==================== cascade_down_up_counter_flat
<file path="config.mk">
export PLATFORM = sky130hd
export DESIGN_NAME = cascade_down_up_counter_flat
export DESIGN_NICKNAME = d
export VERILOG_FILES = /design/src/rtl/cascade_down_up_counter_pkg.sv /design/src/rtl/cascade_down_up_counter_if.sv /design/src/rtl/cascade_down_up_counter_wrap_counter.sv /design/src/rtl/cascade_down_up_counter.sv /design/src/flat_wrapper.sv
export SDC_FILE = /design/constraint.sdc
export NUM_CORES = 1
export LEC_CHECK = 0
export CORE_MARGIN = 2
export CORE_UTILIZATION = 40
export DETAILED_ROUTE_END_ITERATION = 16
export PLACE_DENSITY = 0.84
export SYNTH_ARGS = -nofsm -noshare
export SYNTH_HDL_FRONTEND = slang
export SYNTH_SLANG_ARGS = --single-unit
export TNS_END_PERCENT = 5
</file>
<file path="constraint.sdc">
create_clock -name clk -period 2.2 [get_ports clk]
set_input_delay 0.44 -clock clk [delete_from_list [all_inputs] [get_ports clk]]
set_output_delay 0.44 -clock clk [all_outputs]
set_load 0.005 [all_outputs]
</file>
<file path="src/rtl/cascade_down_up_counter_pkg.sv">
// Shared definitions for the cascaded down/up counter pair:
// default sizing, the count type and its end-of-range constants.
package cnt_pkg;

  localparam int DEF_WIDTH     = 4;
  localparam int DEF_MATCH_VAL = 3;

  typedef logic [DEF_WIDTH-1:0] cnt_t;

  localparam cnt_t CNT_MAX  = cnt_t'((2 ** DEF_WIDTH) - 1);
  localparam cnt_t CNT_ZERO = '0;

endpackage

</file>
<file path="src/rtl/cascade_down_up_counter_if.sv">
// Control and status bundle for cascade_down_up_counter.
// The master side drives enable/load, the slave side (the counter) returns
// the registered counts and flags.
interface cascade_down_up_counter_if
  import cnt_pkg::*;
#(
  parameter int WIDTH = DEF_WIDTH
) ();

  logic             en;
  logic             load;
  logic [WIDTH-1:0] load_a;
  logic [WIDTH-1:0] load_b;
  logic [WIDTH-1:0] count_a;
  logic [WIDTH-1:0] count_b;
  logic             match;
  logic             b_wrap;

  modport master (
    output en, load, load_a, load_b,
    input  count_a, count_b, match, b_wrap
  );

  modport slave (
    input  en, load, load_a, load_b,
    output count_a, count_b, match, b_wrap
  );

endinterface

</file>
<file path="src/rtl/cascade_down_up_counter_wrap_counter.sv">
// Loadable modulo-2**WIDTH counter stepping up or down by one.
// wrap is a combinational look-ahead: it is high when the coming edge will
// roll the count over its end of range, so the parent can register it.
module wrap_counter
  import cnt_pkg::*;
#(
  parameter int WIDTH = DEF_WIDTH,
  parameter bit UP    = 1'b1
) (
  input  logic             clk,
  input  logic             rst,
  input  logic [WIDTH-1:0] rst_val,
  input  logic             load,
  input  logic [WIDTH-1:0] load_val,
  input  logic             step,
  output logic [WIDTH-1:0] q,
  output logic             wrap
);

  logic [WIDTH-1:0] r_q;
  logic [WIDTH-1:0] w_next;
  logic [WIDTH-1:0] w_edgeVal;

  assign w_next    = UP ? (r_q + 1'b1) : (r_q - 1'b1);
  assign w_edgeVal = UP ? {WIDTH{1'b1}} : {WIDTH{1'b0}};
  assign wrap      = step & ~load & (r_q == w_edgeVal);
  assign q         = r_q;

  // Count register: load beats step, otherwise hold.
  always_ff @(posedge clk or posedge rst) begin
    if (rst) begin
      r_q <= rst_val;
    end else if (load) begin
      r_q <= load_val;
    end else if (step) begin
      r_q <= w_next;
    end
  end

endmodule

</file>
<file path="src/rtl/cascade_down_up_counter.sv">
// Two-stage cascade: count_a counts down on every enabled edge, count_b
// counts up once each time count_a leaves MATCH_VAL. match and b_wrap are
// registered here so every output comes straight from a flop.
module cascade_down_up_counter
  import cnt_pkg::*;
#(
  parameter int               WIDTH     = DEF_WIDTH,
  parameter logic [WIDTH-1:0] MATCH_VAL = WIDTH'(DEF_MATCH_VAL),
  parameter logic [WIDTH-1:0] A_INIT    = {WIDTH{1'b1}},
  parameter logic [WIDTH-1:0] B_INIT    = {WIDTH{1'b0}}
) (
  input  logic                     clk,
  input  logic                     rst,
  cascade_down_up_counter_if.slave bus
);

  logic [WIDTH-1:0] w_countA;
  logic [WIDTH-1:0] w_countB;
  logic [WIDTH-1:0] w_nextA;
  logic             w_stepB;
  logic             w_wrapB;
  logic             r_match;
  logic             r_bWrap;

  // count_b only advances on the enabled edge that moves count_a off MATCH_VAL.
  assign w_stepB = bus.en & (w_countA == MATCH_VAL);

  wrap_counter #(
    .WIDTH (WIDTH),
    .UP    (1'b0)
  ) u_countA (
    .clk      (clk),
    .rst      (rst),
    .rst_val  (A_INIT),
    .load     (bus.load),
    .load_val (bus.load_a),
    .step     (bus.en),
    .q        (w_countA),
    .wrap     ()
  );

  wrap_counter #(
    .WIDTH (WIDTH),
    .UP    (1'b1)
  ) u_countB (
    .clk      (clk),
    .rst      (rst),
    .rst_val  (B_INIT),
    .load     (bus.load),
    .load_val (bus.load_b),
    .step     (w_stepB),
    .q        (w_countB),
    .wrap     (w_wrapB)
  );

  // Predict the value count_a takes on this edge so match can be registered.
  always_comb begin
    w_nextA = w_countA;
    if (bus.load) begin
      w_nextA = bus.load_a;
    end else if (bus.en) begin
      w_nextA = w_countA - 1'b1;
    end
  end

  // Registered flags: match tracks count_a, b_wrap is a single-cycle pulse.
  always_ff @(posedge clk or posedge rst) begin
    if (rst) begin
      r_match <= (A_INIT == MATCH_VAL);
      r_bWrap <= 1'b0;
    end else begin
      r_match <= (w_nextA == MATCH_VAL);
      r_bWrap <= w_wrapB;
    end
  end

  assign bus.count_a = w_countA;
  assign bus.count_b = w_countB;
  assign bus.match   = r_match;
  assign bus.b_wrap  = r_bWrap;

endmodule
</file>
<file path="src/flat_wrapper.sv">
// flat-port wrapper written by rule: the top's interface ports become plain ports
module cascade_down_up_counter_flat import cnt_pkg::*;
#(
  parameter int               WIDTH     = DEF_WIDTH,
  parameter logic [WIDTH-1:0] MATCH_VAL = WIDTH'(DEF_MATCH_VAL),
  parameter logic [WIDTH-1:0] A_INIT    = {WIDTH{1'b1}},
  parameter logic [WIDTH-1:0] B_INIT    = {WIDTH{1'b0}}
)
  (clk, rst, bus_en, bus_load, bus_load_a, bus_load_b, bus_count_a, bus_count_b, bus_match, bus_b_wrap);
  cascade_down_up_counter_if #(.WIDTH(WIDTH)) bus_i ();
  input  logic clk;
  input  logic rst;
  input wire logic [$bits(bus_i.en)-1:0] bus_en;
  input wire logic [$bits(bus_i.load)-1:0] bus_load;
  input wire logic [$bits(bus_i.load_a)-1:0] bus_load_a;
  input wire logic [$bits(bus_i.load_b)-1:0] bus_load_b;
  output wire logic [$bits(bus_i.count_a)-1:0] bus_count_a;
  output wire logic [$bits(bus_i.count_b)-1:0] bus_count_b;
  output wire logic [$bits(bus_i.match)-1:0] bus_match;
  output wire logic [$bits(bus_i.b_wrap)-1:0] bus_b_wrap;
  assign bus_i.en = bus_en;
  assign bus_i.load = bus_load;
  assign bus_i.load_a = bus_load_a;
  assign bus_i.load_b = bus_load_b;
  assign bus_count_a = bus_i.count_a;
  assign bus_count_b = bus_i.count_b;
  assign bus_match = bus_i.match;
  assign bus_b_wrap = bus_i.b_wrap;
  cascade_down_up_counter #(.WIDTH(WIDTH), .MATCH_VAL(MATCH_VAL), .A_INIT(A_INIT), .B_INIT(B_INIT)) u_core (.clk(clk), .rst(rst), .bus(bus_i));
endmodule
</file>
==================== data_memory_responder
File: src/rtl/data_memory_responder.sv
// data_memory_responder
//   Responder side of the CPU data-memory interface. A single READ or WRITE
//   strobe is accepted in IDLE. The request then spends LATENCY cycles in
//   ACCESS against a DEPTH x DATA_W storage array, and finishes with one DONE
//   cycle. In the DONE cycle BUSYWAIT is low, so the CPU advances its PC.
//
// Ports
//   CLK        in   1       clock, all state changes on posedge
//   RESET      in   1       synchronous, active-low; clears FSM, READDATA and memory
//   READ       in   1       read strobe from the control unit
//   WRITE      in   1       write strobe from the control unit
//   ADDRESS    in   ADDR_W  word address (ALU result)
//   WRITEDATA  in   DATA_W  store data (register file OUT1)
//   READDATA   out  DATA_W  registered load data to the write-back mux
//   BUSYWAIT   out  1       high while a request is being accepted or serviced
module data_memory_responder #(
  parameter int ADDR_W  = 8,
  parameter int DATA_W  = 8,
  parameter int LATENCY = 5
) (
  input  logic              CLK,
  input  logic              RESET,
  input  logic              READ,
  input  logic              WRITE,
  input  logic [ADDR_W-1:0] ADDRESS,
  input  logic [DATA_W-1:0] WRITEDATA,
  output logic [DATA_W-1:0] READDATA,
  output logic              BUSYWAIT
);

  localparam int DEPTH = 1 << ADDR_W;
  // The counter only has to hold LATENCY-1. Keep it at least one bit wide so
  // that LATENCY == 1 still elaborates.
  localparam int CNT_W = (LATENCY > 1) ? $clog2(LATENCY) : 1;

  typedef enum logic [1:0] {
    IDLE   = 2'd0,
    ACCESS = 2'd1,
    DONE   = 2'd2
  } state_t;

  state_t             state;
  logic [CNT_W-1:0]   cnt;
  logic               wr_p0;
  logic [ADDR_W-1:0]  addr_p0;
  logic [DATA_W-1:0]  data_p0;
  logic [DATA_W-1:0]  mem [DEPTH];
  logic               accept;

  // READ and WRITE together is an illegal request and is never accepted.
  assign accept   = (state == IDLE) && (READ ^ WRITE);
  // BUSYWAIT is combinational, so it rises in the same cycle as the strobe,
  // ahead of the PC edge.
  assign BUSYWAIT = accept || (state == ACCESS);

  always_ff @(posedge CLK) begin
    if (!RESET) begin
      state    <= IDLE;
      cnt      <= '0;
      READDATA <= '0;
      for (int i = 0; i < DEPTH; i++) begin
        mem[i] <= '0;
      end
    end else begin
      case (state)
        // Request capture: the op, address and data are frozen here, so
        // later changes on these inputs during ACCESS have no effect.
        IDLE: begin
          if (accept) begin
            wr_p0   <= WRITE;
            addr_p0 <= ADDRESS;
            data_p0 <= WRITEDATA;
            cnt     <= CNT_W'(LATENCY - 1);
            state   <= ACCESS;
          end
        end
        // Fixed-latency access: commit on the edge where the count reaches zero.
        ACCESS: begin
          if (cnt == '0) begin
            if (wr_p0) begin
              mem[addr_p0] <= data_p0;
            end else begin
              READDATA <= mem[addr_p0];
            end
            state <= DONE;
          end else begin
            cnt <= cnt - CNT_W'(1);
          end
        end
        // Release cycle: strobes are ignored, so a strobe the CPU has not yet
        // dropped cannot start a second access.
        DONE: begin
          state <= IDLE;
        end
        default: begin
          state <= IDLE;
        end
      endcase
    end
  end

endmodule

File: config.mk
export PLATFORM = sky130hd
export DESIGN_NAME = data_memory_responder
export DESIGN_NICKNAME = d
export VERILOG_FILES = /design/src/rtl/data_memory_responder.sv
export SDC_FILE = /design/constraint.sdc
export NUM_CORES = 2
export LEC_CHECK = 0
export CAP_MARGIN = 20
export CORE_MARGIN = 2
export CORE_UTILIZATION = 65
export DETAILED_ROUTE_END_ITERATION = 10
export HOLD_SLACK_MARGIN = 0.12
export PLACE_DENSITY_LB_ADDON = 0.2
export SLEW_MARGIN = 30
export SYNTH_ARGS = -nofsm -noshare
export SYNTH_HDL_FRONTEND = slang
export SYNTH_SLANG_ARGS = --single-unit
File: constraint.sdc
create_clock -name CLK -period 7.15 [get_ports CLK]
set_input_delay 1.0725 -clock CLK [delete_from_list [all_inputs] [get_ports CLK]]
set_output_delay 1.0725 -clock CLK [all_outputs]
set_load 0.01 [all_outputs]
==================== terminal_tx_fifo
===== src/rtl/bus_pkg.sv =====
// Shared bus constants and packet type used by the terminal FIFOs and the bus driver.
package bus_pkg;
    localparam int unsigned PCKG_SZ    = 16;
    localparam int unsigned DRVS       = 4;
    localparam int unsigned DROP_CNT_W = 8;

    typedef logic [PCKG_SZ-1:0] pkt_t;
endpackage


===== src/rtl/fifo_mem.sv =====
// Storage array for the terminal TX FIFO: synchronous write, asynchronous read.
module fifo_mem #(
    parameter int unsigned WIDTH = 16,
    parameter int unsigned DEPTH = 8
) (
    input  logic                       clk,
    input  logic                       we_i,
    input  logic [$clog2(DEPTH)-1:0]   waddr_i,
    input  logic [WIDTH-1:0]           wdata_i,
    input  logic [$clog2(DEPTH)-1:0]   raddr_i,
    output logic [WIDTH-1:0]           rdata_o
);
    logic [WIDTH-1:0] mem_q [DEPTH];

    // Contents are deliberately not reset; validity is tracked by the controller.
    always_ff @(posedge clk) begin
        if (we_i) begin
            mem_q[waddr_i] <= wdata_i;
        end
    end

    assign rdata_o = mem_q[raddr_i];
endmodule


===== src/rtl/terminal_tx_fifo.sv =====
// Per-terminal transmit FIFO feeding the bus driver: first-word fall-through head,
// overflow/underflow pulses and a saturating dropped-push counter.
module terminal_tx_fifo
    import bus_pkg::*;
#(
    parameter int unsigned pckg_sz = PCKG_SZ,
    parameter int unsigned depth   = 8
) (
    input  logic                        clk,
    input  logic                        reset,
    input  logic                        push,
    input  logic [pckg_sz-1:0]          D_in,
    output logic                        full,
    output logic                        pndng,
    input  logic                        pop,
    output logic [pckg_sz-1:0]          D_pop,
    output logic [$clog2(depth):0]      count,
    output logic                        ovf,
    output logic                        udf,
    output logic [DROP_CNT_W-1:0]       drop_cnt
);
    localparam int unsigned AW = $clog2(depth);
    localparam int unsigned CW = AW + 1;

    if ((depth < 2) || (depth > 256) || ((depth & (depth - 1)) != 0)) begin : g_bad_depth
        $error("terminal_tx_fifo: depth must be a power of two in 2..256");
    end

    logic [AW-1:0]         rd_ptr_q, rd_ptr_d;
    logic [AW-1:0]         wr_ptr_q, wr_ptr_d;
    logic [CW-1:0]         count_q, count_d;
    logic                  ovf_q, ovf_d;
    logic                  udf_q, udf_d;
    logic [DROP_CNT_W-1:0] drop_cnt_q, drop_cnt_d;
    logic                  is_full, is_empty;
    logic                  do_push, do_pop;
    logic [pckg_sz-1:0]    head;

    assign is_full  = (count_q == CW'(depth));
    assign is_empty = (count_q == '0);

    // A push into a full FIFO still lands when the same edge frees the head slot.
    assign do_push = push && (!is_full || pop);
    assign do_pop  = pop && !is_empty;

    always_comb begin
        rd_ptr_d   = rd_ptr_q;
        wr_ptr_d   = wr_ptr_q;
        count_d    = count_q;
        drop_cnt_d = drop_cnt_q;
        ovf_d      = push && !do_push;
        udf_d      = pop && is_empty;

        if (do_push) begin
            wr_ptr_d = wr_ptr_q + AW'(1);
        end
        if (do_pop) begin
            rd_ptr_d = rd_ptr_q + AW'(1);
        end
        if (do_push && !do_pop) begin
            count_d = count_q + CW'(1);
        end else if (do_pop && !do_push) begin
            count_d = count_q - CW'(1);
        end
        if (ovf_d && (drop_cnt_q != '1)) begin
            drop_cnt_d = drop_cnt_q + DROP_CNT_W'(1);
        end
    end

    always_ff @(posedge clk or negedge reset) begin
        if (!reset) begin
            rd_ptr_q   <= '0;
            wr_ptr_q   <= '0;
            count_q    <= '0;
            ovf_q      <= 1'b0;
            udf_q      <= 1'b0;
            drop_cnt_q <= '0;
        end else begin
            rd_ptr_q   <= rd_ptr_d;
            wr_ptr_q   <= wr_ptr_d;
            count_q    <= count_d;
            ovf_q      <= ovf_d;
            udf_q      <= udf_d;
            drop_cnt_q <= drop_cnt_d;
        end
    end

    fifo_mem #(
        .WIDTH (pckg_sz),
        .DEPTH (depth)
    ) u_mem (
        .clk     (clk),
        .we_i    (do_push),
        .waddr_i (wr_ptr_q),
        .wdata_i (D_in),
        .raddr_i (rd_ptr_q),
        .rdata_o (head)
    );

    assign full     = is_full;
    assign pndng    = !is_empty;
    assign D_pop    = is_empty ? '0 : head;
    assign count    = count_q;
    assign ovf      = ovf_q;
    assign udf      = udf_q;
    assign drop_cnt = drop_cnt_q;
endmodule


===== config.mk =====
export PLATFORM = sky130hd
export DESIGN_NAME = terminal_tx_fifo
export DESIGN_NICKNAME = d
export VERILOG_FILES = /design/src/rtl/bus_pkg.sv /design/src/rtl/fifo_mem.sv /design/src/rtl/terminal_tx_fifo.sv
export SDC_FILE = /design/constraint.sdc
export NUM_CORES = 1
export LEC_CHECK = 0
export CORE_MARGIN = 5
export CORE_UTILIZATION = 50
export DETAILED_ROUTE_END_ITERATION = 10
export PLACE_DENSITY = 0.71
export SYNTH_ARGS = -nofsm -noshare
export SYNTH_HDL_FRONTEND = slang
export SYNTH_SLANG_ARGS = --single-unit

===== constraint.sdc =====
create_clock -name clk -period 4.61 [get_ports clk]
set_clock_uncertainty 0.15 [all_clocks]
set_input_delay 0.922 -clock clk [delete_from_list [all_inputs] [get_ports clk]]
set_output_delay 0.922 -clock clk [all_outputs]
set_load 0.01 [all_outputs]

==================== audio_serial_tx
File: config.mk
export PLATFORM = sky130hd
export DESIGN_NAME = audio_serial_tx
export DESIGN_NICKNAME = d
export VERILOG_FILES = /design/src/rtl/audio_serial_tx.sv
export SDC_FILE = /design/constraint.sdc
export NUM_CORES = 1
export LEC_CHECK = 0
export ABC_AREA = 1
export CAP_MARGIN = 10
export CORE_UTILIZATION = 35
export DETAILED_ROUTE_END_ITERATION = 8
export SLEW_MARGIN = 15
export SYNTH_ARGS = -nofsm -noshare
export SYNTH_HDL_FRONTEND = slang
export SYNTH_SLANG_ARGS = --single-unit
File: constraint.sdc
create_clock -name clk -period 5.4 [get_ports clk]
set_input_delay 1.08 -clock clk [delete_from_list [all_inputs] [get_ports clk]]
set_output_delay 1.08 -clock clk [all_outputs]
set_load 0.01 [all_outputs]
File: src/rtl/audio_serial_tx.sv
// Frame-paced 16-bit mono-to-stereo serializer for a left-justified DAC, MSB first.
// Optional macro AUDIO_TX_UNDERRUN_MUTE_EN: an underrun frame sends silence instead of repeating the last sample.
module audio_serial_tx #(
  parameter int DIV_LOG2  = 3,
  parameter int READY_POS = 10
) (
  input  logic        clk,
  input  logic        reset,
  input  logic [15:0] SampleIn,
  input  logic        SampleValid,
  output logic        ready,
  output logic        Bclk,
  output logic        Lrclk,
  output logic        Sdata,
  output logic        Underrun,
  output logic        Overrun
);

  localparam int            CW      = 6 + DIV_LOG2;
  localparam logic [CW-1:0] LAST    = CW'((64 << DIV_LOG2) - 1);
  localparam logic [CW-1:0] RDY_PRE = CW'(READY_POS - 1);

  // Handshake: ready is a one-cycle request once per frame; the source answers
  // with a one-cycle SampleValid at any later cycle up to and including the
  // frame's last cycle. SampleValid is never back-pressured.

  logic [CW-1:0] fcnt;
  logic [31:0]   fw;
  logic [15:0]   hold;
  logic [15:0]   last;
  logic          pend;

  logic          load;
  logic [4:0]    idx;
  logic [31:0]   fw_nxt;
  logic [15:0]   last_nxt;
  logic          pend_nxt;
  logic          under_nxt;
  logic          over_nxt;

  assign load = (fcnt == LAST);
  assign idx  = fcnt[CW-1:DIV_LOG2+1];

  always_comb begin
    fw_nxt    = fw;
    last_nxt  = last;
    pend_nxt  = pend;
    under_nxt = 1'b0;
    over_nxt  = 1'b0;
    if (load) begin
      // A sample arriving on the load cycle bypasses the holding register.
      if (SampleValid) begin
        fw_nxt   = {SampleIn, SampleIn};
        last_nxt = SampleIn;
        pend_nxt = 1'b0;
      end else if (pend) begin
        fw_nxt   = {hold, hold};
        last_nxt = hold;
        pend_nxt = 1'b0;
      end else begin
        under_nxt = 1'b1;
`ifdef AUDIO_TX_UNDERRUN_MUTE_EN
        fw_nxt   = 32'h0;
        last_nxt = 16'h0;
`else
        fw_nxt   = {last, last};
`endif
      end
    end else if (SampleValid) begin
      pend_nxt = 1'b1;
      over_nxt = pend;
    end
  end

  always_ff @(posedge clk or posedge reset) begin
    if (reset) begin
      fcnt     <= '0;
      fw       <= '0;
      hold     <= '0;
      last     <= '0;
      pend     <= 1'b0;
      ready    <= 1'b0;
      Bclk     <= 1'b0;
      Lrclk    <= 1'b0;
      Sdata    <= 1'b0;
      Underrun <= 1'b0;
      Overrun  <= 1'b0;
    end else begin
      fcnt     <= load ? '0 : fcnt + CW'(1);
      fw       <= fw_nxt;
      last     <= last_nxt;
      pend     <= pend_nxt;
      if (SampleValid) hold <= SampleIn;
      // Compare one count early so ready lines up with fcnt == READY_POS.
      ready    <= (fcnt == RDY_PRE);
      Bclk     <= fcnt[DIV_LOG2];
      Lrclk    <= fcnt[CW-1];
      Sdata    <= fw[5'd31 - idx];
      Underrun <= under_nxt;
      Overrun  <= over_nxt;
    end
  end

endmodule

==================== serial_adder
`config.mk`:
```
export PLATFORM = sky130hd
export DESIGN_NAME = serial_adder
export DESIGN_NICKNAME = d
export VERILOG_FILES = /design/src/rtl/serial_adder_pkg.sv /design/src/rtl/fa_cell.sv /design/src/rtl/serial_adder.sv
export SDC_FILE = /design/constraint.sdc
export NUM_CORES = 1
export LEC_CHECK = 0
export CORE_UTILIZATION = 51
export CTS_CLUSTER_DIAMETER = 50
export DETAILED_ROUTE_END_ITERATION = 8
export PLACE_DENSITY_LB_ADDON = 0.25
export SLEW_MARGIN = 20
export SYNTH_ARGS = -nofsm -noshare
export SYNTH_HDL_FRONTEND = slang
export SYNTH_SLANG_ARGS = --single-unit
export TNS_END_PERCENT = 30
```
`constraint.sdc`:
```
create_clock -name clk -period 1.45 [get_ports clk]
set_input_delay 0.2175 -clock clk [delete_from_list [all_inputs] [get_ports clk]]
set_output_delay 0.2175 -clock clk [all_outputs]
set_load 0.01 [all_outputs]
```
`src/rtl/serial_adder_pkg.sv`:
```
// Shared types and helpers for the digit-serial adder.
// Holds the control state encoding and the digit-counter sizing rule.
package serial_adder_pkg;

    typedef enum logic {
        IDLE = 1'b0,
        RUN  = 1'b1
    } state_t;

    // One spare bit beyond $clog2 so N=1 still gets a legal 1-bit counter.
    function automatic int cnt_width(input int n);
        return $clog2(n) + 1;
    endfunction

endpackage

```
`src/rtl/fa_cell.sv`:
```
// Combinational 1-bit full adder cell.
// Zero latency; no flow control.
module fa_cell (
    input  logic a,
    input  logic b,
    input  logic ci,
    output logic s,
    output logic co
);

    assign s  = a ^ b ^ ci;
    assign co = (a & b) | (ci & (a ^ b));

endmodule

```
`src/rtl/serial_adder.sv`:
```
// Digit-serial adder: WIDTH-bit a+b+ci, DIGIT bits per clock, start/ready/done handshake.
// Latency N=WIDTH/DIGIT cycles from accept to done; start is ignored while ready is low.
module serial_adder
    import serial_adder_pkg::*;
#(
    parameter int WIDTH = 8,
    parameter int DIGIT = 1
) (
    input  logic             clk,
    input  logic             rst,
    input  logic             start,
    input  logic [WIDTH-1:0] a,
    input  logic [WIDTH-1:0] b,
    input  logic             ci,
    output logic             ready,
    output logic             done,
    output logic [WIDTH-1:0] s,
    output logic             co,
    output logic             ovf
);

    localparam int N  = WIDTH / DIGIT;
    localparam int CW = cnt_width(N);
    localparam logic [CW-1:0] LAST = CW'(N - 1);

    state_t           state;
    logic [WIDTH-1:0] sh_a;
    logic [WIDTH-1:0] sh_b;
    logic [WIDTH-1:0] sh_r;
    logic             carry;
    logic [CW-1:0]    cnt;

    logic [DIGIT:0]   c;
    logic [DIGIT-1:0] dsum;
    logic [WIDTH-1:0] next_r;

    assign c[0] = carry;

    for (genvar i = 0; i < DIGIT; i++) begin : g_cell
        fa_cell u_fa (
            .a  (sh_a[i]),
            .b  (sh_b[i]),
            .ci (c[i]),
            .s  (dsum[i]),
            .co (c[i+1])
        );
    end

    // Digits enter at the top so after N shifts the LSB digit sits at bit 0.
    if (WIDTH == DIGIT) begin : g_single
        assign next_r = dsum;
    end else begin : g_multi
        assign next_r = {dsum, sh_r[WIDTH-1:DIGIT]};
    end

    always_ff @(posedge clk or posedge rst) begin
        if (rst) begin
            state <= IDLE;
            sh_a  <= '0;
            sh_b  <= '0;
            sh_r  <= '0;
            carry <= 1'b0;
            cnt   <= '0;
            ready <= 1'b1;
            done  <= 1'b0;
            s     <= '0;
            co    <= 1'b0;
            ovf   <= 1'b0;
        end else begin
            done <= 1'b0;
            case (state)
                IDLE: begin
                    if (start) begin
                        sh_a  <= a;
                        sh_b  <= b;
                        carry <= ci;
                        cnt   <= '0;
                        ready <= 1'b0;
                        state <= RUN;
                    end
                end
                RUN: begin
                    sh_a  <= sh_a >> DIGIT;
                    sh_b  <= sh_b >> DIGIT;
                    sh_r  <= next_r;
                    carry <= c[DIGIT];
                    cnt   <= cnt + CW'(1);
                    if (cnt == LAST) begin
                        s     <= next_r;
                        co    <= c[DIGIT];
                        ovf   <= c[DIGIT] ^ c[DIGIT-1];
                        done  <= 1'b1;
                        ready <= 1'b1;
                        state <= IDLE;
                    end
                end
                default: state <= IDLE;
            endcase
        end
    end

endmodule

```

## Gallery

Nets reached from selected ports.
picture 1
Bar = 10 microns.
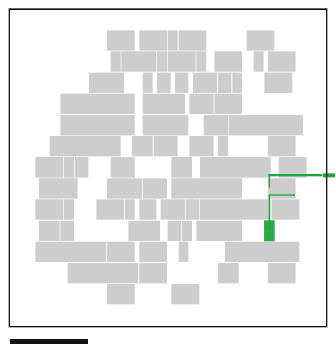
picture 2
Bar = 20 microns.
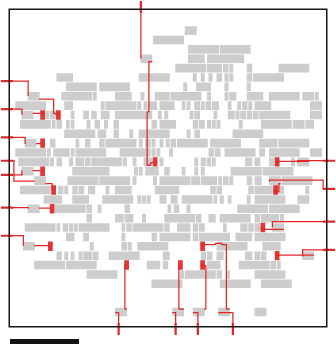
picture 3
Bar = 20 microns.
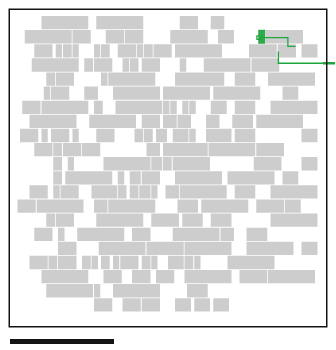
picture 4
Bar = 100 microns.
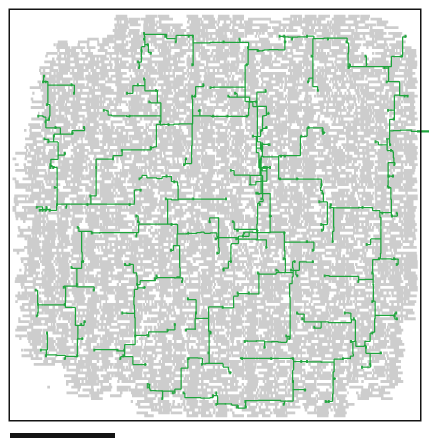
picture 5
Bar = 20 microns.
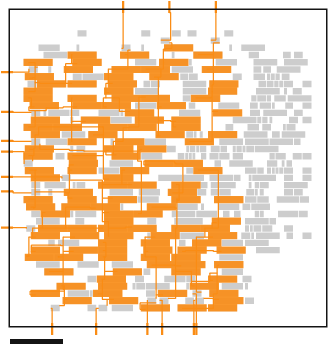
For audio_serial_tx, see picture 2.
For terminal_tx_fifo, see picture 5.
For serial_adder, see picture 3.
For cascade_down_up_counter_flat, see picture 1.
For data_memory_responder, see picture 4.
- smallest die: picture 1
- fewest cells: picture 1

### Sequential cells coloured by netlist name, serial_adder

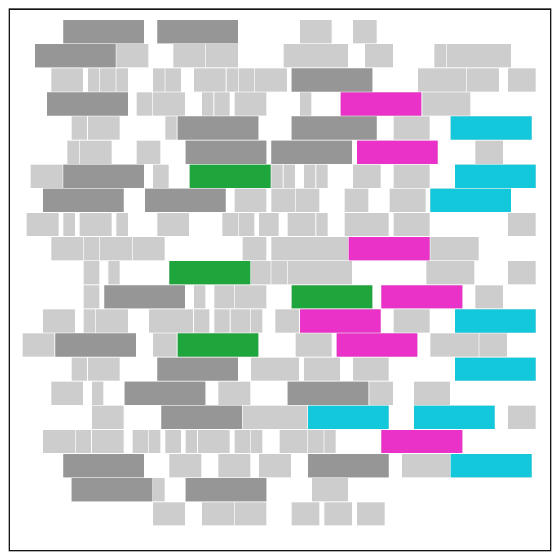
Key: sh_r = magenta [placed flops 7]; s = cyan [placed flops 8]; cnt = green [placed flops 4, where middle]
Another 22 sequential cells are not coloured.

==> ci_impl_report.md, serial_adder <==
### Yosys + OpenROAD results

| Metric | Value |
|---|---|
| Result of the run | `finished clean` |
| Highest routed metal layer | `met4` |
| Clock tree root driver cell | `sky130_fd_sc_hd__clkbuf_4` |
| Met3 routed WL | `132 microns` |
| WL per Instance | `12.5 microns` |
| Number of buffers added by the clock tree synthesis step | `5` |
| Number of clock sinks | `41` |
| Synth-to-Final Area Change | `25.5%` |
| Clk pwr share | `15.6%` |
| Crit path cell chain | `dlygate4sd2_1` |
| Clk pin slew, worst setup/hold paths | `110 ps` |
| Clock latency on the worst-skew pair | `340 ps` |
| CP delay by family, top | `flip-flops` |
| Chip area line of the yosys report | `1770 sq um` |
| Mapped Avg Cell Area | `12.7 sq um` |
| Number of input and output port buffers inserted | `31` |
| TritonCTS clock tree | `built` |
| Grt total ovfl | `0` |
| Total chip power | `4010 uW` |
| Post-Route Utilization | `66.6%` |
| Post-layout instance area | `2220 sq um` |
| Max Cap Viol | `0` |
| Biggest area cells | `sky130_fd_sc_hd__dfrtp_1, sky130_fd_sc_hd__mux2i_1, sky130_fd_sc_hd__mux2_2, sky130_fd_sc_hd__o21ai_0, sky130_fd_sc_hd__mux2_4` |
| Library cells used by synthesis | `22` |
| WHS | `222 ps` |
| Share of final-layout standard cells stronger than drive strength 1 | `18.8%` |
| Worst Setup End Kind | `primary output` |
| Net count after synthesis | `161` |
| Worst Setup Slack post-DPL | `22.0 ps` |
| Cell with the most instances after synthesis | `sky130_fd_sc_hd__dfrtp_1` |
## serial_adder: metal layers
layer  global-route usage [%]  vias up
li1                         -      542
met1                     18.2      551
met2                     32.5       23
met3                     6.18        7
met4                     8.77        0
met5                        0        -
## serial_adder: final cells by class
type	count	area (sq um)	share of cell area, %
sequential	41	1030	46.2
multi-input combinational	88	682	30.7
timing repair buffer	37	378	17.0
clock buffer	7	65.1	2.93
tap	46	57.6	2.59
inverter	2	7.51	0.338
clock inverter	1	5.00	0.225
## serial_adder: cells by family (layout without fill, tap and decap cells)
logic type | after synthesis | count (layout) | share of synthesized area (%)
AND-OR/OR-AND | 19 | 19 | 5.37
flip-flops | 41 | 41 | 58.0
XOR/XNOR | 2 | 2 | 0.990
buffers and inverters | 10 | 47 | 3.60
multiplexers | 34 | 34 | 21.6
adder cells (fa/ha/maj) | 2 | 2 | 1.84
AND/OR/NAND/NOR | 31 | 31 | 8.55
## serial_adder: sequential cells by signal (all words and copies together) (netlist names)
name,cells
cnt,4
co,1
ready,1
carry,1
done,1
ovf,1
sh_r,7
sh_b,8
sh_a,8
s,8
state,1
## serial_adder: repair_timing
item,in CTS,in global routing
gates resized,12,1
setup endpoints to repair,12,9
buffers inserted,0,1
pin swaps,0,1
### Signal wires by layer, data_memory_responder

Only two layers are drawn.
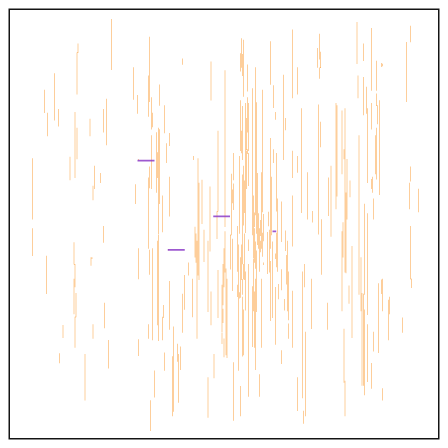
Key: met5 = purple [wire length 43.2 microns]; met4 = orange [wire length 11100 microns]

==> ci_impl_report.md, data_memory_responder <==
### Yosys + OpenROAD results

| Metric | Value |
|---|---|
| Result of the run | `finished clean` |
| Critical Path Sink | `READDATA[3]` |
| Die height | `391 microns` |
| Dominant kind of combinational cell | `simple AND/OR/NAND/NOR gates` |
| Highest routed metal layer | `met5` |
| Register containing the most flip-flops in the final layout | `mem` |
| Placeable core region | `148000 sq um` |
| Initial Util | `65.6%` |
| Launch point of the critical path | `addr_p0[3]` |
| GR Layer Usage met2 | `53.1%` |
| Drc violations | `0` |
| # clk buffers | `266` |
| Post-layout instance area | `104000 sq um` |
| Total count of hold-check failures in the final report | `0` |
| Clock H-tree levels | `4` |
| Routed metal-1 wirelength | `96700 microns` |
| Met1 Resource Use GR | `50.2%` |
| Final ANT Viol Nets | `0` |
| Crit share post-route | `61.2%` |
| Combinational Power | `2070 uW` |
| Total die area | `153000 sq um` |
| Hold path depth | `2` |
-- data_memory_responder: placed cells by master (no fill, tap or decap), types with 37 or more instances in the layout --
| master | n |
|---|---|
| sky130_fd_sc_hd__nand3_1 | 54 |
| sky130_fd_sc_hd__o22ai_1 | 37 |
| sky130_fd_sc_hd__a22oi_1 | 54 |
| sky130_fd_sc_hd__mux4_2 | 472 |
| sky130_fd_sc_hd__buf_4 | 100 |
| sky130_fd_sc_hd__mux2i_1 | 147 |
| sky130_fd_sc_hd__clkinv_1 | 43 |
| sky130_fd_sc_hd__clkbuf_1 | 55 |
| sky130_fd_sc_hd__nand2_1 | 684 |
| sky130_fd_sc_hd__clkinv_2 | 48 |
| sky130_fd_sc_hd__and3_1 | 2056 |
| sky130_fd_sc_hd__clkbuf_16 | 207 |
| sky130_fd_sc_hd__edfxtp_1 | 2065 |
| sky130_fd_sc_hd__a21oi_1 | 39 |
-- data_memory_responder: worst min-delay path by stage --
stage,from,to,slack (ps)
6_report,cnt[0],cnt[0],540
5_1_grt,cnt[0],cnt[0],590
4_1_cts,cnt[0],cnt[0],550
3_5_place_dp,cnt[0],cnt[0],530
3_3_place_gp,cnt[0],cnt[0],530
2_1_floorplan,cnt[0],cnt[0],500
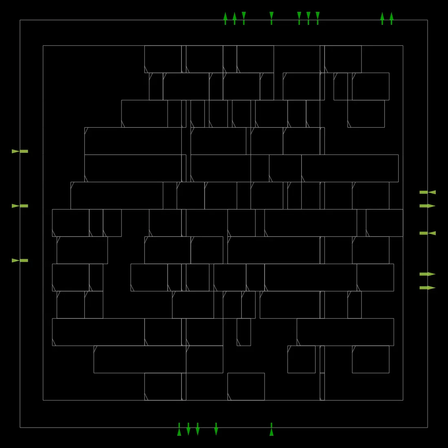
*Placement view, cascade_down_up_counter_flat*
number of non-filler instances in the completed layout: 89
Taps Inserted: 15
Post-Route Utilization: 62.9%

==> ci_impl_report.md, cascade_down_up_counter_flat <==
### Yosys + OpenROAD results

| Metric | Value |
|---|---|
| First-pass detailed-route iteration total | `2` |
| Worst voltage drop across the vdd grid | `0.000433 V` |
| Post-CTS resize count | `0` |
| Library cell occupying the most area in the post-synthesis netlist | `sky130_fd_sc_hd__dfrtp_1` |
| Library cells used by synthesis | `18` |
| CP delay by family, top | `flip-flops` |
| Share of synthesized cell area in full adder, half adder and majority cells | `6.99%` |
| Asr flop ratio synth | `100%` |
| Die height | `40.6 microns` |
| Sequential share of the synthesized area | `47.6%` |
| Result of the run | `finished clean` |
| Share of the synthesized area in the top cell type | `28.0%` |
| Total via count after detailed routing | `422` |
| Cell count after placement | `85` |
| Highest-count cells in the layout ignoring fill and taps | `sky130_fd_sc_hd__clkdlybuf4s50_1, sky130_fd_sc_hd__nand2_1, sky130_fd_sc_hd__dfrtp_1` |
| Max Cap Viol | `0` |
| Area share of and-or/or-and cells after synthesis | `8.86%` |
| Cts-stage hold buffer count | `0` |
| Initial Util | `42.3%` |
| Post-layout instance area | `798 sq um` |
| Minimum clock period | `1800 ps` |
| Crit path arrival time | `1360 ps` |
| Number of input and output port buffers inserted | `21` |
| Commonest flop | `sky130_fd_sc_hd__dfrtp_1` |
| Avg Vias per Cell | `4.74` |
| Clk pin slew, worst setup/hold paths | `70 ps` |
| Bufs and invs on worst path | `1` |
| Slack of the worst reg-to-reg path | `500 ps` |
| Ys cells | `49` |
[cascade_down_up_counter_flat: worst paths after layout]
kind,cells after the start,to
setup / recovery,1,bus_count_a[2]
hold / removal,2,u_core.bus.b_wrap
setup reg to reg,6,u_core.bus.match
hold reg to reg,2,u_core.bus.b_wrap
max in group asynchronous,2,u_core.u_countA.q[0]
min in group clk,2,u_core.bus.b_wrap
[cascade_down_up_counter_flat: state kept, by name (all words and copies together), names as in the netlist]
| register | flops |
|---|---|
| u_core.bus.b_wrap | 1 |
| u_core.u_countB.q | 4 |
| u_core.u_countA.q | 4 |
| u_core.bus.match | 1 |
[cascade_down_up_counter_flat: layer usage]
layer  track usage [%]  share of wire (%)
met1              15.8                 41
met2              25.0                 50
met3              8.15                7.0
met4              5.00                1.4
met5                 0                  0
[cascade_down_up_counter_flat: cell type report]
cell class              instances  area [sq um]
inverters                       3          11.3
fillers                       114           470
repair buffers                 22           218
well taps                      15          18.8
clock buffers                   4          36.3
multi-input cells              35           259
flip-flops and latches         10           255
[cascade_down_up_counter_flat: power breakdown]
part           switching [uW]  internal (uW)
clock network            66.6            101
registers                22.0            210
logic                    43.9           79.6
### Sequential cells coloured by netlist name, audio_serial_tx

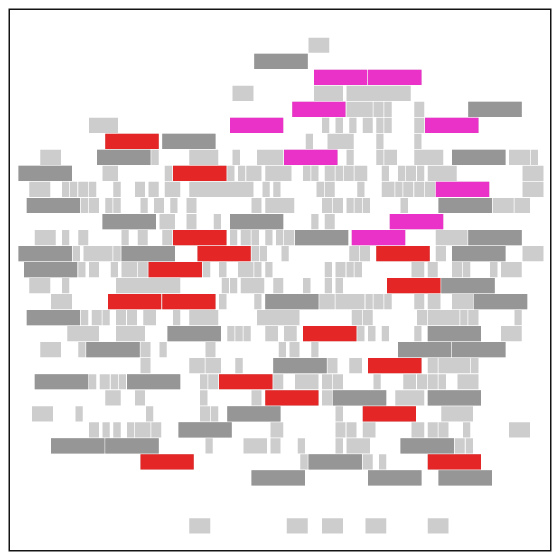
Key: fcnt = magenta [placed flops 9]; fw = red [placed flops 16]

==> ci_impl_report.md, audio_serial_tx <==
### Yosys + OpenROAD results

| Metric | Value |
|---|---|
| Cts-stage hold buffer count | `0` |
| Placeable core region | `7770 sq um` |
| Worst voltage drop across the vdd grid | `0.000162 V` |
| Clock H-tree levels | `3` |
| Sequential share of the synthesized area | `56.9%` |
| Pin slew with the least headroom to its limit | `797 ps` |
| Grt total ovfl | `0` |
| Cell with the most instances after synthesis | `sky130_fd_sc_hd__dfrtp_1` |
| Result of the run | `finished clean` |
| Highest cell delay on the worst timing path | `600 ps` |
| Clock tree root driver cell | `sky130_fd_sc_hd__clkbuf_8` |
| Post-route clock skew | `6.57 ps` |
| Cell count after placement | `412` |
| Hold path startpoint | `fcnt[3]` |
| Met1 Resource Use GR | `21.6%` |
| Final ANT Viol Nets | `0` |
| Asr flop ratio synth | `100%` |
| PwrDens | `319 nW/um^2` |
| Number of DRC violations after detailed-routing iteration 0 | `142` |
| IO Count | `25` |
| Total die area | `8400 sq um` |
audio_serial_tx: sequential cells by signal, indices dropped and copies added (netlist names), 9 cells and up:
signal / count
fw: 16
hold: 16
fcnt: 9
last: 16
audio_serial_tx: power breakdown:
part | switching [uW] | internal, uW
clock | 190 | 331
combinational | 31.4 | 21.3
sequential | 6.24 | 491
audio_serial_tx: area by class of cell:
| class | instances | share of cell area, % |
|---|---|---|
| Clock buffer | 11 | 4.51 |
| Clock inverter | 5 | 3.06 |
| Inverter | 29 | 3.39 |
| Multi-Input combinational cell | 190 | 29.7 |
| Sequential cell | 64 | 47.7 |
| Tap cell | 102 | 3.80 |
| Timing Repair Buffer | 27 | 7.83 |
audio_serial_tx: worst max-delay path: cells and delay by family, from the launching register on:
family | cells | cell delay (ps)
compound gates | 1 | 100
simple gates | 4 | 750
buf+inv | 2 | 820
fa+ha+maj | 1 | 580
flops | 1 | 600
audio_serial_tx: kinds of logic after synthesis:
group / Yosys count
adder cells (fa/ha/maj): 4
AND-OR/OR-AND: 58
AND/OR/NAND/NOR: 120
buffers and inverters: 45
flip-flops: 64
multiplexers: 8
### Placement view, terminal_tx_fifo

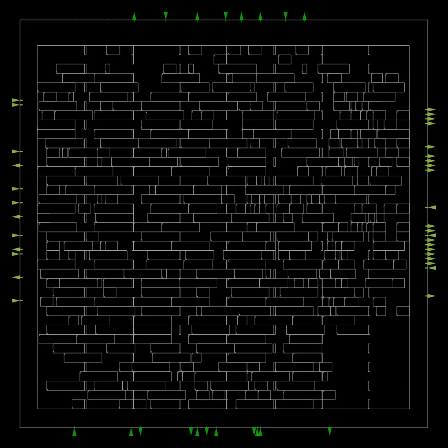
Taps Inserted: 143
tally of filler cells in the layout: 799
placeable core region: 11500 sq um

==> ci_impl_report.md, terminal_tx_fifo <==
### Yosys + OpenROAD results

| Metric | Value |
|---|---|
| Minimum clock period | `3790 ps` |
| Critical path fanouts, max | `16` |
| Net count after synthesis | `330` |
| Sequential share of the synthesized area | `73.2%` |
| Slack of the worst reg-to-reg path | `1510 ps` |
| Logic share of the area | `21.2%` |
| Crit share post-route | `82.3%` |
| Reg-to-Reg End | `count[3]` |
| Critical register-to-register path startpoint | `count[1]` |
| Setup Buffers After CTS | `0` |
| Number of antenna violations at the first check in global routing | `0` |
| Largest register FFs | `128` |
| Clk pin slew, worst setup/hold paths | `60 ps` |
| WL per Instance | `20.7 microns` |
| Number of buffers on the longest clock path | `2` |
| Number of DRC violations after detailed-routing iteration 0 | `201` |
| Warning count from the yosys run | `0` |
| Synth Area in XOR/XNOR | `1.62%` |
| Result of the run | `finished clean` |
| FF+latch count | `148` |
| Post-Route Utilization | `62.8%` |
-- terminal_tx_fifo: power groups by stage --
stage / Sequential, uW / Clock [uW] / Combinational, uW
2_1_floorplan: 1820 / 0 / 953
3_3_place_gp: 1860 / 0 / 1530
3_5_place_dp: 1870 / 0 / 1560
4_1_cts: 1850 / 1280 / 1580
5_1_grt: 1870 / 1350 / 1660
6_report: 1850 / 1250 / 1530
-- terminal_tx_fifo: critical path: stages, from the launching register on --
cell	delay [ps]
sky130_fd_sc_hd__dfrtp_2	690
sky130_fd_sc_hd__buf_4	330
sky130_fd_sc_hd__mux4_2	520
sky130_fd_sc_hd__mux2i_1	200
sky130_fd_sc_hd__nor2_1	60
sky130_fd_sc_hd__clkdlybuf4s50_1	480
-- terminal_tx_fifo: how the worst min path moves through the flow --
stage                           start          end  cells past startpoint
final                     drop_cnt[4]  drop_cnt[4]                      1
after CTS                 drop_cnt[4]  drop_cnt[4]                      1
after detailed placement  drop_cnt[4]  drop_cnt[4]                      1
after floorplan           wr_ptr_q[0]  wr_ptr_q[0]                      1
after global routing      drop_cnt[4]  drop_cnt[4]                      1
after global placement    drop_cnt[4]  drop_cnt[4]                      1

==================== numerator_entry_ctrl
### Met2 routing, numerator_entry_ctrl

Bar = 20 microns.
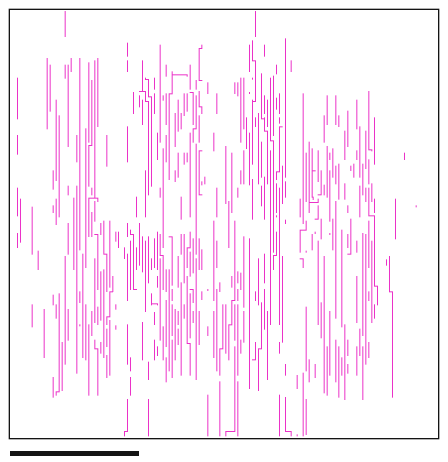

File: src/rtl/numerator_entry_ctrl_pkg.sv
// numerator_entry_ctrl_pkg: Numerator field selects, keypad codes and digit-key helper
package numerator_entry_ctrl_pkg;
  localparam logic [2:0] SL_A = 3'd1;
  localparam logic [2:0] SL_B = 3'd2;
  localparam logic [4:0] KEY_0 = 5'd0;
  localparam logic [4:0] KEY_1 = 5'd1;
  localparam logic [4:0] KEY_2 = 5'd2;
  localparam logic [4:0] KEY_3 = 5'd3;
  localparam logic [4:0] KEY_4 = 5'd4;
  localparam logic [4:0] KEY_5 = 5'd5;
  localparam logic [4:0] KEY_6 = 5'd6;
  localparam logic [4:0] KEY_7 = 5'd7;
  localparam logic [4:0] KEY_8 = 5'd8;
  localparam logic [4:0] KEY_9 = 5'd9;
  localparam logic [4:0] KEY_ENT = 5'd10;
  localparam logic [4:0] KEY_CLR = 5'd11;
  localparam logic [4:0] KEY_BSP = 5'd12;
  function automatic logic is_digit(input logic [4:0] k);
    return k <= KEY_9;
  endfunction
endpackage

File: src/rtl/numerator_entry_ctrl_timer.sv
// entry_timeout_timer: idle-cycle counter; clr zeroes, run counts, expired pulses on the last idle cycle
module entry_timeout_timer #(
  parameter int TIMEOUT_CYC = 1000000,
  parameter int TO_W = 20
) (
  input  logic clk,
  input  logic rst,
  input  logic clr,
  input  logic run,
  output logic expired
);
  logic [TO_W-1:0] cnt;
  // a clear in the same cycle wins, so a key on the final cycle suppresses expiry
  assign expired = run && !clr && cnt == TO_W'(TIMEOUT_CYC - 1);
  always_ff @(posedge clk or posedge rst)
    if (rst) cnt <= '0;
    else cnt <= clr ? '0 : run ? cnt + 1'b1 : cnt;
endmodule

File: src/rtl/numerator_entry_ctrl.sv
// numerator_entry_ctrl: sequences keypad strobes into Numerator write cycles for field A or B
//   in : clk, rst (async, active-high), start, field_sel, key_valid, key_code[4:0]
//   out: index[1:0], enabled, key[4:0], ST_L[2:0] (Numerator write port);
//        busy, digit_count[2:0], done, aborted (status)
module numerator_entry_ctrl
  import numerator_entry_ctrl_pkg::*;
#(
  parameter int DIGITS = 4,
  parameter int TIMEOUT_CYC = 1000000,
  parameter int TO_W = 20
) (
  input  logic       clk,
  input  logic       rst,
  input  logic       start,
  input  logic       field_sel,
  input  logic       key_valid,
  input  logic [4:0] key_code,
  output logic [1:0] index,
  output logic       enabled,
  output logic [4:0] key,
  output logic [2:0] ST_L,
  output logic       busy,
  output logic [2:0] digit_count,
  output logic       done,
  output logic       aborted
);
  localparam logic [1:0] IDLE = 2'd0, ENTRY = 2'd1, WRITE = 2'd2, FULL = 2'd3;
  logic [1:0] state;
  logic run, clr, expired;
  assign busy = state != IDLE;
  assign run = state == ENTRY || state == FULL;
  // any strobe restarts the idle window; IDLE keeps the timer parked at zero
  assign clr = key_valid || state == IDLE;
  entry_timeout_timer #(.TIMEOUT_CYC(TIMEOUT_CYC), .TO_W(TO_W)) u_timer (
    .clk(clk), .rst(rst), .clr(clr), .run(run), .expired(expired)
  );
  always_ff @(posedge clk or posedge rst)
    if (rst) begin
      state <= IDLE;
      index <= '0;
      enabled <= 1'b0;
      key <= KEY_0;
      ST_L <= SL_A;
      digit_count <= '0;
      done <= 1'b0;
      aborted <= 1'b0;
    end else begin
      enabled <= 1'b0;
      done <= 1'b0;
      aborted <= 1'b0;
      case (state)
        IDLE:
          if (start) begin
            state <= ENTRY;
            ST_L <= field_sel ? SL_B : SL_A;
            digit_count <= '0;
            index <= '0;
          end
        WRITE: begin
          digit_count <= digit_count + 3'd1;
          state <= (digit_count + 3'd1 == 3'(DIGITS)) ? FULL : ENTRY;
        end
        default:
          if (key_valid) begin
            if (state == ENTRY && is_digit(key_code)) begin
              key <= key_code;
              index <= digit_count[1:0];
              enabled <= 1'b1;
              state <= WRITE;
            end else if (key_code == KEY_CLR) begin
              digit_count <= '0;
              index <= '0;
              state <= ENTRY;
            end else if (key_code == KEY_BSP && digit_count != '0) begin
              digit_count <= digit_count - 3'd1;
              index <= 2'(digit_count - 3'd1);
              state <= ENTRY;
            end else if (state == FULL && key_code == KEY_ENT) begin
              done <= 1'b1;
              state <= IDLE;
            end
          end else if (expired) begin
            aborted <= 1'b1;
            digit_count <= '0;
            state <= IDLE;
          end
      endcase
    end
endmodule
File: config.mk
export PLATFORM = sky130hd
export DESIGN_NAME = numerator_entry_ctrl
export DESIGN_NICKNAME = d
export VERILOG_FILES = /design/src/rtl/numerator_entry_ctrl_pkg.sv /design/src/rtl/numerator_entry_ctrl_timer.sv /design/src/rtl/numerator_entry_ctrl.sv
export SDC_FILE = /design/constraint.sdc
export NUM_CORES = 1
export LEC_CHECK = 0
export CORE_MARGIN = 3
export CORE_UTILIZATION = 54
export CTS_CLUSTER_SIZE = 16
export DETAILED_ROUTE_END_ITERATION = 7
export PLACE_DENSITY_LB_ADDON = 0.2
export SLEW_MARGIN = 5
export SYNTH_ARGS = -nofsm -noshare
export SYNTH_HDL_FRONTEND = slang
export SYNTH_SLANG_ARGS = --single-unit
File: constraint.sdc
create_clock -name clk -period 2.6 [get_ports clk]
set_clock_uncertainty 0.15 [all_clocks]
set_input_delay 0.52 -clock clk [delete_from_list [all_inputs] [get_ports clk]]
set_output_delay 0.52 -clock clk [all_outputs]
set_load 0.01 [all_outputs]
==================== uart_cmd_parser
==> config.mk <==
export PLATFORM = sky130hd
export DESIGN_NAME = uart_cmd_parser
export DESIGN_NICKNAME = d
export VERILOG_FILES = /design/src/rtl/uart_cmd_parser.sv
export SDC_FILE = /design/constraint.sdc
export NUM_CORES = 1
export LEC_CHECK = 0
export CORE_AREA = 2 2 89 91
export DETAILED_ROUTE_END_ITERATION = 8
export DIE_AREA = 0 0 91 93
export PLACE_DENSITY = 0.76
export SLEW_MARGIN = 20
export SYNTH_ARGS = -nofsm -noshare
export SYNTH_HDL_FRONTEND = slang
export SYNTH_SLANG_ARGS = --single-unit
==> constraint.sdc <==
create_clock -name MCLK -period 2.9 [get_ports MCLK]
set_input_delay 0.435 -clock MCLK [delete_from_list [all_inputs] [get_ports MCLK]]
set_output_delay 0.435 -clock MCLK [all_outputs]
set_load 0.01 [all_outputs]
==> src/rtl/uart_cmd_parser.sv <==
// ASCII command-line parser: turns "W addr data<CR>" / "R addr<CR>" lines from a
// UART receiver into a held command with a valid/ack handshake.
//
// state  | meaning
// IDLE   | waiting for a command letter; stray CR/LF/space skipped
// SP1    | command letter seen, expecting the separating space
// ADDR   | accumulating address hex digits
// DATA   | accumulating write-data hex digits
// ISSUE  | command held on the outputs until acknowledged
// FLUSH  | malformed line, discarding bytes until CR
module uart_cmd_parser #(
  parameter int ADDR_W = 16,
  parameter int DATA_W = 16
) (
  input  logic              MCLK,
  input  logic              HRST,
  input  logic [7:0]        i_DATA,
  input  logic              i_DONE,
  output logic              o_CMD_VALID,
  output logic              o_CMD_WR,
  output logic [ADDR_W-1:0] o_ADDR,
  output logic [DATA_W-1:0] o_WDATA,
  input  logic              i_CMD_ACK,
  output logic              o_ERR,
  output logic              o_OVERRUN,
  output logic [7:0]        o_ERR_CNT
);

  localparam int ADDR_DIG = ADDR_W / 4;
  localparam int DATA_DIG = DATA_W / 4;
  localparam int MAX_DIG  = (ADDR_DIG > DATA_DIG) ? ADDR_DIG : DATA_DIG;
  localparam int CNT_W    = $clog2(MAX_DIG + 1);
  localparam logic [CNT_W-1:0] ADDR_MAX = CNT_W'(ADDR_DIG);
  localparam logic [CNT_W-1:0] DATA_MAX = CNT_W'(DATA_DIG);
  localparam logic [7:0] CH_CR = 8'h0D;
  localparam logic [7:0] CH_LF = 8'h0A;
  localparam logic [7:0] CH_SP = 8'h20;

  typedef enum logic [2:0] {
    S_IDLE, S_SP1, S_ADDR, S_DATA, S_ISSUE, S_FLUSH
  } state_t;

  state_t              state, state_nxt;
  logic [ADDR_W-1:0]   addr_acc, addr_acc_nxt;
  logic [DATA_W-1:0]   data_acc, data_acc_nxt;
  logic [CNT_W-1:0]    cnt, cnt_nxt;
  logic                op_wr, op_wr_nxt;
  logic                valid_nxt, wr_nxt, err_nxt, ovr_nxt;
  logic [ADDR_W-1:0]   addr_nxt;
  logic [DATA_W-1:0]   wdata_nxt;
  logic                is_hex, is_cr, is_sp, is_lf, is_r, is_w;
  logic [3:0]          nib;

  always_comb begin
    is_hex = 1'b0;
    nib    = 4'h0;
    if (i_DATA >= 8'h30 && i_DATA <= 8'h39) begin
      is_hex = 1'b1;
      nib    = i_DATA[3:0];
    end else if ((i_DATA >= 8'h41 && i_DATA <= 8'h46) ||
                 (i_DATA >= 8'h61 && i_DATA <= 8'h66)) begin
      is_hex = 1'b1;
      nib    = i_DATA[3:0] + 4'd9;
    end
    is_cr = (i_DATA == CH_CR);
    is_lf = (i_DATA == CH_LF);
    is_sp = (i_DATA == CH_SP);
    is_r  = (i_DATA == 8'h52) || (i_DATA == 8'h72);
    is_w  = (i_DATA == 8'h57) || (i_DATA == 8'h77);
  end

  always_comb begin
    state_nxt    = state;
    addr_acc_nxt = addr_acc;
    data_acc_nxt = data_acc;
    cnt_nxt      = cnt;
    op_wr_nxt    = op_wr;
    valid_nxt    = o_CMD_VALID;
    wr_nxt       = o_CMD_WR;
    addr_nxt     = o_ADDR;
    wdata_nxt    = o_WDATA;
    err_nxt      = 1'b0;
    ovr_nxt      = 1'b0;
    case (state)
      S_IDLE: if (i_DONE) begin
        if (is_r) begin
          state_nxt = S_SP1;
          op_wr_nxt = 1'b0;
        end else if (is_w) begin
          state_nxt = S_SP1;
          op_wr_nxt = 1'b1;
        end else if (!(is_cr || is_lf || is_sp)) begin
          state_nxt = S_FLUSH;
        end
      end
      S_SP1: if (i_DONE) begin
        if (is_sp) begin
          state_nxt    = S_ADDR;
          addr_acc_nxt = '0;
          cnt_nxt      = '0;
        end else if (is_cr) begin
          err_nxt   = 1'b1;
          state_nxt = S_IDLE;
        end else begin
          state_nxt = S_FLUSH;
        end
      end
      S_ADDR: if (i_DONE) begin
        if (is_hex) begin
          if (cnt < ADDR_MAX) begin
            addr_acc_nxt = (addr_acc << 4) | ADDR_W'(nib);
            cnt_nxt      = cnt + CNT_W'(1);
          end else begin
            state_nxt = S_FLUSH;
          end
        end else if (is_sp && cnt != '0 && op_wr) begin
          state_nxt    = S_DATA;
          data_acc_nxt = '0;
          cnt_nxt      = '0;
        end else if (is_cr && cnt != '0 && !op_wr) begin
          state_nxt = S_ISSUE;
          valid_nxt = 1'b1;
          wr_nxt    = 1'b0;
          addr_nxt  = addr_acc;
          wdata_nxt = '0;
        end else if (is_cr) begin
          err_nxt   = 1'b1;
          state_nxt = S_IDLE;
        end else begin
          state_nxt = S_FLUSH;
        end
      end
      S_DATA: if (i_DONE) begin
        if (is_hex) begin
          if (cnt < DATA_MAX) begin
            data_acc_nxt = (data_acc << 4) | DATA_W'(nib);
            cnt_nxt      = cnt + CNT_W'(1);
          end else begin
            state_nxt = S_FLUSH;
          end
        end else if (is_cr && cnt != '0) begin
          state_nxt = S_ISSUE;
          valid_nxt = 1'b1;
          wr_nxt    = 1'b1;
          addr_nxt  = addr_acc;
          wdata_nxt = data_acc;
        end else if (is_cr) begin
          err_nxt   = 1'b1;
          state_nxt = S_IDLE;
        end else begin
          state_nxt = S_FLUSH;
        end
      end
      S_ISSUE: begin
        // Bytes arriving while a command is held have nowhere to go.
        if (i_DONE) ovr_nxt = 1'b1;
        if (o_CMD_VALID && i_CMD_ACK) begin
          valid_nxt = 1'b0;
          state_nxt = S_IDLE;
        end
      end
      S_FLUSH: if (i_DONE && is_cr) begin
        err_nxt   = 1'b1;
        state_nxt = S_IDLE;
      end
      default: state_nxt = S_IDLE;
    endcase
  end

  always_ff @(posedge MCLK) begin
    if (HRST) begin
      state       <= S_IDLE;
      addr_acc    <= '0;
      data_acc    <= '0;
      cnt         <= '0;
      op_wr       <= 1'b0;
      o_CMD_VALID <= 1'b0;
      o_CMD_WR    <= 1'b0;
      o_ADDR      <= '0;
      o_WDATA     <= '0;
      o_ERR       <= 1'b0;
      o_OVERRUN   <= 1'b0;
      o_ERR_CNT   <= 8'd0;
    end else begin
      state       <= state_nxt;
      addr_acc    <= addr_acc_nxt;
      data_acc    <= data_acc_nxt;
      cnt         <= cnt_nxt;
      op_wr       <= op_wr_nxt;
      o_CMD_VALID <= valid_nxt;
      o_CMD_WR    <= wr_nxt;
      o_ADDR      <= addr_nxt;
      o_WDATA     <= wdata_nxt;
      o_ERR       <= err_nxt;
      o_OVERRUN   <= ovr_nxt;
      if (err_nxt && o_ERR_CNT != 8'hFF) o_ERR_CNT <= o_ERR_CNT + 8'd1;
    end
  end

endmodule

==================== envelope_adsr
## config.mk

```make
export PLATFORM = sky130hd
export DESIGN_NAME = envelope_adsr
export DESIGN_NICKNAME = d
export VERILOG_FILES = /design/src/rtl/envelope_pkg.sv /design/src/rtl/envelope_adsr.sv
export SDC_FILE = /design/constraint.sdc
export NUM_CORES = 1
export LEC_CHECK = 0
export CORE_MARGIN = 2
export CORE_UTILIZATION = 36
export DETAILED_ROUTE_END_ITERATION = 16
export PLACE_DENSITY = 0.54
export SYNTH_ARGS = -nofsm -noshare
export SYNTH_HDL_FRONTEND = slang
export SYNTH_SLANG_ARGS = --single-unit
```

## constraint.sdc

```tcl
create_clock -name clk -period 4.92 [get_ports clk]
set_clock_uncertainty 0.05 [all_clocks]
set_input_delay 0.738 -clock clk [delete_from_list [all_inputs] [get_ports clk]]
set_output_delay 0.738 -clock clk [all_outputs]
set_load 0.02 [all_outputs]
```

## src/rtl/envelope_pkg.sv

```systemverilog
// Shared ADSR envelope definitions: state encoding plus default step and sustain constants.
// Pure declarations; no latency or flow control involved.
package envelope_pkg;

  typedef enum logic [2:0] {
    ST_IDLE    = 3'd0,
    ST_ATTACK  = 3'd1,
    ST_DECAY   = 3'd2,
    ST_SUSTAIN = 3'd3,
    ST_RELEASE = 3'd4
  } adsr_state_e;

  localparam int unsigned DEF_N            = 8;
  localparam int unsigned DEF_ATTACK_STEP  = 16;
  localparam int unsigned DEF_DECAY_STEP   = 4;
  localparam int unsigned DEF_SUSTAIN_LVL  = 128;
  localparam int unsigned DEF_RELEASE_STEP = 2;

endpackage

```

## src/rtl/envelope_adsr.sv

```systemverilog
// ADSR envelope generator with output scaler; level steps on tick, sample_out lags level by 1 clk.
// No backpressure: note pulses are always accepted and take priority over a coincident tick.
module envelope_adsr
  import envelope_pkg::*;
#(
  parameter int unsigned N            = DEF_N,
  parameter int unsigned ATTACK_STEP  = DEF_ATTACK_STEP,
  parameter int unsigned DECAY_STEP   = DEF_DECAY_STEP,
  parameter int unsigned SUSTAIN_LVL  = DEF_SUSTAIN_LVL,
  parameter int unsigned RELEASE_STEP = DEF_RELEASE_STEP
) (
  input  logic         clk,
  input  logic         reset,
  input  logic         tick,
  input  logic         note_on,
  input  logic         note_off,
  input  logic [N-1:0] sample_in,
  output logic [N-1:0] sample_out,
  output logic [N-1:0] level,
  output logic         busy
);

  localparam logic [N:0]   LVL_MAX_X = {1'b0, {N{1'b1}}};
  localparam logic [N:0]   ATK_X     = (N+1)'(ATTACK_STEP);
  localparam logic [N:0]   DEC_X     = (N+1)'(DECAY_STEP);
  localparam logic [N:0]   REL_X     = (N+1)'(RELEASE_STEP);
  localparam logic [N-1:0] SUS_LVL   = N'(SUSTAIN_LVL);

  adsr_state_e  state_q, state_d;
  logic [N-1:0] level_q, level_d;
  logic [N-1:0] sample_q, sample_d;
  logic         busy_q, busy_d;
  logic [N:0]   up_x, dn_x;

  always_comb begin
    state_d = state_q;
    level_d = level_q;
    up_x    = '0;
    dn_x    = '0;

    // A note pulse swallows any coincident tick so retriggers never click.
    if (note_on) begin
      state_d = ST_ATTACK;
    end else if (note_off) begin
      if (state_q inside {ST_ATTACK, ST_DECAY, ST_SUSTAIN}) begin
        state_d = ST_RELEASE;
      end
    end else if (tick) begin
      case (state_q)
        ST_IDLE: begin
          level_d = '0;
        end
        ST_ATTACK: begin
          up_x = {1'b0, level_q} + ATK_X;
          if (up_x >= LVL_MAX_X) begin
            level_d = LVL_MAX_X[N-1:0];
            state_d = ST_DECAY;
          end else begin
            level_d = up_x[N-1:0];
          end
        end
        ST_DECAY: begin
          dn_x = {1'b0, level_q} - DEC_X;
          // Bit N set means the subtraction borrowed below zero.
          if (dn_x[N] || (dn_x[N-1:0] <= SUS_LVL)) begin
            level_d = SUS_LVL;
            state_d = ST_SUSTAIN;
          end else begin
            level_d = dn_x[N-1:0];
          end
        end
        ST_SUSTAIN: begin
          level_d = SUS_LVL;
        end
        ST_RELEASE: begin
          dn_x = {1'b0, level_q} - REL_X;
          if (dn_x[N] || (dn_x[N-1:0] == '0)) begin
            level_d = '0;
            state_d = ST_IDLE;
          end else begin
            level_d = dn_x[N-1:0];
          end
        end
        default: begin
          state_d = ST_IDLE;
          level_d = '0;
        end
      endcase
    end

    busy_d   = (state_d != ST_IDLE);
    sample_d = N'(({{N{1'b0}}, sample_in} * {{N{1'b0}}, level_q}) >> N);
  end

  always_ff @(posedge clk or negedge reset) begin
    if (!reset) begin
      state_q  <= ST_IDLE;
      level_q  <= '0;
      sample_q <= '0;
      busy_q   <= 1'b0;
    end else begin
      state_q  <= state_d;
      level_q  <= level_d;
      sample_q <= sample_d;
      busy_q   <= busy_d;
    end
  end

  assign level      = level_q;
  assign sample_out = sample_q;
  assign busy       = busy_q;

endmodule

```

==================== icache
### src/rtl/icache.sv
// Direct-mapped, read-only, one-word-line instruction cache between the fetch port and the memory arbiter.
// Optional hit/miss counters are built when ICACHE_STATS_EN is defined; otherwise both outputs are tied to zero.
module icache #(
  parameter int SETS  = 16,
  parameter int IDX_W = $clog2(SETS),
  parameter int TAG_W = 32 - IDX_W - 2
) (
  input  logic        CLK,
  input  logic        RST,
  input  logic        imemREN,
  input  logic [31:0] imemaddr,
  output logic        ihit,
  output logic [31:0] imemload,
  output logic        iREN,
  output logic [31:0] iaddr,
  input  logic        iwait,
  input  logic [31:0] iload,
  output logic [31:0] hit_count,
  output logic [31:0] miss_count,
  output logic        state_dbg
);

  // Memory handshake: a read request is held (iREN=1, iaddr stable) until a
  // cycle with iwait=0, in which iload carries the word and the fill ends.
  typedef enum logic {IDLE = 1'b0, FILL = 1'b1} state_t;

  state_t             state;
  logic [SETS-1:0]    valid;
  logic [TAG_W-1:0]   tags [SETS];
  logic [31:0]        data [SETS];
  logic [29:0]        fill_word;

  logic [IDX_W-1:0]   idx;
  logic [TAG_W-1:0]   tag;
  logic [IDX_W-1:0]   fill_idx;
  logic [TAG_W-1:0]   fill_tag;
  logic               lookup_hit;
  logic               miss_start;
  logic               fill_done;
  logic [1:0]         unused_byte_off;

  assign idx             = imemaddr[IDX_W+1:2];
  assign tag             = imemaddr[31:IDX_W+2];
  assign fill_idx        = fill_word[IDX_W-1:0];
  assign fill_tag        = fill_word[29:IDX_W];
  assign unused_byte_off = imemaddr[1:0];

  assign lookup_hit = valid[idx] && (tags[idx] == tag);
  assign ihit       = imemREN && (state == IDLE) && lookup_hit;
  assign miss_start = imemREN && (state == IDLE) && !lookup_hit;
  assign fill_done  = (state == FILL) && !iwait;

  assign imemload  = ihit ? data[idx] : 32'h0;
  assign iREN      = (state == FILL);
  assign iaddr     = (state == FILL) ? {fill_word, 2'b00} : 32'h0;
  assign state_dbg = state;

  always_ff @(posedge CLK or posedge RST) begin
    if (RST) begin
      state     <= IDLE;
      valid     <= '0;
      fill_word <= '0;
    end else begin
      case (state)
        IDLE: if (miss_start) begin
          state     <= FILL;
          fill_word <= imemaddr[31:2];
        end
        FILL: if (!iwait) begin
          state           <= IDLE;
          valid[fill_idx] <= 1'b1;
        end
        default: state <= IDLE;
      endcase
    end
  end

  // Tag and data arrays carry no reset; valid bits alone qualify them.
  always_ff @(posedge CLK) begin
    if (fill_done) begin
      tags[fill_idx] <= fill_tag;
      data[fill_idx] <= iload;
    end
  end

`ifdef ICACHE_STATS_EN
  logic [31:0] hit_cnt_q;
  logic [31:0] miss_cnt_q;

  always_ff @(posedge CLK or posedge RST) begin
    if (RST) begin
      hit_cnt_q  <= 32'h0;
      miss_cnt_q <= 32'h0;
    end else begin
      if (ihit)       hit_cnt_q  <= hit_cnt_q + 32'd1;
      if (miss_start) miss_cnt_q <= miss_cnt_q + 32'd1;
    end
  end

  assign hit_count  = hit_cnt_q;
  assign miss_count = miss_cnt_q;
`else
  assign hit_count  = 32'h0;
  assign miss_count = 32'h0;
`endif

endmodule

### config.mk
export PLATFORM = sky130hd
export DESIGN_NAME = icache
export DESIGN_NICKNAME = d
export VERILOG_FILES = /design/src/rtl/icache.sv
export SDC_FILE = /design/constraint.sdc
export NUM_CORES = 1
export LEC_CHECK = 0
export CAP_MARGIN = 20
export CORE_MARGIN = 4
export CORE_UTILIZATION = 60
export DETAILED_ROUTE_END_ITERATION = 12
export MAX_ROUTING_LAYER = met4
export PLACE_DENSITY = 0.8
export SYNTH_ARGS = -nofsm -noshare
export SYNTH_HDL_FRONTEND = slang
export SYNTH_SLANG_ARGS = --single-unit
### constraint.sdc
create_clock -name CLK -period 6.48 [get_ports CLK]
set_clock_uncertainty 0.2 [all_clocks]
set_input_delay 1.296 -clock CLK [delete_from_list [all_inputs] [get_ports CLK]]
set_output_delay 1.296 -clock CLK [all_outputs]
set_load 0.1 [all_outputs]
==================== if_prefetch_queue
--- config.mk ---
export PLATFORM = sky130hd
export DESIGN_NAME = if_prefetch_queue
export DESIGN_NICKNAME = d
export VERILOG_FILES = /design/src/rtl/ifq_pkg.sv /design/src/rtl/ifq_fifo.sv /design/src/rtl/if_prefetch_queue.sv
export SDC_FILE = /design/constraint.sdc
export NUM_CORES = 1
export LEC_CHECK = 0
export ABC_AREA = 1
export ABC_CLOCK_PERIOD_IN_PS = 10570
export CAP_MARGIN = 20
export CORE_MARGIN = 8
export CORE_UTILIZATION = 45
export DETAILED_ROUTE_END_ITERATION = 8
export GPL_TIMING_DRIVEN = 1
export PLACE_DENSITY = 0.74
export SETUP_SLACK_MARGIN = 0.02
export SLEW_MARGIN = 15
export SYNTH_ARGS = -nofsm -noshare
export SYNTH_HDL_FRONTEND = slang
export SYNTH_HIERARCHICAL = 1
export SYNTH_SLANG_ARGS = --single-unit
export TNS_END_PERCENT = 20
--- constraint.sdc ---
create_clock -name clk -period 10.57 [get_ports clk]
set_input_delay 2.114 -clock clk [delete_from_list [all_inputs] [get_ports clk]]
set_output_delay 2.114 -clock clk [all_outputs]
set_load 0.005 [all_outputs]
--- src/rtl/ifq_pkg.sv ---
// Shared types and constants for the instruction fetch queue.
// The IFQ_STATS_EN build option changes only the top module, not this package.
package ifq_pkg;

    localparam int IFQ_PC_W    = 16;
    localparam int IFQ_INSTR_W = 32;
    localparam int IFQ_PC_STEP = 4;

    // One queue entry: the fetch address and the word IM returned for it.
    typedef struct packed {
        logic [IFQ_PC_W-1:0]    pc;
        logic [IFQ_INSTR_W-1:0] instr;
    } ifq_entry_t;

    // Forces a byte address onto a word boundary.
    function automatic logic [IFQ_PC_W-1:0] ifq_align(input logic [IFQ_PC_W-1:0] addr);
        return addr & ~IFQ_PC_W'(3);
    endfunction

endpackage

--- src/rtl/ifq_fifo.sv ---
// Synchronous FIFO holding fetched {pc, instr} entries.
// Pointers wrap modulo DEPTH (a power of two). Flush empties the queue in one cycle.
// The IFQ_STATS_EN build option does not affect this module.
module ifq_fifo
    import ifq_pkg::*;
#(
    parameter int  DEPTH = 4,
    parameter type T     = ifq_entry_t,
    localparam int PTR_W = $clog2(DEPTH),
    localparam int CNT_W = $clog2(DEPTH) + 1
) (
    input  logic             clk,
    input  logic             rst,
    input  logic             flush,
    input  logic             push,
    input  T                 push_data,
    input  logic             pop,
    output T                 head,
    output logic [CNT_W-1:0] count
);

    logic [PTR_W-1:0] wr_ptr;
    logic [PTR_W-1:0] rd_ptr;
    T                 mem [DEPTH];
    logic             do_push;
    logic             do_pop;

    // Never push into a full queue or pop an empty one, whatever the caller does.
    assign do_pop  = pop && (count != '0);
    assign do_push = push && (count != CNT_W'(DEPTH));

    // Track the read/write pointers and the occupancy.
    always_ff @(posedge clk) begin
        // NOTE: sequential state uses non-blocking assignments, so every read sees the pre-edge value.
        if (rst || flush) begin
            wr_ptr <= '0;
            rd_ptr <= '0;
            count  <= '0;
        end else begin
            if (do_push) wr_ptr <= wr_ptr + PTR_W'(1);
            if (do_pop)  rd_ptr <= rd_ptr + PTR_W'(1);
            case ({do_push, do_pop})
                2'b10:   count <= count + CNT_W'(1);
                2'b01:   count <= count - CNT_W'(1);
                default: count <= count;
            endcase
        end
    end

    // Write the pushed entry into storage.
    always_ff @(posedge clk) begin
        // NOTE: storage has no reset; count alone decides which slots hold valid data.
        if (do_push) mem[wr_ptr] <= push_data;
    end

    assign head = mem[rd_ptr];

endmodule

--- src/rtl/if_prefetch_queue.sv ---
// Instruction fetch unit: issues sequential word reads to IM, absorbs the
// 1-cycle SRAM latency, and queues {pc, instr} pairs for decode.
// A redirect flushes the queue and restarts fetch at the new address.
// Build option IFQ_STATS_EN adds saturating issue and empty-cycle counters.
module if_prefetch_queue
    import ifq_pkg::*;
#(
    parameter int                  DEPTH    = 4,
    parameter logic [IFQ_PC_W-1:0] RESET_PC = 16'h0000
) (
    input  logic                   clk,
    input  logic                   rst,
    output logic                   im_ceb,
    output logic [IFQ_PC_W-1:0]    im_addr,
    input  logic [IFQ_INSTR_W-1:0] im_rdata,
    input  logic                   redirect_valid,
    input  logic [IFQ_PC_W-1:0]    redirect_pc,
    output logic                   out_valid,
    input  logic                   out_ready,
    output logic [IFQ_PC_W-1:0]    out_pc,
    output logic [IFQ_INSTR_W-1:0] out_instr
`ifdef IFQ_STATS_EN
    ,
    output logic [31:0]            stat_fetch_cnt,
    output logic [31:0]            stat_empty_cnt
`endif
);

    localparam int CNT_W  = $clog2(DEPTH) + 1;
    localparam int CRED_W = CNT_W + 1;

    logic [IFQ_PC_W-1:0] fetch_pc;
    logic [IFQ_PC_W-1:0] inflight_pc;
    logic                inflight_v;
    logic [CNT_W-1:0]    q_count;
    logic [CRED_W-1:0]   credit;
    logic                issue;
    logic                push;
    logic                pop;
    ifq_entry_t          push_entry;
    ifq_entry_t          head;

    // Issue only when the queue can hold every outstanding word; a same-cycle pop earns no credit.
    always_comb begin
        // NOTE: every always_comb output is assigned on every path, so no latch is inferred.
        credit = CRED_W'(q_count) + CRED_W'(inflight_v);
        issue  = !rst && !redirect_valid && (credit < CRED_W'(DEPTH));
    end

    assign im_ceb     = !issue;
    assign im_addr    = rst ? RESET_PC : fetch_pc;

    assign out_valid  = (q_count != '0);
    assign pop        = out_valid && out_ready && !redirect_valid;
    assign push       = inflight_v && !redirect_valid && !rst;
    assign push_entry = '{pc: inflight_pc, instr: im_rdata};
    assign out_pc     = head.pc;
    assign out_instr  = head.instr;

    // Advance the fetch address and remember which address the pending IM read belongs to.
    always_ff @(posedge clk) begin
        if (rst) begin
            fetch_pc    <= RESET_PC;
            inflight_v  <= 1'b0;
            inflight_pc <= RESET_PC;
        end else if (redirect_valid) begin
            fetch_pc    <= ifq_align(redirect_pc);
            inflight_v  <= 1'b0;
        end else begin
            inflight_v <= issue;
            if (issue) begin
                fetch_pc    <= fetch_pc + IFQ_PC_W'(IFQ_PC_STEP);
                inflight_pc <= fetch_pc;
            end
        end
    end

    ifq_fifo #(
        .DEPTH (DEPTH),
        .T     (ifq_entry_t)
    ) u_fifo (
        .clk       (clk),
        .rst       (rst),
        .flush     (redirect_valid),
        .push      (push),
        .push_data (push_entry),
        .pop       (pop),
        .head      (head),
        .count     (q_count)
    );

`ifdef IFQ_STATS_EN
    // Saturating counters of IM issues and of cycles with nothing to offer decode.
    always_ff @(posedge clk) begin
        if (rst) begin
            stat_fetch_cnt <= '0;
            stat_empty_cnt <= '0;
        end else begin
            if (issue && (stat_fetch_cnt != '1))      stat_fetch_cnt <= stat_fetch_cnt + 32'd1;
            if (!out_valid && (stat_empty_cnt != '1)) stat_empty_cnt <= stat_empty_cnt + 32'd1;
        end
    end
`endif

endmodule

### Met2 routing, envelope_adsr

Bar = 20 microns.
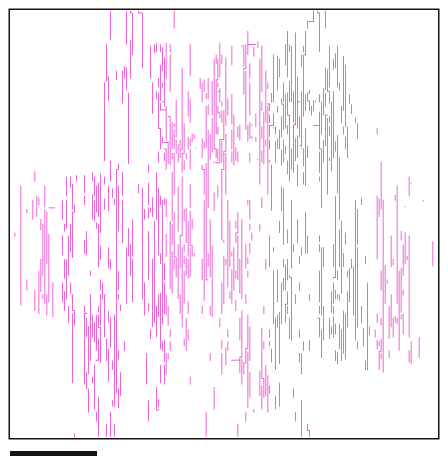
The layer carries 3690 microns of wire. 420 nets have wire on it. The wires run mostly vertical. The layer holds 48% of the routed length.

### Nets reached from selected ports, envelope_adsr

Bar = 20 microns.
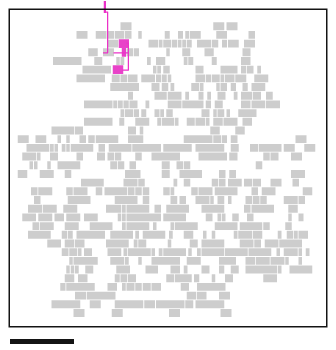
Key: note_on = magenta [bits 1, direction input, edge top, end cells 3, buffers 1, wire 30.9 microns]

==> ci_impl_report.md, envelope_adsr <==
### Yosys + OpenROAD results

| Metric | Value |
|---|---|
| Required arrival time at the worst endpoint | `5060 ps` |
| Number of input and output port buffers inserted | `29` |
| Cell with the most instances after synthesis | `sky130_fd_sc_hd__and2_1` |
| Chip area line of the yosys report | `3240 sq um` |
| Worst Setup End Kind | `register` |
| Result of the run | `finished clean` |
| Clock latency on the worst-skew pair | `260 ps` |
| Net count after synthesis | `445` |
| Highest cell delay on the worst timing path | `540 ps` |
| Minimum clock period | `4760 ps` |
| Drc violations | `0` |
| Total count of hold-check failures in the final report | `0` |
| Critical register-to-register path startpoint | `level[6]` |
| Slack of the worst reg-to-reg path | `510 ps` |
| Setup slack of the critical path after layout | `162 ps` |
| Via count of the first global-routing pass | `2731` |
| Setup Buffers After CTS | `0` |
| Tally of filler cells in the layout | `851` |
| Sequential share of power | `21.3%` |
| CP delay by family, top | `adder cells` |
[envelope_adsr: metal layers]
metal / wire length (microns) / global-route usage, % / vias up
met5: 0 / 0 / -
met4: 41 / 3.06 / 0
met3: 260 / 1.13 / 2
met2: 3690 / 26.9 / 36
met1: 3770 / 24.5 / 1308
li1: - / - / 1270
[envelope_adsr: per-stage QoR]
| stage | TNS [ps] | util, % |
|---|---|---|
| 4_1_cts | 0 | 44.3 |
| 6_report | 0 | 44.9 |
| 3_5_place_dp | -2440 | 43.4 |
| 2_1_floorplan | 0 | - |
| 3_3_place_gp | -2160 | 43.4 |
| 5_1_grt | -63.4 | 44.9 |
[envelope_adsr: state kept, by name, summed over array words and instances (netlist names)]
| name | cells |
|---|---|
| level | 8 |
| sample_out | 8 |
| state_q | 3 |
| busy | 1 |
[envelope_adsr: worst min path at each step]
stage                    start    endpoint  slack, ps  depth (start not counted)
detailed placement  state_q[1]  state_q[1]        560                          1
floorplan                reset        busy        390                          0
global route        state_q[1]  state_q[1]        620                          1
global placement    state_q[1]  state_q[1]        560                          1
finish              state_q[1]  state_q[1]        570                          1
CTS                 state_q[1]  state_q[1]        580                          1
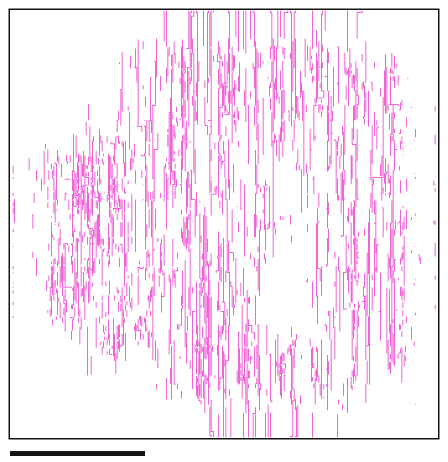
*Met2 routing, if_prefetch_queue*
Bar = 50 microns.
The longest straight run is 65.3 microns. The layer holds 48% of the routed length. The wires run mostly vertical.

### Signal wires by layer, if_prefetch_queue

Only two layers are drawn.
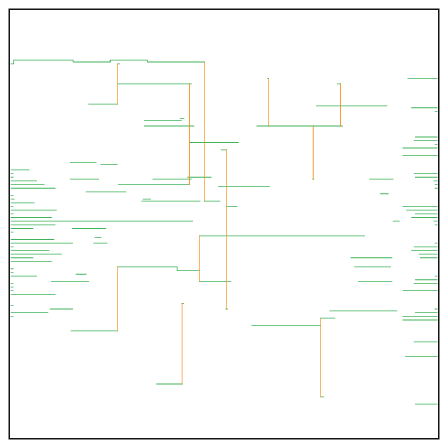
Key: met3 = green [wire length 1230 microns]; met4 = orange [wire length 316 microns]

==> ci_impl_report.md, if_prefetch_queue <==
### Yosys + OpenROAD results

| Metric | Value |
|---|---|
| Result of the run | `finished clean` |
| Clk pwr share | `43.6%` |
| Count of antenna diodes in the layout | `0` |
| Number of buffers on the longest clock path | `3` |
| IO Count | `118` |
| Commonest flop | `sky130_fd_sc_hd__edfxtp_1` |
| Share of final-layout standard cells stronger than drive strength 1 | `7.22%` |
| Leak | `0.00385 uW` |
| Biggest area cells | `sky130_fd_sc_hd__edfxtp_1, sky130_fd_sc_hd__dfxtp_1, sky130_fd_sc_hd__o21ai_0, sky130_fd_sc_hd__nor2_1, sky130_fd_sc_hd__o22ai_1` |
| Logic share of the area | `20.0%` |
| Number of buffers added by the clock tree synthesis step | `24` |
| Non-CTS inverters | `47` |
| Worst Setup End Kind | `primary output` |
| Highest-count cells in the layout ignoring fill and taps | `sky130_fd_sc_hd__edfxtp_1, sky130_fd_sc_hd__nor2_1, sky130_fd_sc_hd__clkdlybuf4s50_1` |
| Worst Setup Slack post-DPL | `4330 ps` |
| Mapped Avg Cell Area | `12.0 sq um` |
| Share of synthesized cell area in full adder, half adder and majority cells | `1.03%` |
| Post-synthesis cell area | `9210 sq um` |
| Number of cells on the worst reg-to-reg path | `5` |
| First-pass GRT wire length | `30400 microns` |
| CP delay by family, top | `buffers and inverters` |
| Ys cells | `770` |
| Cell row count | `52` |
| Grt total ovfl | `0` |
| Area share of and-or/or-and cells after synthesis | `11.7%` |
| Critical Path Sink | `im_ceb` |
| Post-CTS resize count | `0` |
| Number of clock sinks | `230` |
| WHS Endpoint | `u_fifo/mem[0][46]` |
if_prefetch_queue: per-stage QoR:
step	instances	cell area, sq um	power [uW]	util (%)
finish	1170	11300	1900	55.9
CTS	1170	11300	1920	55.9
global route	1170	11300	1970	55.9
detailed placement	1126	10500	1090	52.0
floorplan	779	9240	1050	-
global placement	1126	10500	1090	52.0
if_prefetch_queue: routing by layer:
metal / up-vias / wire length, microns / track usage [%]
li1: 2969 / - / -
met1: 2832 / 8280 / 18.0
met2: 156 / 8990 / 25.0
met3: 27 / 1230 / 3.62
met4: 0 / 316 / 3.86
met5: - / 0 / 0
if_prefetch_queue: synth_stat cells, drive strengths merged (5+ instances only):
cell / number
edfxtp: 192
nand4: 5
clkbuf: 13
ha: 6
dfxtp: 38
inv: 47
nor2: 142
nand3: 30
buf: 29
nand2: 61
a21oi: 29
o21ai: 120
o22ai: 48
if_prefetch_queue: flip-flops by register name, indices dropped and copies added (netlist names), named ones only:
signal,count
fetch_pc,14
inflight_pc,14
inflight_v,1
u_fifo/count,3
u_fifo/mem,192
u_fifo/rd_ptr,2
u_fifo/wr_ptr,2
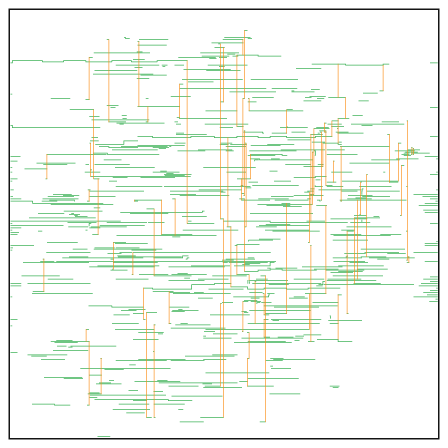
*Signal wires by layer, icache*
Only two layers are drawn.
Key: met4 = orange [wire length 2660 microns]; met3 = green [wire length 8840 microns]

### Met2 routing, icache

Bar = 100 microns.
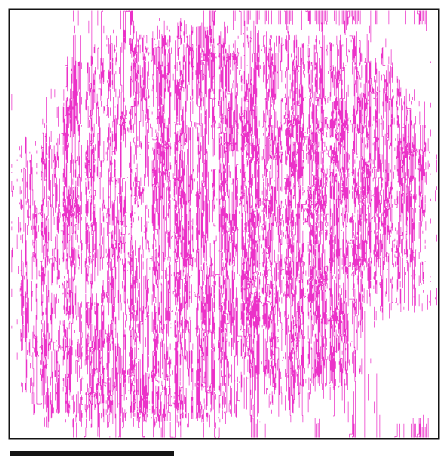
The wires run mostly vertical. The layer carries 47.0 mm of wire. 1924 nets have wire on it. The layer holds 51% of the routed length. The longest straight run is 83.0 microns.

==> ci_impl_report.md, icache <==
### Yosys + OpenROAD results

| Metric | Value |
|---|---|
| Sequential share of cell area | `65.0%` |
| Maximum number of pins on one net before global-route repair | `75` |
| Number of buffers added by the clock tree synthesis step | `94` |
| Post-layout instance area | `44700 sq um` |
| Total die area | `68200 sq um` |
| Pin slew with the least headroom to its limit | `1130 ps` |
| NumNets Final | `2062` |
| Cell count after placement | `2742` |
| Initial Util | `60.8%` |
| Worst Setup Slack post-DPL | `77.9 ps` |
| Global placement routability congestion | `0.852` |
| Clock latency on the worst-skew pair | `660 ps` |
| Type of the most critical hold path | `reg2reg` |
| Max Cap Viol | `0` |
| Critical register-to-register path startpoint | `tags[14][10]` |
| Result of the run | `finished clean` |
==> icache: state kept, by name (all words and copies together), names as in the netlist <==
| signal | flops |
|---|---|
| valid | 16 |
| fill_word | 30 |
| data | 512 |
| tags | 416 |
| iREN | 1 |
==> icache: worst register-to-register path, delay by kind of cell (launching register included) <==
kind / cells / cell delay, ps
AND/OR/NAND/NOR: 1 / 460
flip-flops: 1 / 350
XOR/XNOR: 1 / 290
buffers and inverters: 1 / 330
multiplexers: 3 / 1110
AND-OR/OR-AND: 3 / 1040
==> icache: cell families (layout without fill, tap and decap cells) <==
group	Yosys count	after routing	share of synthesized area [%]
AOI/OAI and AO/OA	66	66	1.28
muxes	355	355	17.1
DFF	975	975	75.6
other	1	69	0.00976
buffers and inverters	162	387	2.49
and+or+nand+nor	199	199	2.94
xor gates and xnor gates	28	28	0.638
==> icache: layer usage <==
| metal | GRT usage, % | vias to the layer above | share of wire [%] |
|---|---|---|---|
| li1 | - | 7661 | - |
| met1 | 38.7 | 9925 | 37 |
| met2 | 45.6 | 1168 | 51 |
| met3 | 4.95 | 190 | 9.6 |
| met4 | 8.26 | 0 | 2.9 |
| met5 | - | - | 0 |
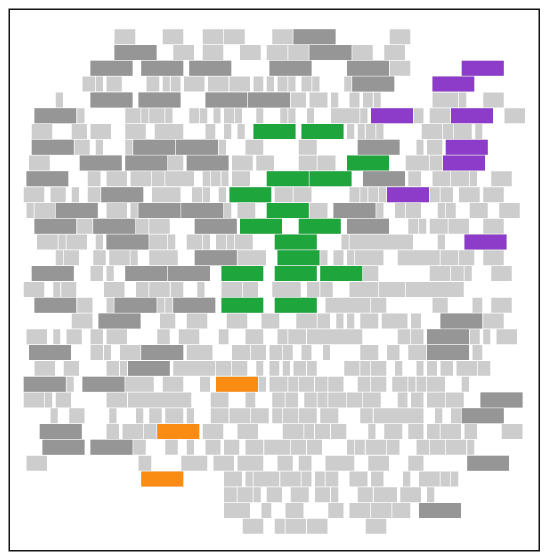
*Sequential cells coloured by netlist name, uart_cmd_parser*
Key: o_ERR_CNT = purple [placed flops 8, where top right]; cnt = orange [placed flops 3]; addr_acc = green [placed flops 16, where middle]
Another 56 sequential cells are not coloured.

==> ci_impl_report.md, uart_cmd_parser <==
### Yosys + OpenROAD results

| Metric | Value |
|---|---|
| Clock H-tree levels | `3` |
| Post-synthesis cell area | `3850 sq um` |
| Maximum number of pins on one net before global-route repair | `49` |
| #MultiIn Comb | `300` |
| Share of final-layout standard cells stronger than drive strength 1 | `11.3%` |
| Cell row count | `32` |
| WHS Endpoint | `o_ADDR[12]` |
| Cell with the most instances after synthesis | `sky130_fd_sc_hd__dfxtp_1` |
| Post-route clock skew | `12.2 ps` |
| Crit path cell chain | `clkdlybuf4s50_1 > inv_1 > ha_1 > or4b_4 > nor4_1 > a221oi_4 > a22o_1` |
| Library cells used by synthesis | `68` |
| Simple-gate portion of the synthesized area | `21.7%` |
| Post-CTS resize count | `0` |
| Clock latency on the worst-skew pair | `340 ps` |
| Number of buffers on the longest clock path | `2` |
| Asr flop ratio synth | `0%` |
| Area share of and-or/or-and cells after synthesis | `22.5%` |
| Setup slack of the critical path after layout | `223 ps` |
| Number of DRC violations after detailed-routing iteration 0 | `262` |
| Crit. path cell count | `7` |
| Result of the run | `finished clean` |
## uart_cmd_parser: registers in the layout (all words and copies together), names as in the netlist
| register | cells |
|---|---|
| op_wr | 1 |
| o_ERR_CNT | 8 |
| o_OVERRUN | 1 |
| state | 3 |
| o_CMD_WR | 1 |
| addr_acc | 16 |
| cnt | 3 |
| o_CMD_VALID | 1 |
| o_WDATA | 16 |
| o_ADDR | 16 |
| data_acc | 16 |
| o_ERR | 1 |
## uart_cmd_parser: placed cells by master (no fill, tap or decap), drive strengths merged, types with 3 or more instances in the layout
cell	netlist	final
inv	12	14
a22oi	17	17
nor2b	9	9
a2111oi	5	5
nor4b	3	3
a211oi	5	5
a22o	16	16
o21ai	10	10
mux2i	20	20
nand3	10	10
o211a	3	3
clkdlybuf4s50	0	54
and4	3	3
buf	8	21
dfxtp	83	83
nand2	56	56
o211ai	5	5
nand2b	25	25
a31oi	3	3
and3	3	3
ha	7	7
clkbuf	17	10
a21oi	27	27
nor2	26	26
nor3	4	4
## uart_cmd_parser: per-layer routing
layer	vias up	global-route usage, %	routed length [microns]
met5	-	0	0
met4	0	6.94	100
met3	9	3.22	422
met2	79	36.5	4360
met1	1558	27.0	3960
li1	1638	-	-
### Nets reached from selected ports, numerator_entry_ctrl

Bar = 20 microns.
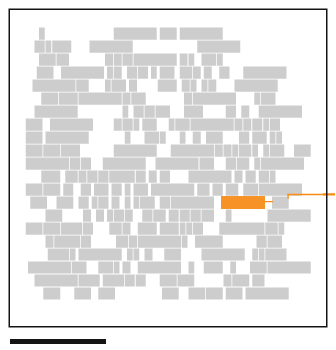
Key: aborted = orange [bits 1, direction output, edge right, end cells 1, buffers 1, wire 10.6 microns]

### Sequential cells coloured by netlist name, numerator_entry_ctrl

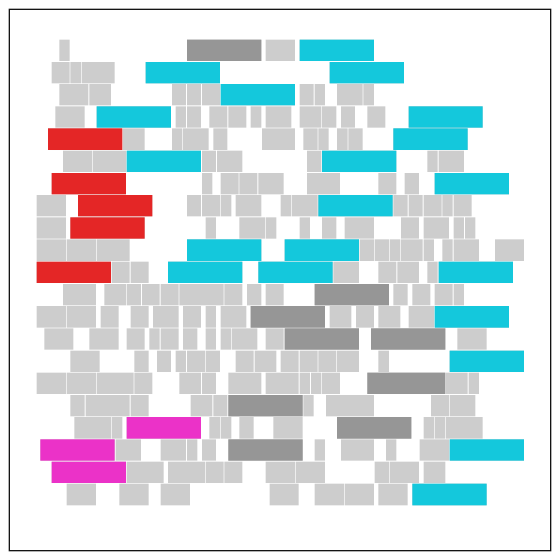
Key: u_timer.cnt = cyan [placed flops 20]; digit_count = magenta [placed flops 3]; key = red [placed flops 5]

About 'Met2 routing' of numerator_entry_ctrl:
The wires run mostly vertical. The layer carries 2120 microns of wire. The longest straight run is 29.6 microns.

==> ci_impl_report.md, numerator_entry_ctrl <==
### Yosys + OpenROAD results

| Metric | Value |
|---|---|
| Result of the run | `finished clean` |
| Sequential share of the synthesized area | `47.5%` |
| Clock tree root driver cell | `sky130_fd_sc_hd__clkbuf_4` |
| Cell with the most instances after synthesis | `sky130_fd_sc_hd__dfrtp_1` |
| TritonCTS clock tree | `built` |
| Final HPWL DP | `3100 microns` |
| Leak | `0.000999 uW` |
| Number of cells on the worst reg-to-reg path | `5` |
| Highest routed metal layer | `met4` |
| Unrepaired setup endpoints after global routing | `false` |
| Slowest cell on crit path | `sky130_fd_sc_hd__clkdlybuf4s50_1` |
| Avg Vias per Cell | `5.67` |
| Worst voltage drop across the vdd grid | `0.000551 V` |
| Chip area line of the yosys report | `1950 sq um` |
| Synthesized instance count | `197` |
| Total count of hold-check failures in the final report | `0` |
| Number of non-filler instances in the completed layout | `275` |
| Chip Width | `66.1 microns` |
| Worst Setup End Kind | `primary output` |
| Drc violations | `0` |
| Total die area | `4370 sq um` |
| Share of synthesized cell area in full adder, half adder and majority cells | `3.20%` |
| Post-synthesis cell area | `1950 sq um` |
| Routed metal-1 wirelength | `1810 microns` |
| Routing usage on met3 | `6.63%` |
| Pin slew with the least headroom to its limit | `534 ps` |
## numerator_entry_ctrl: state kept, by name, indices dropped and copies added, names as in the netlist
name and count:
state 2, ST_L 2, digit_count 3, index 2, aborted 1, enabled 1, u_timer.cnt 20, key 5
done 1
## numerator_entry_ctrl: final cells by class
| class | instances | area (sq um) |
|---|---|---|
| well taps | 46 | 57.6 |
| fillers | 273 | 1090 |
| inverters | 9 | 33.8 |
| clock inverters | 2 | 10.0 |
| repair buffers | 30 | 288 |
| multi-input cells | 145 | 966 |
| flip-flops and latches | 37 | 927 |
| clock buffers | 6 | 41.3 |
## numerator_entry_ctrl: power by group
part | total, uW | switching (uW) | internal (uW)
sequential | 763 | 81.8 | 681
combinational | 661 | 316 | 344
clock | 293 | 190 | 103
total | 1720 | 588 | 1130
## numerator_entry_ctrl: stage by stage
| step | power [uW] | util (%) |
|---|---|---|
| 3_5_place_dp | 1430 | 66.5 |
| 2_1_floorplan | 1130 | - |
| 3_3_place_gp | 1400 | 66.5 |
| 4_1_cts | 1730 | 68.0 |
| 5_1_grt | 1820 | 68.0 |
| 6_report | 1720 | 68.0 |

==================== sudoku_game_ctrl
### Signal wires by layer, sudoku_game_ctrl

Only two layers are drawn.
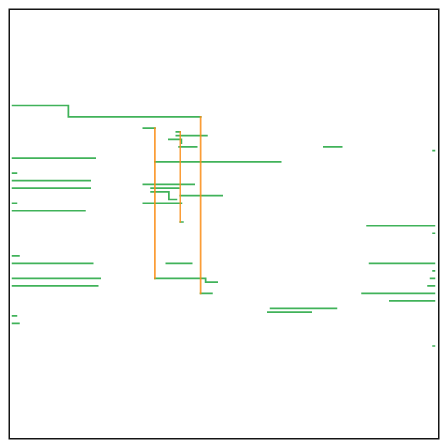

===== config.mk =====
export PLATFORM = sky130hd
export DESIGN_NAME = sudoku_game_ctrl
export DESIGN_NICKNAME = d
export VERILOG_FILES = /design/src/rtl/sudoku_game_ctrl.sv
export SDC_FILE = /design/constraint.sdc
export NUM_CORES = 1
export LEC_CHECK = 0
export CORE_MARGIN = 10
export CORE_UTILIZATION = 52
export DETAILED_ROUTE_END_ITERATION = 8
export GPL_TIMING_DRIVEN = 0
export PLACE_DENSITY = 0.84
export SYNTH_ARGS = -nofsm -noshare
export SYNTH_HDL_FRONTEND = slang
export SYNTH_SLANG_ARGS = --single-unit
export TNS_END_PERCENT = 10

===== constraint.sdc =====
create_clock -name clka -period 4.2 [get_ports clka]
set_clock_uncertainty 0.1 [all_clocks]
set_input_delay 1.05 -clock clka [delete_from_list [all_inputs] [get_ports clka]]
set_output_delay 1.05 -clock clka [all_outputs]
set_load 0.1 [all_outputs]

===== src/rtl/sudoku_game_ctrl.sv =====
// sudoku_game_ctrl: game sequencer for the Sudoku board. It latches the difficulty,
// loads the puzzle rows, waits for the player and checks each row with the datapath.
`default_nettype none

module sudoku_game_ctrl #(
  parameter int N_ROWS = 9,
  parameter int RIDX_W = 4,
  parameter int DIFF_W = 2,
  parameter int MOVE_W = 8
) (
  input  logic              clka,
  input  logic              restart_n,
  input  logic              restart,
  input  logic              start,
  input  logic              enter,
  input  logic [DIFF_W-1:0] difficulty,
  input  logic              dp_valid,
  input  logic              dp_row_ok,
  output logic              load_en,
  output logic              dp_check,
  output logic [RIDX_W-1:0] ridx,
  output logic [N_ROWS-1:0] fill_flag,
  output logic [DIFF_W-1:0] diff_q,
  output logic [MOVE_W-1:0] moves,
  output logic [RIDX_W-1:0] bad_row,
  output logic              err,
  output logic              won,
  output logic [2:0]        state
);

  typedef enum logic [2:0] {
    S_IDLE    = 3'd0,
    S_LOAD    = 3'd1,
    S_PLAY    = 3'd2,
    S_CHECK   = 3'd3,
    S_WAIT_DP = 3'd4,
    S_WON     = 3'd5
  } state_t;

  localparam logic [RIDX_W-1:0] LAST_ROW = RIDX_W'(N_ROWS - 1);

  state_t              state_q, state_d;
  logic [RIDX_W-1:0]   ridx_q, ridx_d;
  logic [N_ROWS-1:0]   fill_q, fill_d;
  logic [DIFF_W-1:0]   diff_d, diff_r;
  logic [MOVE_W-1:0]   moves_q, moves_d;
  logic [RIDX_W-1:0]   bad_q, bad_d;
  logic                err_q, err_d;
  logic                enter_q;
  logic                enter_rise;

  assign enter_rise = enter & ~enter_q;

  always_ff @(posedge clka or negedge restart_n) begin
    if (!restart_n) begin
      state_q <= S_IDLE;
      ridx_q  <= '0;
      fill_q  <= '0;
      diff_r  <= '0;
      moves_q <= '0;
      bad_q   <= '0;
      err_q   <= 1'b0;
      enter_q <= 1'b0;
    end else begin
      state_q <= state_d;
      ridx_q  <= ridx_d;
      fill_q  <= fill_d;
      diff_r  <= diff_d;
      moves_q <= moves_d;
      bad_q   <= bad_d;
      err_q   <= err_d;
      enter_q <= enter;
    end
  end

  always_comb begin
    state_d = state_q;
    ridx_d  = ridx_q;
    fill_d  = fill_q;
    diff_d  = diff_r;
    moves_d = moves_q;
    bad_d   = bad_q;
    err_d   = 1'b0;
    if (restart) begin
      // Difficulty survives a restart so the next game reuses it unless start re-latches.
      state_d = S_IDLE;
      ridx_d  = '0;
      fill_d  = '0;
      moves_d = '0;
      bad_d   = '0;
    end else begin
      unique case (state_q)
        S_IDLE: begin
          if (start) begin
            diff_d  = difficulty;
            ridx_d  = '0;
            moves_d = '0;
            state_d = S_LOAD;
          end
        end
        S_LOAD: begin
          fill_d = fill_q | (N_ROWS'(1) << ridx_q);
          if (ridx_q == LAST_ROW) begin
            ridx_d  = '0;
            state_d = S_PLAY;
          end else begin
            ridx_d = ridx_q + 1'b1;
          end
        end
        S_PLAY: begin
          if (enter_rise) begin
            if (moves_q != '1) moves_d = moves_q + 1'b1;
            ridx_d  = '0;
            state_d = S_CHECK;
          end
        end
        S_CHECK: state_d = S_WAIT_DP;
        S_WAIT_DP: begin
          if (dp_valid) begin
            if (!dp_row_ok) begin
              bad_d   = ridx_q;
              err_d   = 1'b1;
              state_d = S_PLAY;
            end else if (ridx_q == LAST_ROW) begin
              state_d = S_WON;
            end else begin
              ridx_d  = ridx_q + 1'b1;
              state_d = S_CHECK;
            end
          end
        end
        S_WON:   state_d = S_WON;
        default: state_d = S_IDLE;
      endcase
    end
  end

  assign load_en   = (state_q == S_LOAD);
  assign dp_check  = (state_q == S_CHECK);
  assign won       = (state_q == S_WON);
  assign state     = state_q;
  assign ridx      = ridx_q;
  assign fill_flag = fill_q;
  assign diff_q    = diff_r;
  assign moves     = moves_q;
  assign bad_row   = bad_q;
  assign err       = err_q;

endmodule

`default_nettype wire


==================== adder_digit_serial
$ cat src/rtl/adder_digit_serial.sv
// -----------------------------------------------------------------------------
// adder_digit_serial
//
// Digit-serial adder/subtractor. A request is accepted in IDLE, the operands
// are then added one p_nbits_digit-wide digit per cycle (LSB digit first) over
// D = p_nbits/p_nbits_digit CALC cycles, and the result is presented in DONE
// until the consumer takes it.
//
// Handshake: a transfer happens on a rising edge where valid & ready are both
// 1. in_rdy is high only in IDLE, out_val only in DONE. While out_val is high
// sum/cout/ovf are stable and held until the next completion or reset.
//
// Ports:
//   clk, rst          clock, synchronous active-high reset
//   in_val / in_rdy   request handshake
//   in0, in1          operands A and B
//   cin               carry-in for add (ignored when sub=1)
//   sub               0: A+B+cin, 1: A-B computed as A + ~B + 1
//   out_val / out_rdy result handshake
//   sum               result, modulo 2^p_nbits
//   cout              carry out of the MSB (subtract: 1 = no borrow)
//   ovf               two's-complement signed overflow
//   dbg_o             debug view: {latched sub, fsm state}
// -----------------------------------------------------------------------------
module adder_digit_serial #(
    parameter int p_nbits       = 32,
    parameter int p_nbits_digit = 8
) (
    input  logic               clk,
    input  logic               rst,
    input  logic               in_val,
    output logic               in_rdy,
    input  logic [p_nbits-1:0] in0,
    input  logic [p_nbits-1:0] in1,
    input  logic               cin,
    input  logic               sub,
    output logic               out_val,
    input  logic               out_rdy,
    output logic [p_nbits-1:0] sum,
    output logic               cout,
    output logic               ovf,
    output logic [2:0]         dbg_o
);

    localparam int D  = p_nbits / p_nbits_digit;
    localparam int CW = (D > 1) ? $clog2(D) : 1;
    localparam int MSB = p_nbits_digit - 1;

    typedef enum logic [1:0] {
        IDLE = 2'd0,
        CALC = 2'd1,
        DONE = 2'd2
    } state_e;

    state_e             state_q;
    logic [p_nbits-1:0] a_q;
    logic [p_nbits-1:0] b_q;
    logic [p_nbits-1:0] acc_q;
    logic [p_nbits-1:0] sum_q;
    logic               carry_q;
    logic               sub_q;
    logic               cout_q;
    logic               ovf_q;
    logic               in_rdy_q;
    logic               out_val_q;
    logic [CW-1:0]      cnt_q;

    logic [p_nbits_digit-1:0] dig_a;
    logic [p_nbits_digit-1:0] dig_b;
    logic [p_nbits_digit:0]   dsum_d;
    logic                     dcarry_d;
    logic                     dovf_d;
    logic [p_nbits-1:0]       a_d;
    logic [p_nbits-1:0]       b_d;
    logic [p_nbits-1:0]       acc_d;

    // One digit of the addition. The operands are shifted right each cycle so
    // the current digit always sits in the low bits; the digit sum is shifted
    // into the accumulator from the top, so after D cycles the accumulator
    // holds the full result in place.
    always_comb begin
        dig_a    = a_q[p_nbits_digit-1:0];
        dig_b    = b_q[p_nbits_digit-1:0];
        dsum_d   = {1'b0, dig_a} + {1'b0, dig_b} + {{p_nbits_digit{1'b0}}, carry_q};
        dcarry_d = dsum_d[p_nbits_digit];
        // Carry into the digit MSB is a^b^s at that bit; XOR with carry out.
        dovf_d   = dig_a[MSB] ^ dig_b[MSB] ^ dsum_d[MSB] ^ dcarry_d;
        a_d      = a_q >> p_nbits_digit;
        b_d      = b_q >> p_nbits_digit;
        acc_d    = (acc_q >> p_nbits_digit)
                 | (p_nbits'(dsum_d[p_nbits_digit-1:0]) << (p_nbits - p_nbits_digit));
    end

    always_ff @(posedge clk) begin
        if (rst) begin
            state_q   <= IDLE;
            a_q       <= '0;
            b_q       <= '0;
            acc_q     <= '0;
            sum_q     <= '0;
            carry_q   <= 1'b0;
            sub_q     <= 1'b0;
            cout_q    <= 1'b0;
            ovf_q     <= 1'b0;
            cnt_q     <= '0;
            in_rdy_q  <= 1'b1;
            out_val_q <= 1'b0;
        end else begin
            case (state_q)
                IDLE: begin
                    if (in_val) begin
                        a_q      <= in0;
                        b_q      <= sub ? ~in1 : in1;
                        // Subtract supplies the +1 of the two's complement.
                        carry_q  <= sub | cin;
                        sub_q    <= sub;
                        acc_q    <= '0;
                        cnt_q    <= '0;
                        in_rdy_q <= 1'b0;
                        state_q  <= CALC;
                    end
                end
                CALC: begin
                    a_q     <= a_d;
                    b_q     <= b_d;
                    acc_q   <= acc_d;
                    carry_q <= dcarry_d;
                    if (cnt_q == CW'(D - 1)) begin
                        sum_q     <= acc_d;
                        cout_q    <= dcarry_d;
                        ovf_q     <= dovf_d;
                        out_val_q <= 1'b1;
                        state_q   <= DONE;
                    end else begin
                        cnt_q <= cnt_q + 1'b1;
                    end
                end
                DONE: begin
                    if (out_rdy) begin
                        out_val_q <= 1'b0;
                        in_rdy_q  <= 1'b1;
                        state_q   <= IDLE;
                    end
                end
                default: begin
                    out_val_q <= 1'b0;
                    in_rdy_q  <= 1'b1;
                    state_q   <= IDLE;
                end
            endcase
        end
    end

    assign in_rdy  = in_rdy_q;
    assign out_val = out_val_q;
    assign sum     = sum_q;
    assign cout    = cout_q;
    assign ovf     = ovf_q;
    assign dbg_o   = {sub_q, state_q};

endmodule

$ cat config.mk
export PLATFORM = sky130hd
export DESIGN_NAME = adder_digit_serial
export DESIGN_NICKNAME = d
export VERILOG_FILES = /design/src/rtl/adder_digit_serial.sv
export SDC_FILE = /design/constraint.sdc
export NUM_CORES = 1
export LEC_CHECK = 0
export CAP_MARGIN = 10
export CORE_MARGIN = 3
export CORE_UTILIZATION = 46
export DETAILED_ROUTE_END_ITERATION = 10
export PLACE_DENSITY = 0.81
export SYNTH_ARGS = -nofsm -noshare
export SYNTH_HDL_FRONTEND = slang
export SYNTH_SLANG_ARGS = --single-unit
$ cat constraint.sdc
create_clock -name clk -period 2 [get_ports clk]
set_input_delay 0.4 -clock clk [delete_from_list [all_inputs] [get_ports clk]]
set_output_delay 0.4 -clock clk [all_outputs]
set_load 0.1 [all_outputs]
==================== pipe_hazard_ctrl
<file path="src/rtl/pipe_hazard_ctrl.sv">
// -----------------------------------------------------------------------------
// pipe_hazard_ctrl
//
// Forwarding and hazard controller for the in-order pipeline. It tracks the
// destination-register state of EX and FWD_DEPTH downstream stages
// (S1 = MEM, S2 = WB, ...). From that state it produces:
//   - per-operand forwarding selects for the EX operand muxes,
//   - load-use stalls sized to the configured load latency,
//   - bubble insertion into EX,
//   - flush handling, deferred across busy freezes.
//
// Ports:
//   clk, rst            clock, asynchronous active-low reset
//   id_valid            ID holds a real instruction
//   id_rs1, id_rs2      ID source registers
//   id_uses_rs          bit0 = rs1 read, bit1 = rs2 read
//   id_rd, id_wen       ID destination register and write enable
//   id_is_load          ID instruction is a load
//   flush               redirect resolved in stage 1
//   busy                multi-cycle unit in EX, freezes the tracked pipeline
//   stall_id            hold PC and IF/ID
//   bubble_ex           EX entry written this edge is a bubble
//   fwd_sel_a/b         EX operand source: 0 = regfile, k = stage k result
//   perf_stall_cnt      (HAZARD_PERF_EN only) saturating stall-cycle count
//   perf_flush_cnt      (HAZARD_PERF_EN only) saturating applied-flush count
//
// Optional feature macro: HAZARD_PERF_EN adds the two performance counters.
//
// FSM states:
//   state         | meaning
//   --------------+-----------------------------------------------------------
//   ST_RUN        | normal operation, no flush outstanding
//   ST_FREEZE     | last edge was frozen by busy, no flush outstanding
//   ST_FLUSH_PEND | a flush arrived during busy; applied on first edge with
//                 | busy = 0, then back to ST_RUN
// -----------------------------------------------------------------------------
module pipe_hazard_ctrl #(
    parameter int REG_ADDR_W = 5,
    parameter int FWD_DEPTH  = 2,
    parameter int LOAD_LAT   = 1,
    parameter int SEL_W      = $clog2(FWD_DEPTH + 1)
) (
    input  logic                  clk,
    input  logic                  rst,
    input  logic                  id_valid,
    input  logic [REG_ADDR_W-1:0] id_rs1,
    input  logic [REG_ADDR_W-1:0] id_rs2,
    input  logic [1:0]            id_uses_rs,
    input  logic [REG_ADDR_W-1:0] id_rd,
    input  logic                  id_wen,
    input  logic                  id_is_load,
    input  logic                  flush,
    input  logic                  busy,
    output logic                  stall_id,
    output logic                  bubble_ex,
    output logic [SEL_W-1:0]      fwd_sel_a,
    output logic [SEL_W-1:0]      fwd_sel_b
`ifdef HAZARD_PERF_EN
    ,
    output logic [31:0]           perf_stall_cnt,
    output logic [31:0]           perf_flush_cnt
`endif
);

    // Index 0 is EX, index k (1..FWD_DEPTH) is stage Sk.
    localparam int NST = FWD_DEPTH + 1;

    typedef enum logic [1:0] {
        ST_RUN        = 2'd0,
        ST_FREEZE     = 2'd1,
        ST_FLUSH_PEND = 2'd2
    } state_t;

    state_t                         state_q, state_d;
    logic [NST-1:0]                 vld_q, vld_d;
    logic [NST-1:0]                 wen_q, wen_d;
    logic [NST-1:0]                 ld_q, ld_d;
    logic [NST-1:0][REG_ADDR_W-1:0] rd_q, rd_d;
    logic [REG_ADDR_W-1:0]          ex_rs1_q, ex_rs1_d;
    logic [REG_ADDR_W-1:0]          ex_rs2_q, ex_rs2_d;
    logic [1:0]                     ex_uses_q, ex_uses_d;

    logic flush_pend;
    logic apply_flush;
    logic ld_hit_rs1;
    logic ld_hit_rs2;
    logic ld_haz;

    assign flush_pend  = (state_q == ST_FLUSH_PEND);
    assign apply_flush = ~busy & (flush | flush_pend);

    // Load-use detection: a load still in EX or S1..S(LOAD_LAT-1) cannot
    // supply its data to the instruction that would enter EX next.
    always_comb begin
        ld_hit_rs1 = 1'b0;
        ld_hit_rs2 = 1'b0;
        for (int k = 0; k < LOAD_LAT; k++) begin
            if (vld_q[k] && wen_q[k] && ld_q[k] && (rd_q[k] != '0)) begin
                if (rd_q[k] == id_rs1) ld_hit_rs1 = 1'b1;
                if (rd_q[k] == id_rs2) ld_hit_rs2 = 1'b1;
            end
        end
        ld_haz = id_valid & ((id_uses_rs[0] & ld_hit_rs1) |
                             (id_uses_rs[1] & ld_hit_rs2));
    end

    // Outputs are forced low while reset is held, even if busy is asserted.
    assign stall_id  = rst & (busy | ld_haz);
    assign bubble_ex = rst & ~busy & (flush | flush_pend | ld_haz);

    // Forwarding select: walk from the oldest stage toward S1 so the youngest
    // matching producer wins. Loads not yet past LOAD_LAT carry no data.
    always_comb begin
        fwd_sel_a = '0;
        fwd_sel_b = '0;
        for (int k = FWD_DEPTH; k >= 1; k--) begin
            if (vld_q[k] && wen_q[k] && (rd_q[k] != '0) &&
                !(ld_q[k] && (k <= LOAD_LAT))) begin
                if (rd_q[k] == ex_rs1_q) fwd_sel_a = SEL_W'(k);
                if (rd_q[k] == ex_rs2_q) fwd_sel_b = SEL_W'(k);
            end
        end
        if (!vld_q[0] || !ex_uses_q[0]) fwd_sel_a = '0;
        if (!vld_q[0] || !ex_uses_q[1]) fwd_sel_b = '0;
    end

    // Next-state of the tracking chain and FSM.
    always_comb begin
        state_d   = state_q;
        vld_d     = vld_q;
        wen_d     = wen_q;
        ld_d      = ld_q;
        rd_d      = rd_q;
        ex_rs1_d  = ex_rs1_q;
        ex_rs2_d  = ex_rs2_q;
        ex_uses_d = ex_uses_q;

        if (busy) begin
            // Everything holds; remember a flush for the first unfrozen edge.
            state_d = (flush || flush_pend) ? ST_FLUSH_PEND : ST_FREEZE;
        end else begin
            state_d = ST_RUN;

            // S2 and beyond shift in every unfrozen edge.
            for (int k = NST - 1; k >= 2; k--) begin
                vld_d[k] = vld_q[k-1];
                wen_d[k] = wen_q[k-1];
                ld_d[k]  = ld_q[k-1];
                rd_d[k]  = rd_q[k-1];
            end

            if (apply_flush) begin
                // The redirecting instruction's younger neighbour in EX and
                // the instruction in ID are squashed; S1 becomes empty.
                vld_d[1] = 1'b0;
                wen_d[1] = 1'b0;
                ld_d[1]  = 1'b0;
                rd_d[1]  = '0;
            end else begin
                vld_d[1] = vld_q[0];
                wen_d[1] = wen_q[0];
                ld_d[1]  = ld_q[0];
                rd_d[1]  = rd_q[0];
            end

            if (apply_flush || ld_haz) begin
                vld_d[0]  = 1'b0;
                wen_d[0]  = 1'b0;
                ld_d[0]   = 1'b0;
                rd_d[0]   = '0;
                ex_rs1_d  = '0;
                ex_rs2_d  = '0;
                ex_uses_d = '0;
            end else begin
                vld_d[0]  = id_valid;
                wen_d[0]  = id_wen;
                ld_d[0]   = id_is_load;
                rd_d[0]   = id_rd;
                ex_rs1_d  = id_rs1;
                ex_rs2_d  = id_rs2;
                ex_uses_d = id_uses_rs;
            end
        end
    end

    always_ff @(posedge clk or negedge rst) begin
        if (!rst) begin
            state_q   <= ST_RUN;
            vld_q     <= '0;
            wen_q     <= '0;
            ld_q      <= '0;
            rd_q      <= '0;
            ex_rs1_q  <= '0;
            ex_rs2_q  <= '0;
            ex_uses_q <= '0;
        end else begin
            state_q   <= state_d;
            vld_q     <= vld_d;
            wen_q     <= wen_d;
            ld_q      <= ld_d;
            rd_q      <= rd_d;
            ex_rs1_q  <= ex_rs1_d;
            ex_rs2_q  <= ex_rs2_d;
            ex_uses_q <= ex_uses_d;
        end
    end

`ifdef HAZARD_PERF_EN
    logic [31:0] perf_stall_q;
    logic [31:0] perf_flush_q;

    // Saturating counters; a latched flush counts only when it is applied.
    always_ff @(posedge clk or negedge rst) begin
        if (!rst) begin
            perf_stall_q <= '0;
            perf_flush_q <= '0;
        end else begin
            if (stall_id && (perf_stall_q != 32'hFFFF_FFFF)) begin
                perf_stall_q <= perf_stall_q + 32'd1;
            end
            if (apply_flush && (perf_flush_q != 32'hFFFF_FFFF)) begin
                perf_flush_q <= perf_flush_q + 32'd1;
            end
        end
    end

    assign perf_stall_cnt = perf_stall_q;
    assign perf_flush_cnt = perf_flush_q;
`endif

endmodule

</file>
<file path="config.mk">
export PLATFORM = sky130hd
export DESIGN_NAME = pipe_hazard_ctrl
export DESIGN_NICKNAME = d
export VERILOG_FILES = /design/src/rtl/pipe_hazard_ctrl.sv
export SDC_FILE = /design/constraint.sdc
export NUM_CORES = 1
export LEC_CHECK = 0
export CORE_MARGIN = 2
export CORE_UTILIZATION = 55
export DETAILED_ROUTE_END_ITERATION = 10
export PLACE_DENSITY_LB_ADDON = 0.1
export SYNTH_ARGS = -nofsm -noshare
export SYNTH_HDL_FRONTEND = slang
export SYNTH_SLANG_ARGS = --single-unit
</file>
<file path="constraint.sdc">
create_clock -name clk -period 2.1 [get_ports clk]
set_input_delay 0.42 -clock clk [delete_from_list [all_inputs] [get_ports clk]]
set_output_delay 0.42 -clock clk [all_outputs]
set_load 0.02 [all_outputs]
</file>
### Sequential cells coloured by netlist name, sudoku_game_ctrl

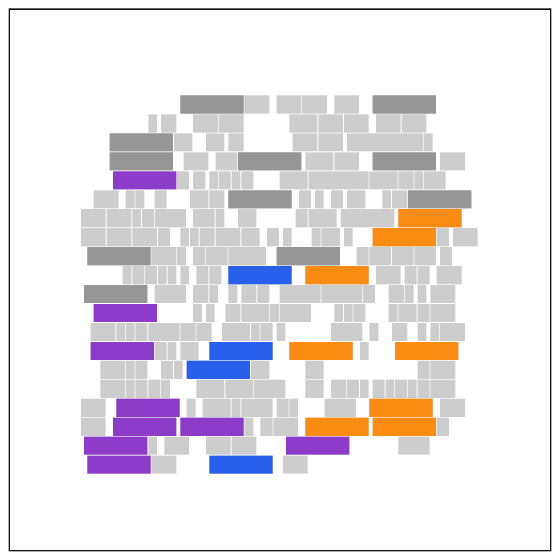
Key: ridx = blue [placed flops 4]; fill_flag = purple [placed flops 9, where bottom left]; moves = orange [placed flops 8]

### Met2 routing, sudoku_game_ctrl

Bar = 20 microns.
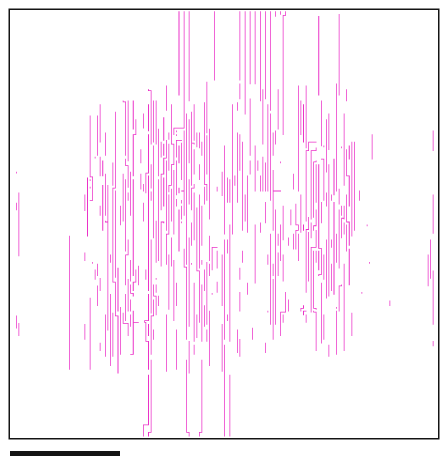
The layer carries 2360 microns of wire. The layer holds 52% of the routed length.

Notes on 'Signal wires by layer' of sudoku_game_ctrl above:
Key: met4 = orange [wire length 75.5 microns]; met3 = green [wire length 304 microns]

==> ci_impl_report.md, sudoku_game_ctrl <==
### Yosys + OpenROAD results

| Metric | Value |
|---|---|
| Result of the run | `finished clean` |
| Multiplexer share of the synthesized area | `3.93%` |
| Sequential share of power | `30.1%` |
| Clk pwr share | `18.1%` |
| Total Neg Setup Slack | `0 ps` |
| Number of buffers added by the clock tree synthesis step | `5` |
| CP delay by family, top | `buffers and inverters` |
| Total count of hold-check failures in the final report | `0` |
| # clk buffers | `5` |
| Mapped Avg Cell Area | `9.82 sq um` |
| Most used logic cell in the final layout | `sky130_fd_sc_hd__clkdlybuf4s50_1` |
| Synth Area in XOR/XNOR | `0.510%` |
| Portion of the layout cell area used by non-clock buffers | `20.1%` |
| Commonest flop | `sky130_fd_sc_hd__dfrtp_1` |
| PwrDens | `567 nW/um^2` |
| Biggest area cells | `sky130_fd_sc_hd__dfrtp_1, sky130_fd_sc_hd__nor2_1, sky130_fd_sc_hd__a21oi_1, sky130_fd_sc_hd__ha_1, sky130_fd_sc_hd__mux2_1` |
| Maximum number of pins on one net before global-route repair | `33` |
| Required arrival time at the worst endpoint | `3050 ps` |
| WL per Instance | `16.8 microns` |
| Critical register-to-register path startpoint | `ridx[0]` |
| Grt total ovfl | `0` |
| Setup Buffers After CTS | `0` |
| Synth-to-Final Area Change | `32.0%` |
| Worst Setup End Kind | `primary output` |
| Placeable core region | `3100 sq um` |
| Met1 Resource Use GR | `15.5%` |
| Total global-route track usage | `15.3%` |
| Number of input and output port buffers inserted | `42` |
## sudoku_game_ctrl: cells in the mapped netlist (3+ instances only)
master	count
sky130_fd_sc_hd__dfrtp_1	32
sky130_fd_sc_hd__nand2_1	10
sky130_fd_sc_hd__and2_1	3
sky130_fd_sc_hd__mux2_1	4
sky130_fd_sc_hd__ha_1	7
sky130_fd_sc_hd__o21ai_0	5
sky130_fd_sc_hd__nor2_1	32
sky130_fd_sc_hd__inv_1	7
sky130_fd_sc_hd__nand3_1	7
sky130_fd_sc_hd__nor3_1	3
sky130_fd_sc_hd__a21oi_1	19
## sudoku_game_ctrl: sequential cells by signal, summed over array words and instances (netlist names)
| name | flops |
|---|---|
| ridx | 4 |
| bad_row | 4 |
| fill_flag | 9 |
| enter_q | 1 |
| err | 1 |
| state | 3 |
| moves | 8 |
| diff_q | 2 |
## sudoku_game_ctrl: path summary, 6_finish.rpt
| check | end | cells past startpoint |
|---|---|---|
| hold / removal | fill_flag[3] | 2 |
| setup reg to reg | ridx[2] | 6 |
| min in group asynchronous | ridx[3] | 1 |
| max in group asynchronous | enter_q | 1 |
| setup / recovery | load_en | 4 |
| hold reg to reg | fill_flag[3] | 2 |
### Placement view, pipe_hazard_ctrl

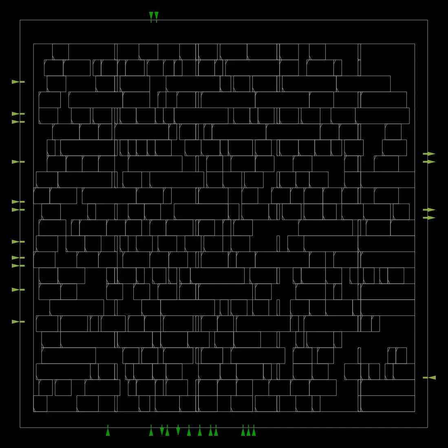
Post-Route Utilization: 75.2%
placeable core region: 4060 sq um
number of non-filler instances in the completed layout: 341
tally of filler cells in the layout: 305
sequential share of cell area: 30.3%

==> ci_impl_report.md, pipe_hazard_ctrl <==
### Yosys + OpenROAD results

| Metric | Value |
|---|---|
| Result of the run | `finished, violations left` |
| Violations in the final reports | `setup timing` |
| Worst Setup Slack post-DPL | `-545 ps` |
| Clock H-tree levels | `2` |
| Post-CTS resize count | `44` |
| Library cell occupying the most area in the post-synthesis netlist | `sky130_fd_sc_hd__dfrtp_1` |
| Warning count from the yosys run | `0` |
| Total global-route track usage | `25.1%` |
| Number of input and output port buffers inserted | `29` |
| NumNets Final | `315` |
| Number of cells on the worst reg-to-reg path | `5` |
| Critical Path Sink | `fwd_sel_b[1]` |
| Synthesized instance count | `232` |
| Setup slack of the critical path after layout | `-224 ps` |
| Register containing the most flip-flops in the final layout | `rd_q` |
| Share of final-layout standard cells stronger than drive strength 1 | `31.3%` |
| IO Count | `30` |
| Total Neg Setup Slack | `-847 ps` |
| Final HPWL DP | `3680 microns` |
| Clock tree root driver cell | `sky130_fd_sc_hd__clkbuf_8` |
| WHS | `473 ps` |
| Endpoints failing setup | `6` |
| Die height | `69.3 microns` |
| Clk pwr share | `26.4%` |
| Worst voltage drop across the vdd grid | `0.000417 V` |
| Worst slew margin | `55.6%` |
| Area after DPL | `2920 sq um` |
| Category of the critical setup timing path | `reg2out` |
## pipe_hazard_ctrl: cells in the mapped netlist, drive strengths merged
| master | instances |
|---|---|
| and3 | 1 |
| a21oi | 1 |
| and2 | 1 |
| o22ai | 1 |
| or4 | 3 |
| dfrtp | 37 |
| a22o | 1 |
| nand4b | 20 |
| mux2 | 7 |
| clkbuf | 11 |
| o21ai | 9 |
| nand4 | 4 |
| nor3 | 1 |
| o2111ai | 1 |
| inv | 3 |
| and4 | 1 |
| nor2 | 2 |
| nor4 | 4 |
| buf | 7 |
| o2bb2ai | 1 |
| nand2 | 40 |
| nand2b | 1 |
| xor2 | 7 |
| o31a | 1 |
| nor2b | 1 |
| xnor2 | 23 |
| nand3b | 20 |
| nand3 | 2 |
| o211ai | 21 |
## pipe_hazard_ctrl: routing by layer
metal	wire, microns	vias up	GRT usage, %
li1	-	958	-
met1	2690	926	36.4
met2	2560	33	38.4
met3	168	6	4.51
met4	58	0	7.41
met5	0	-	0
## pipe_hazard_ctrl: layout make-up
cell class,instances,area [sq um]
clock buffer,7,86.3
fill,305,1000
inverter,3,11.3
multi-input combinational,174,1380
sequential,37,926
tap,50,62.6
timing repair buffer,70,587
### Signal wires by layer, adder_digit_serial

Only two layers are drawn.
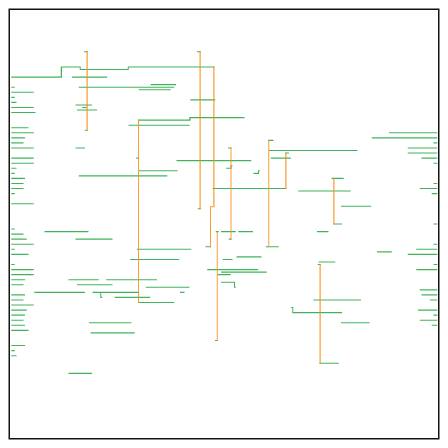
Key: met4 = orange [wire length 292 microns]; met3 = green [wire length 820 microns]

### Sequential cells coloured by netlist name, adder_digit_serial

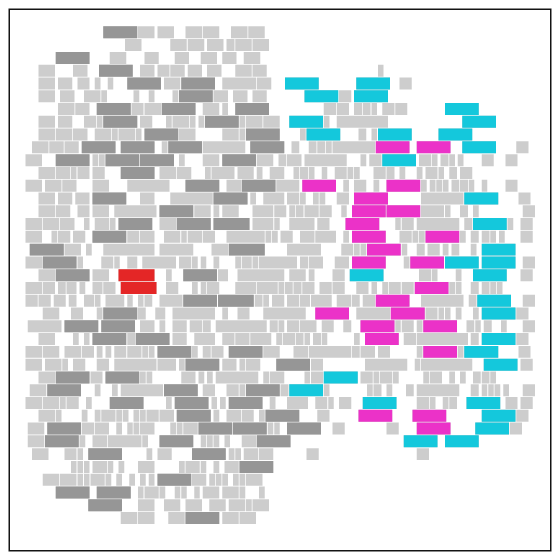
Key: state_q = red [placed flops 2]; sum = cyan [placed flops 32]; acc_q = magenta [placed flops 24]

==> ci_impl_report.md, adder_digit_serial <==
### Yosys + OpenROAD results

| Metric | Value |
|---|---|
| Result of the run | `finished, violations left` |
| Violations in the final reports | `setup timing` |
| Reg-to-Reg End | `ovf` |
| Taps Inserted | `143` |
| Synthesized instance count | `625` |
| Cell count after placement | `843` |
| Worst Setup Slack post-DPL | `-28.3 ps` |
| Clock latency on the worst-skew pair | `410 ps` |
| Routed wire length | `14300 microns` |
| Post-Route Utilization | `63.4%` |
| Total global-route track usage | `21.7%` |
| Number of buffers added by the clock tree synthesis step | `17` |
| Synth top cells by count | `sky130_fd_sc_hd__dfxtp_1, sky130_fd_sc_hd__nand2_1, sky130_fd_sc_hd__nor2_1` |
| Required arrival time at the worst endpoint | `2290 ps` |
| Endpoints failing setup | `4` |
| Total die area | `13200 sq um` |
| Total via count after detailed routing | `4982` |
| Cell row count | `39` |
| Routing usage on met3 | `4.47%` |
| Total chip power | `7090 uW` |
| Setup slack of the critical path after layout | `-67.9 ps` |
| Number of cells on the worst reg-to-reg path | `8` |
| Clock tree root driver cell | `sky130_fd_sc_hd__clkbuf_16` |
| Number of input and output port buffers inserted | `108` |
| Switch Pwr | `1700 uW` |
| Worst slew margin | `69.5%` |
| CP delay by family, top | `AND-OR/OR-AND gates` |
| Biggest area cells | `sky130_fd_sc_hd__dfxtp_1, sky130_fd_sc_hd__nand2_1, sky130_fd_sc_hd__nor2_1, sky130_fd_sc_hd__xor2_1, sky130_fd_sc_hd__a22oi_1` |
| Initial Util | `47.4%` |
| Commonest flop | `sky130_fd_sc_hd__dfxtp_1` |
-- adder_digit_serial: per-layer routing --
metal | vias to the layer above | wire, microns
met3 | 23 | 819
li1 | 2391 | -
met4 | 0 | 291
met2 | 192 | 7600
met5 | - | 0
met1 | 2376 | 5590
-- adder_digit_serial: cell usage in the layout, fill, tap and decap left out, types with 4 or more instances in the layout --
master and instances:
sky130_fd_sc_hd__dfxtp_1 125, sky130_fd_sc_hd__nand2_1 111, sky130_fd_sc_hd__nor2_1 104, sky130_fd_sc_hd__clkdlybuf4s50_1 67, sky130_fd_sc_hd__buf_4 57, sky130_fd_sc_hd__a21oi_1 39
sky130_fd_sc_hd__a22oi_1 38, sky130_fd_sc_hd__xor2_1 33, sky130_fd_sc_hd__a222oi_1 24, sky130_fd_sc_hd__a311oi_1 24, sky130_fd_sc_hd__clkbuf_16 17, sky130_fd_sc_hd__ha_1 8
sky130_fd_sc_hd__buf_12 6, sky130_fd_sc_hd__dfxtp_2 5, sky130_fd_sc_hd__bufinv_16 5, sky130_fd_sc_hd__nand3b_1 4, sky130_fd_sc_hd__xnor2_1 4, sky130_fd_sc_hd__a211oi_1 4
sky130_fd_sc_hd__nor3_1 4

==> layout pictures side by side <==
Nets reached from selected ports.
Bar = 20 microns.
(a)
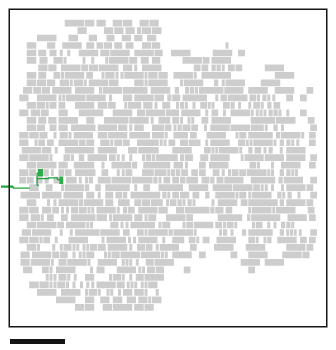
(b)
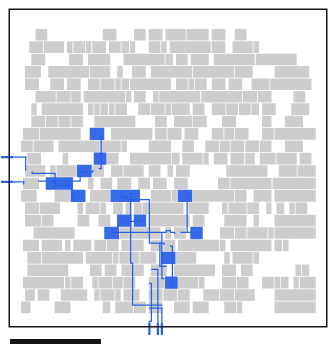
(c)
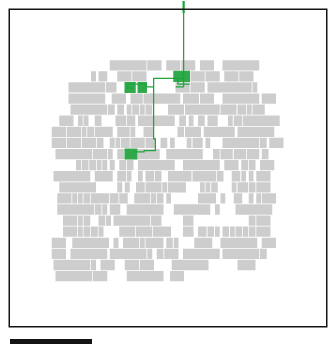
- (c) = sudoku_game_ctrl
- (a) = adder_digit_serial
- (b) = pipe_hazard_ctrl
- largest die: (a)
- fewest cells: (c)



## Gallery

Placement view.
shot_01.png
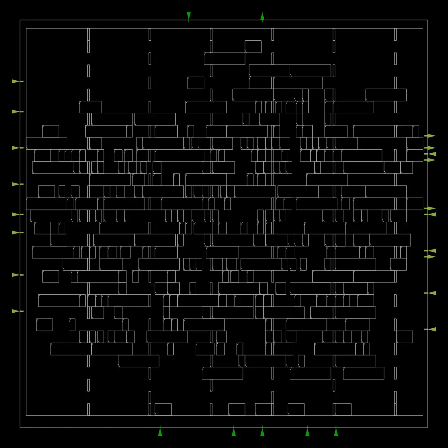
shot_02.png
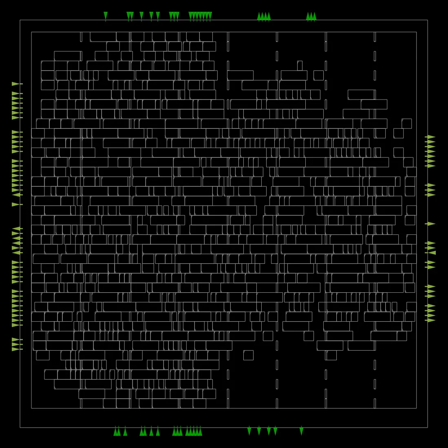
shot_03.png
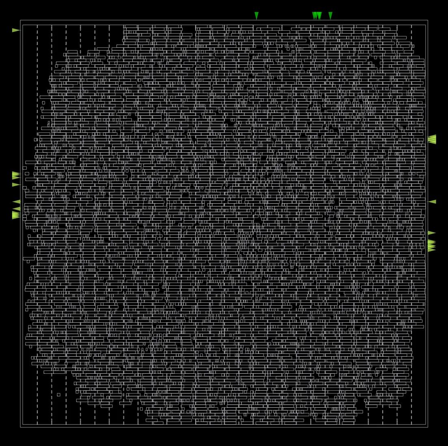
shot_04.png
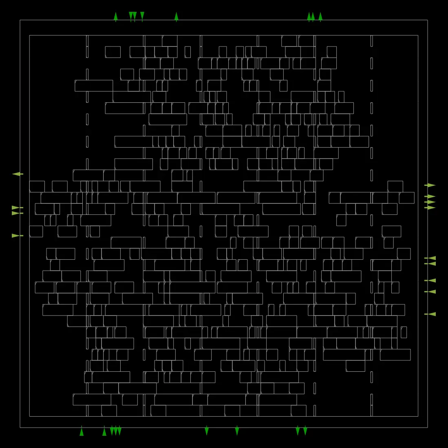
shot_05.png
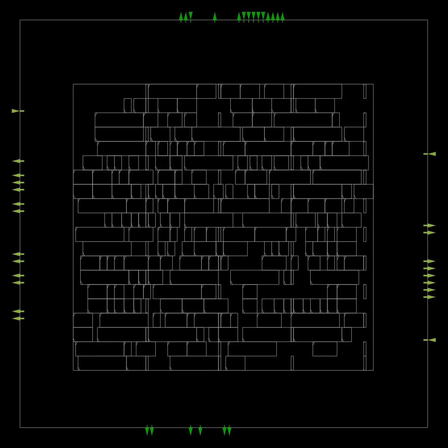
shot_06.png
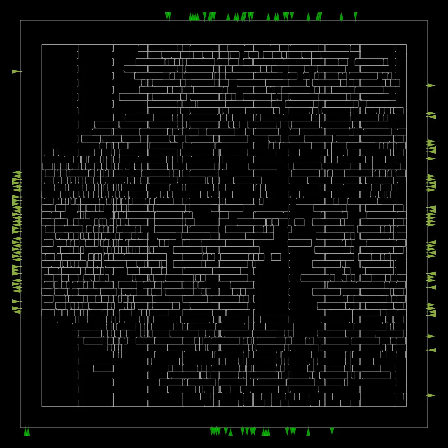
The one with the most cells is shot_03.png.
shot_01.png is audio_serial_tx.
shot_05.png is sudoku_game_ctrl.
shot_03.png is data_memory_responder.
shot_02.png is adder_digit_serial.
shot_04.png is envelope_adsr.
shot_06.png is if_prefetch_queue.


==> screenshots <==
Sequential cells coloured by netlist name.
image #1
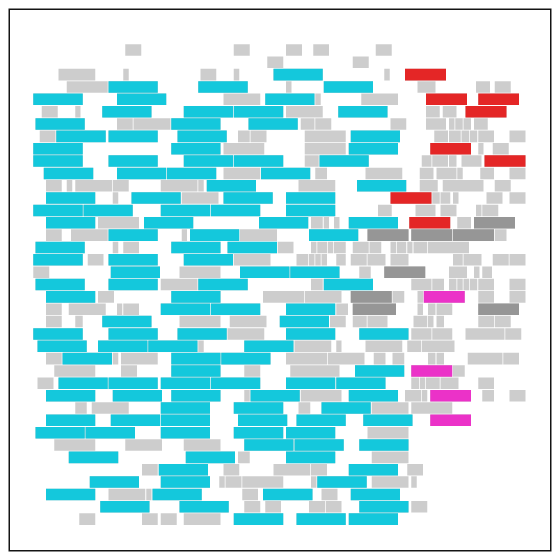
image #2
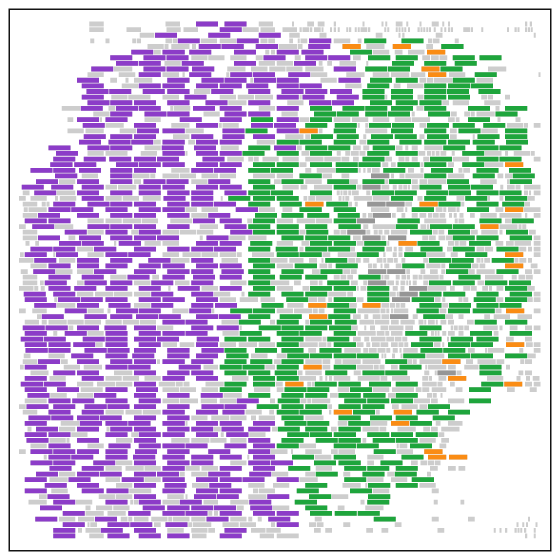
image #3
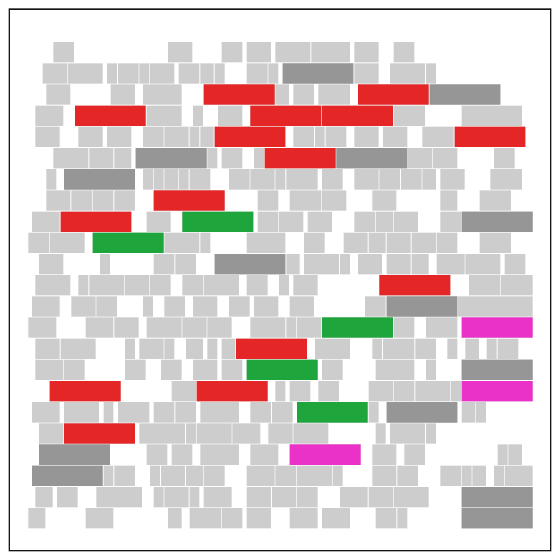
image #4
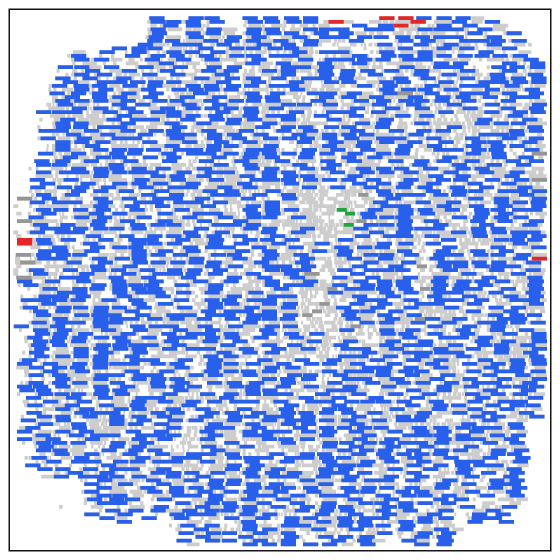
image #5
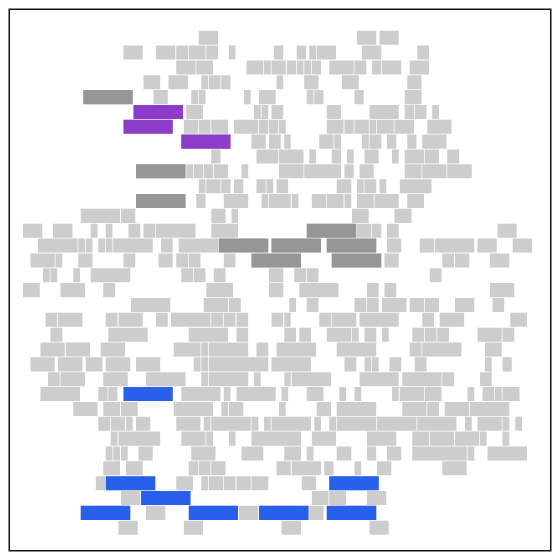
image #6
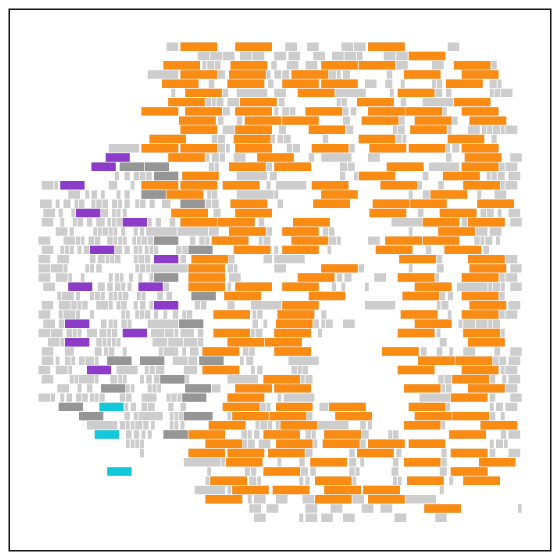
The one with the most cells is image #4.
pipe_hazard_ctrl is image #3.
data_memory_responder is image #4.
if_prefetch_queue is image #6.
envelope_adsr is image #5.
terminal_tx_fifo is image #1.
icache is image #2.

No activity file was given, so power comes from the tool's default toggle rates.
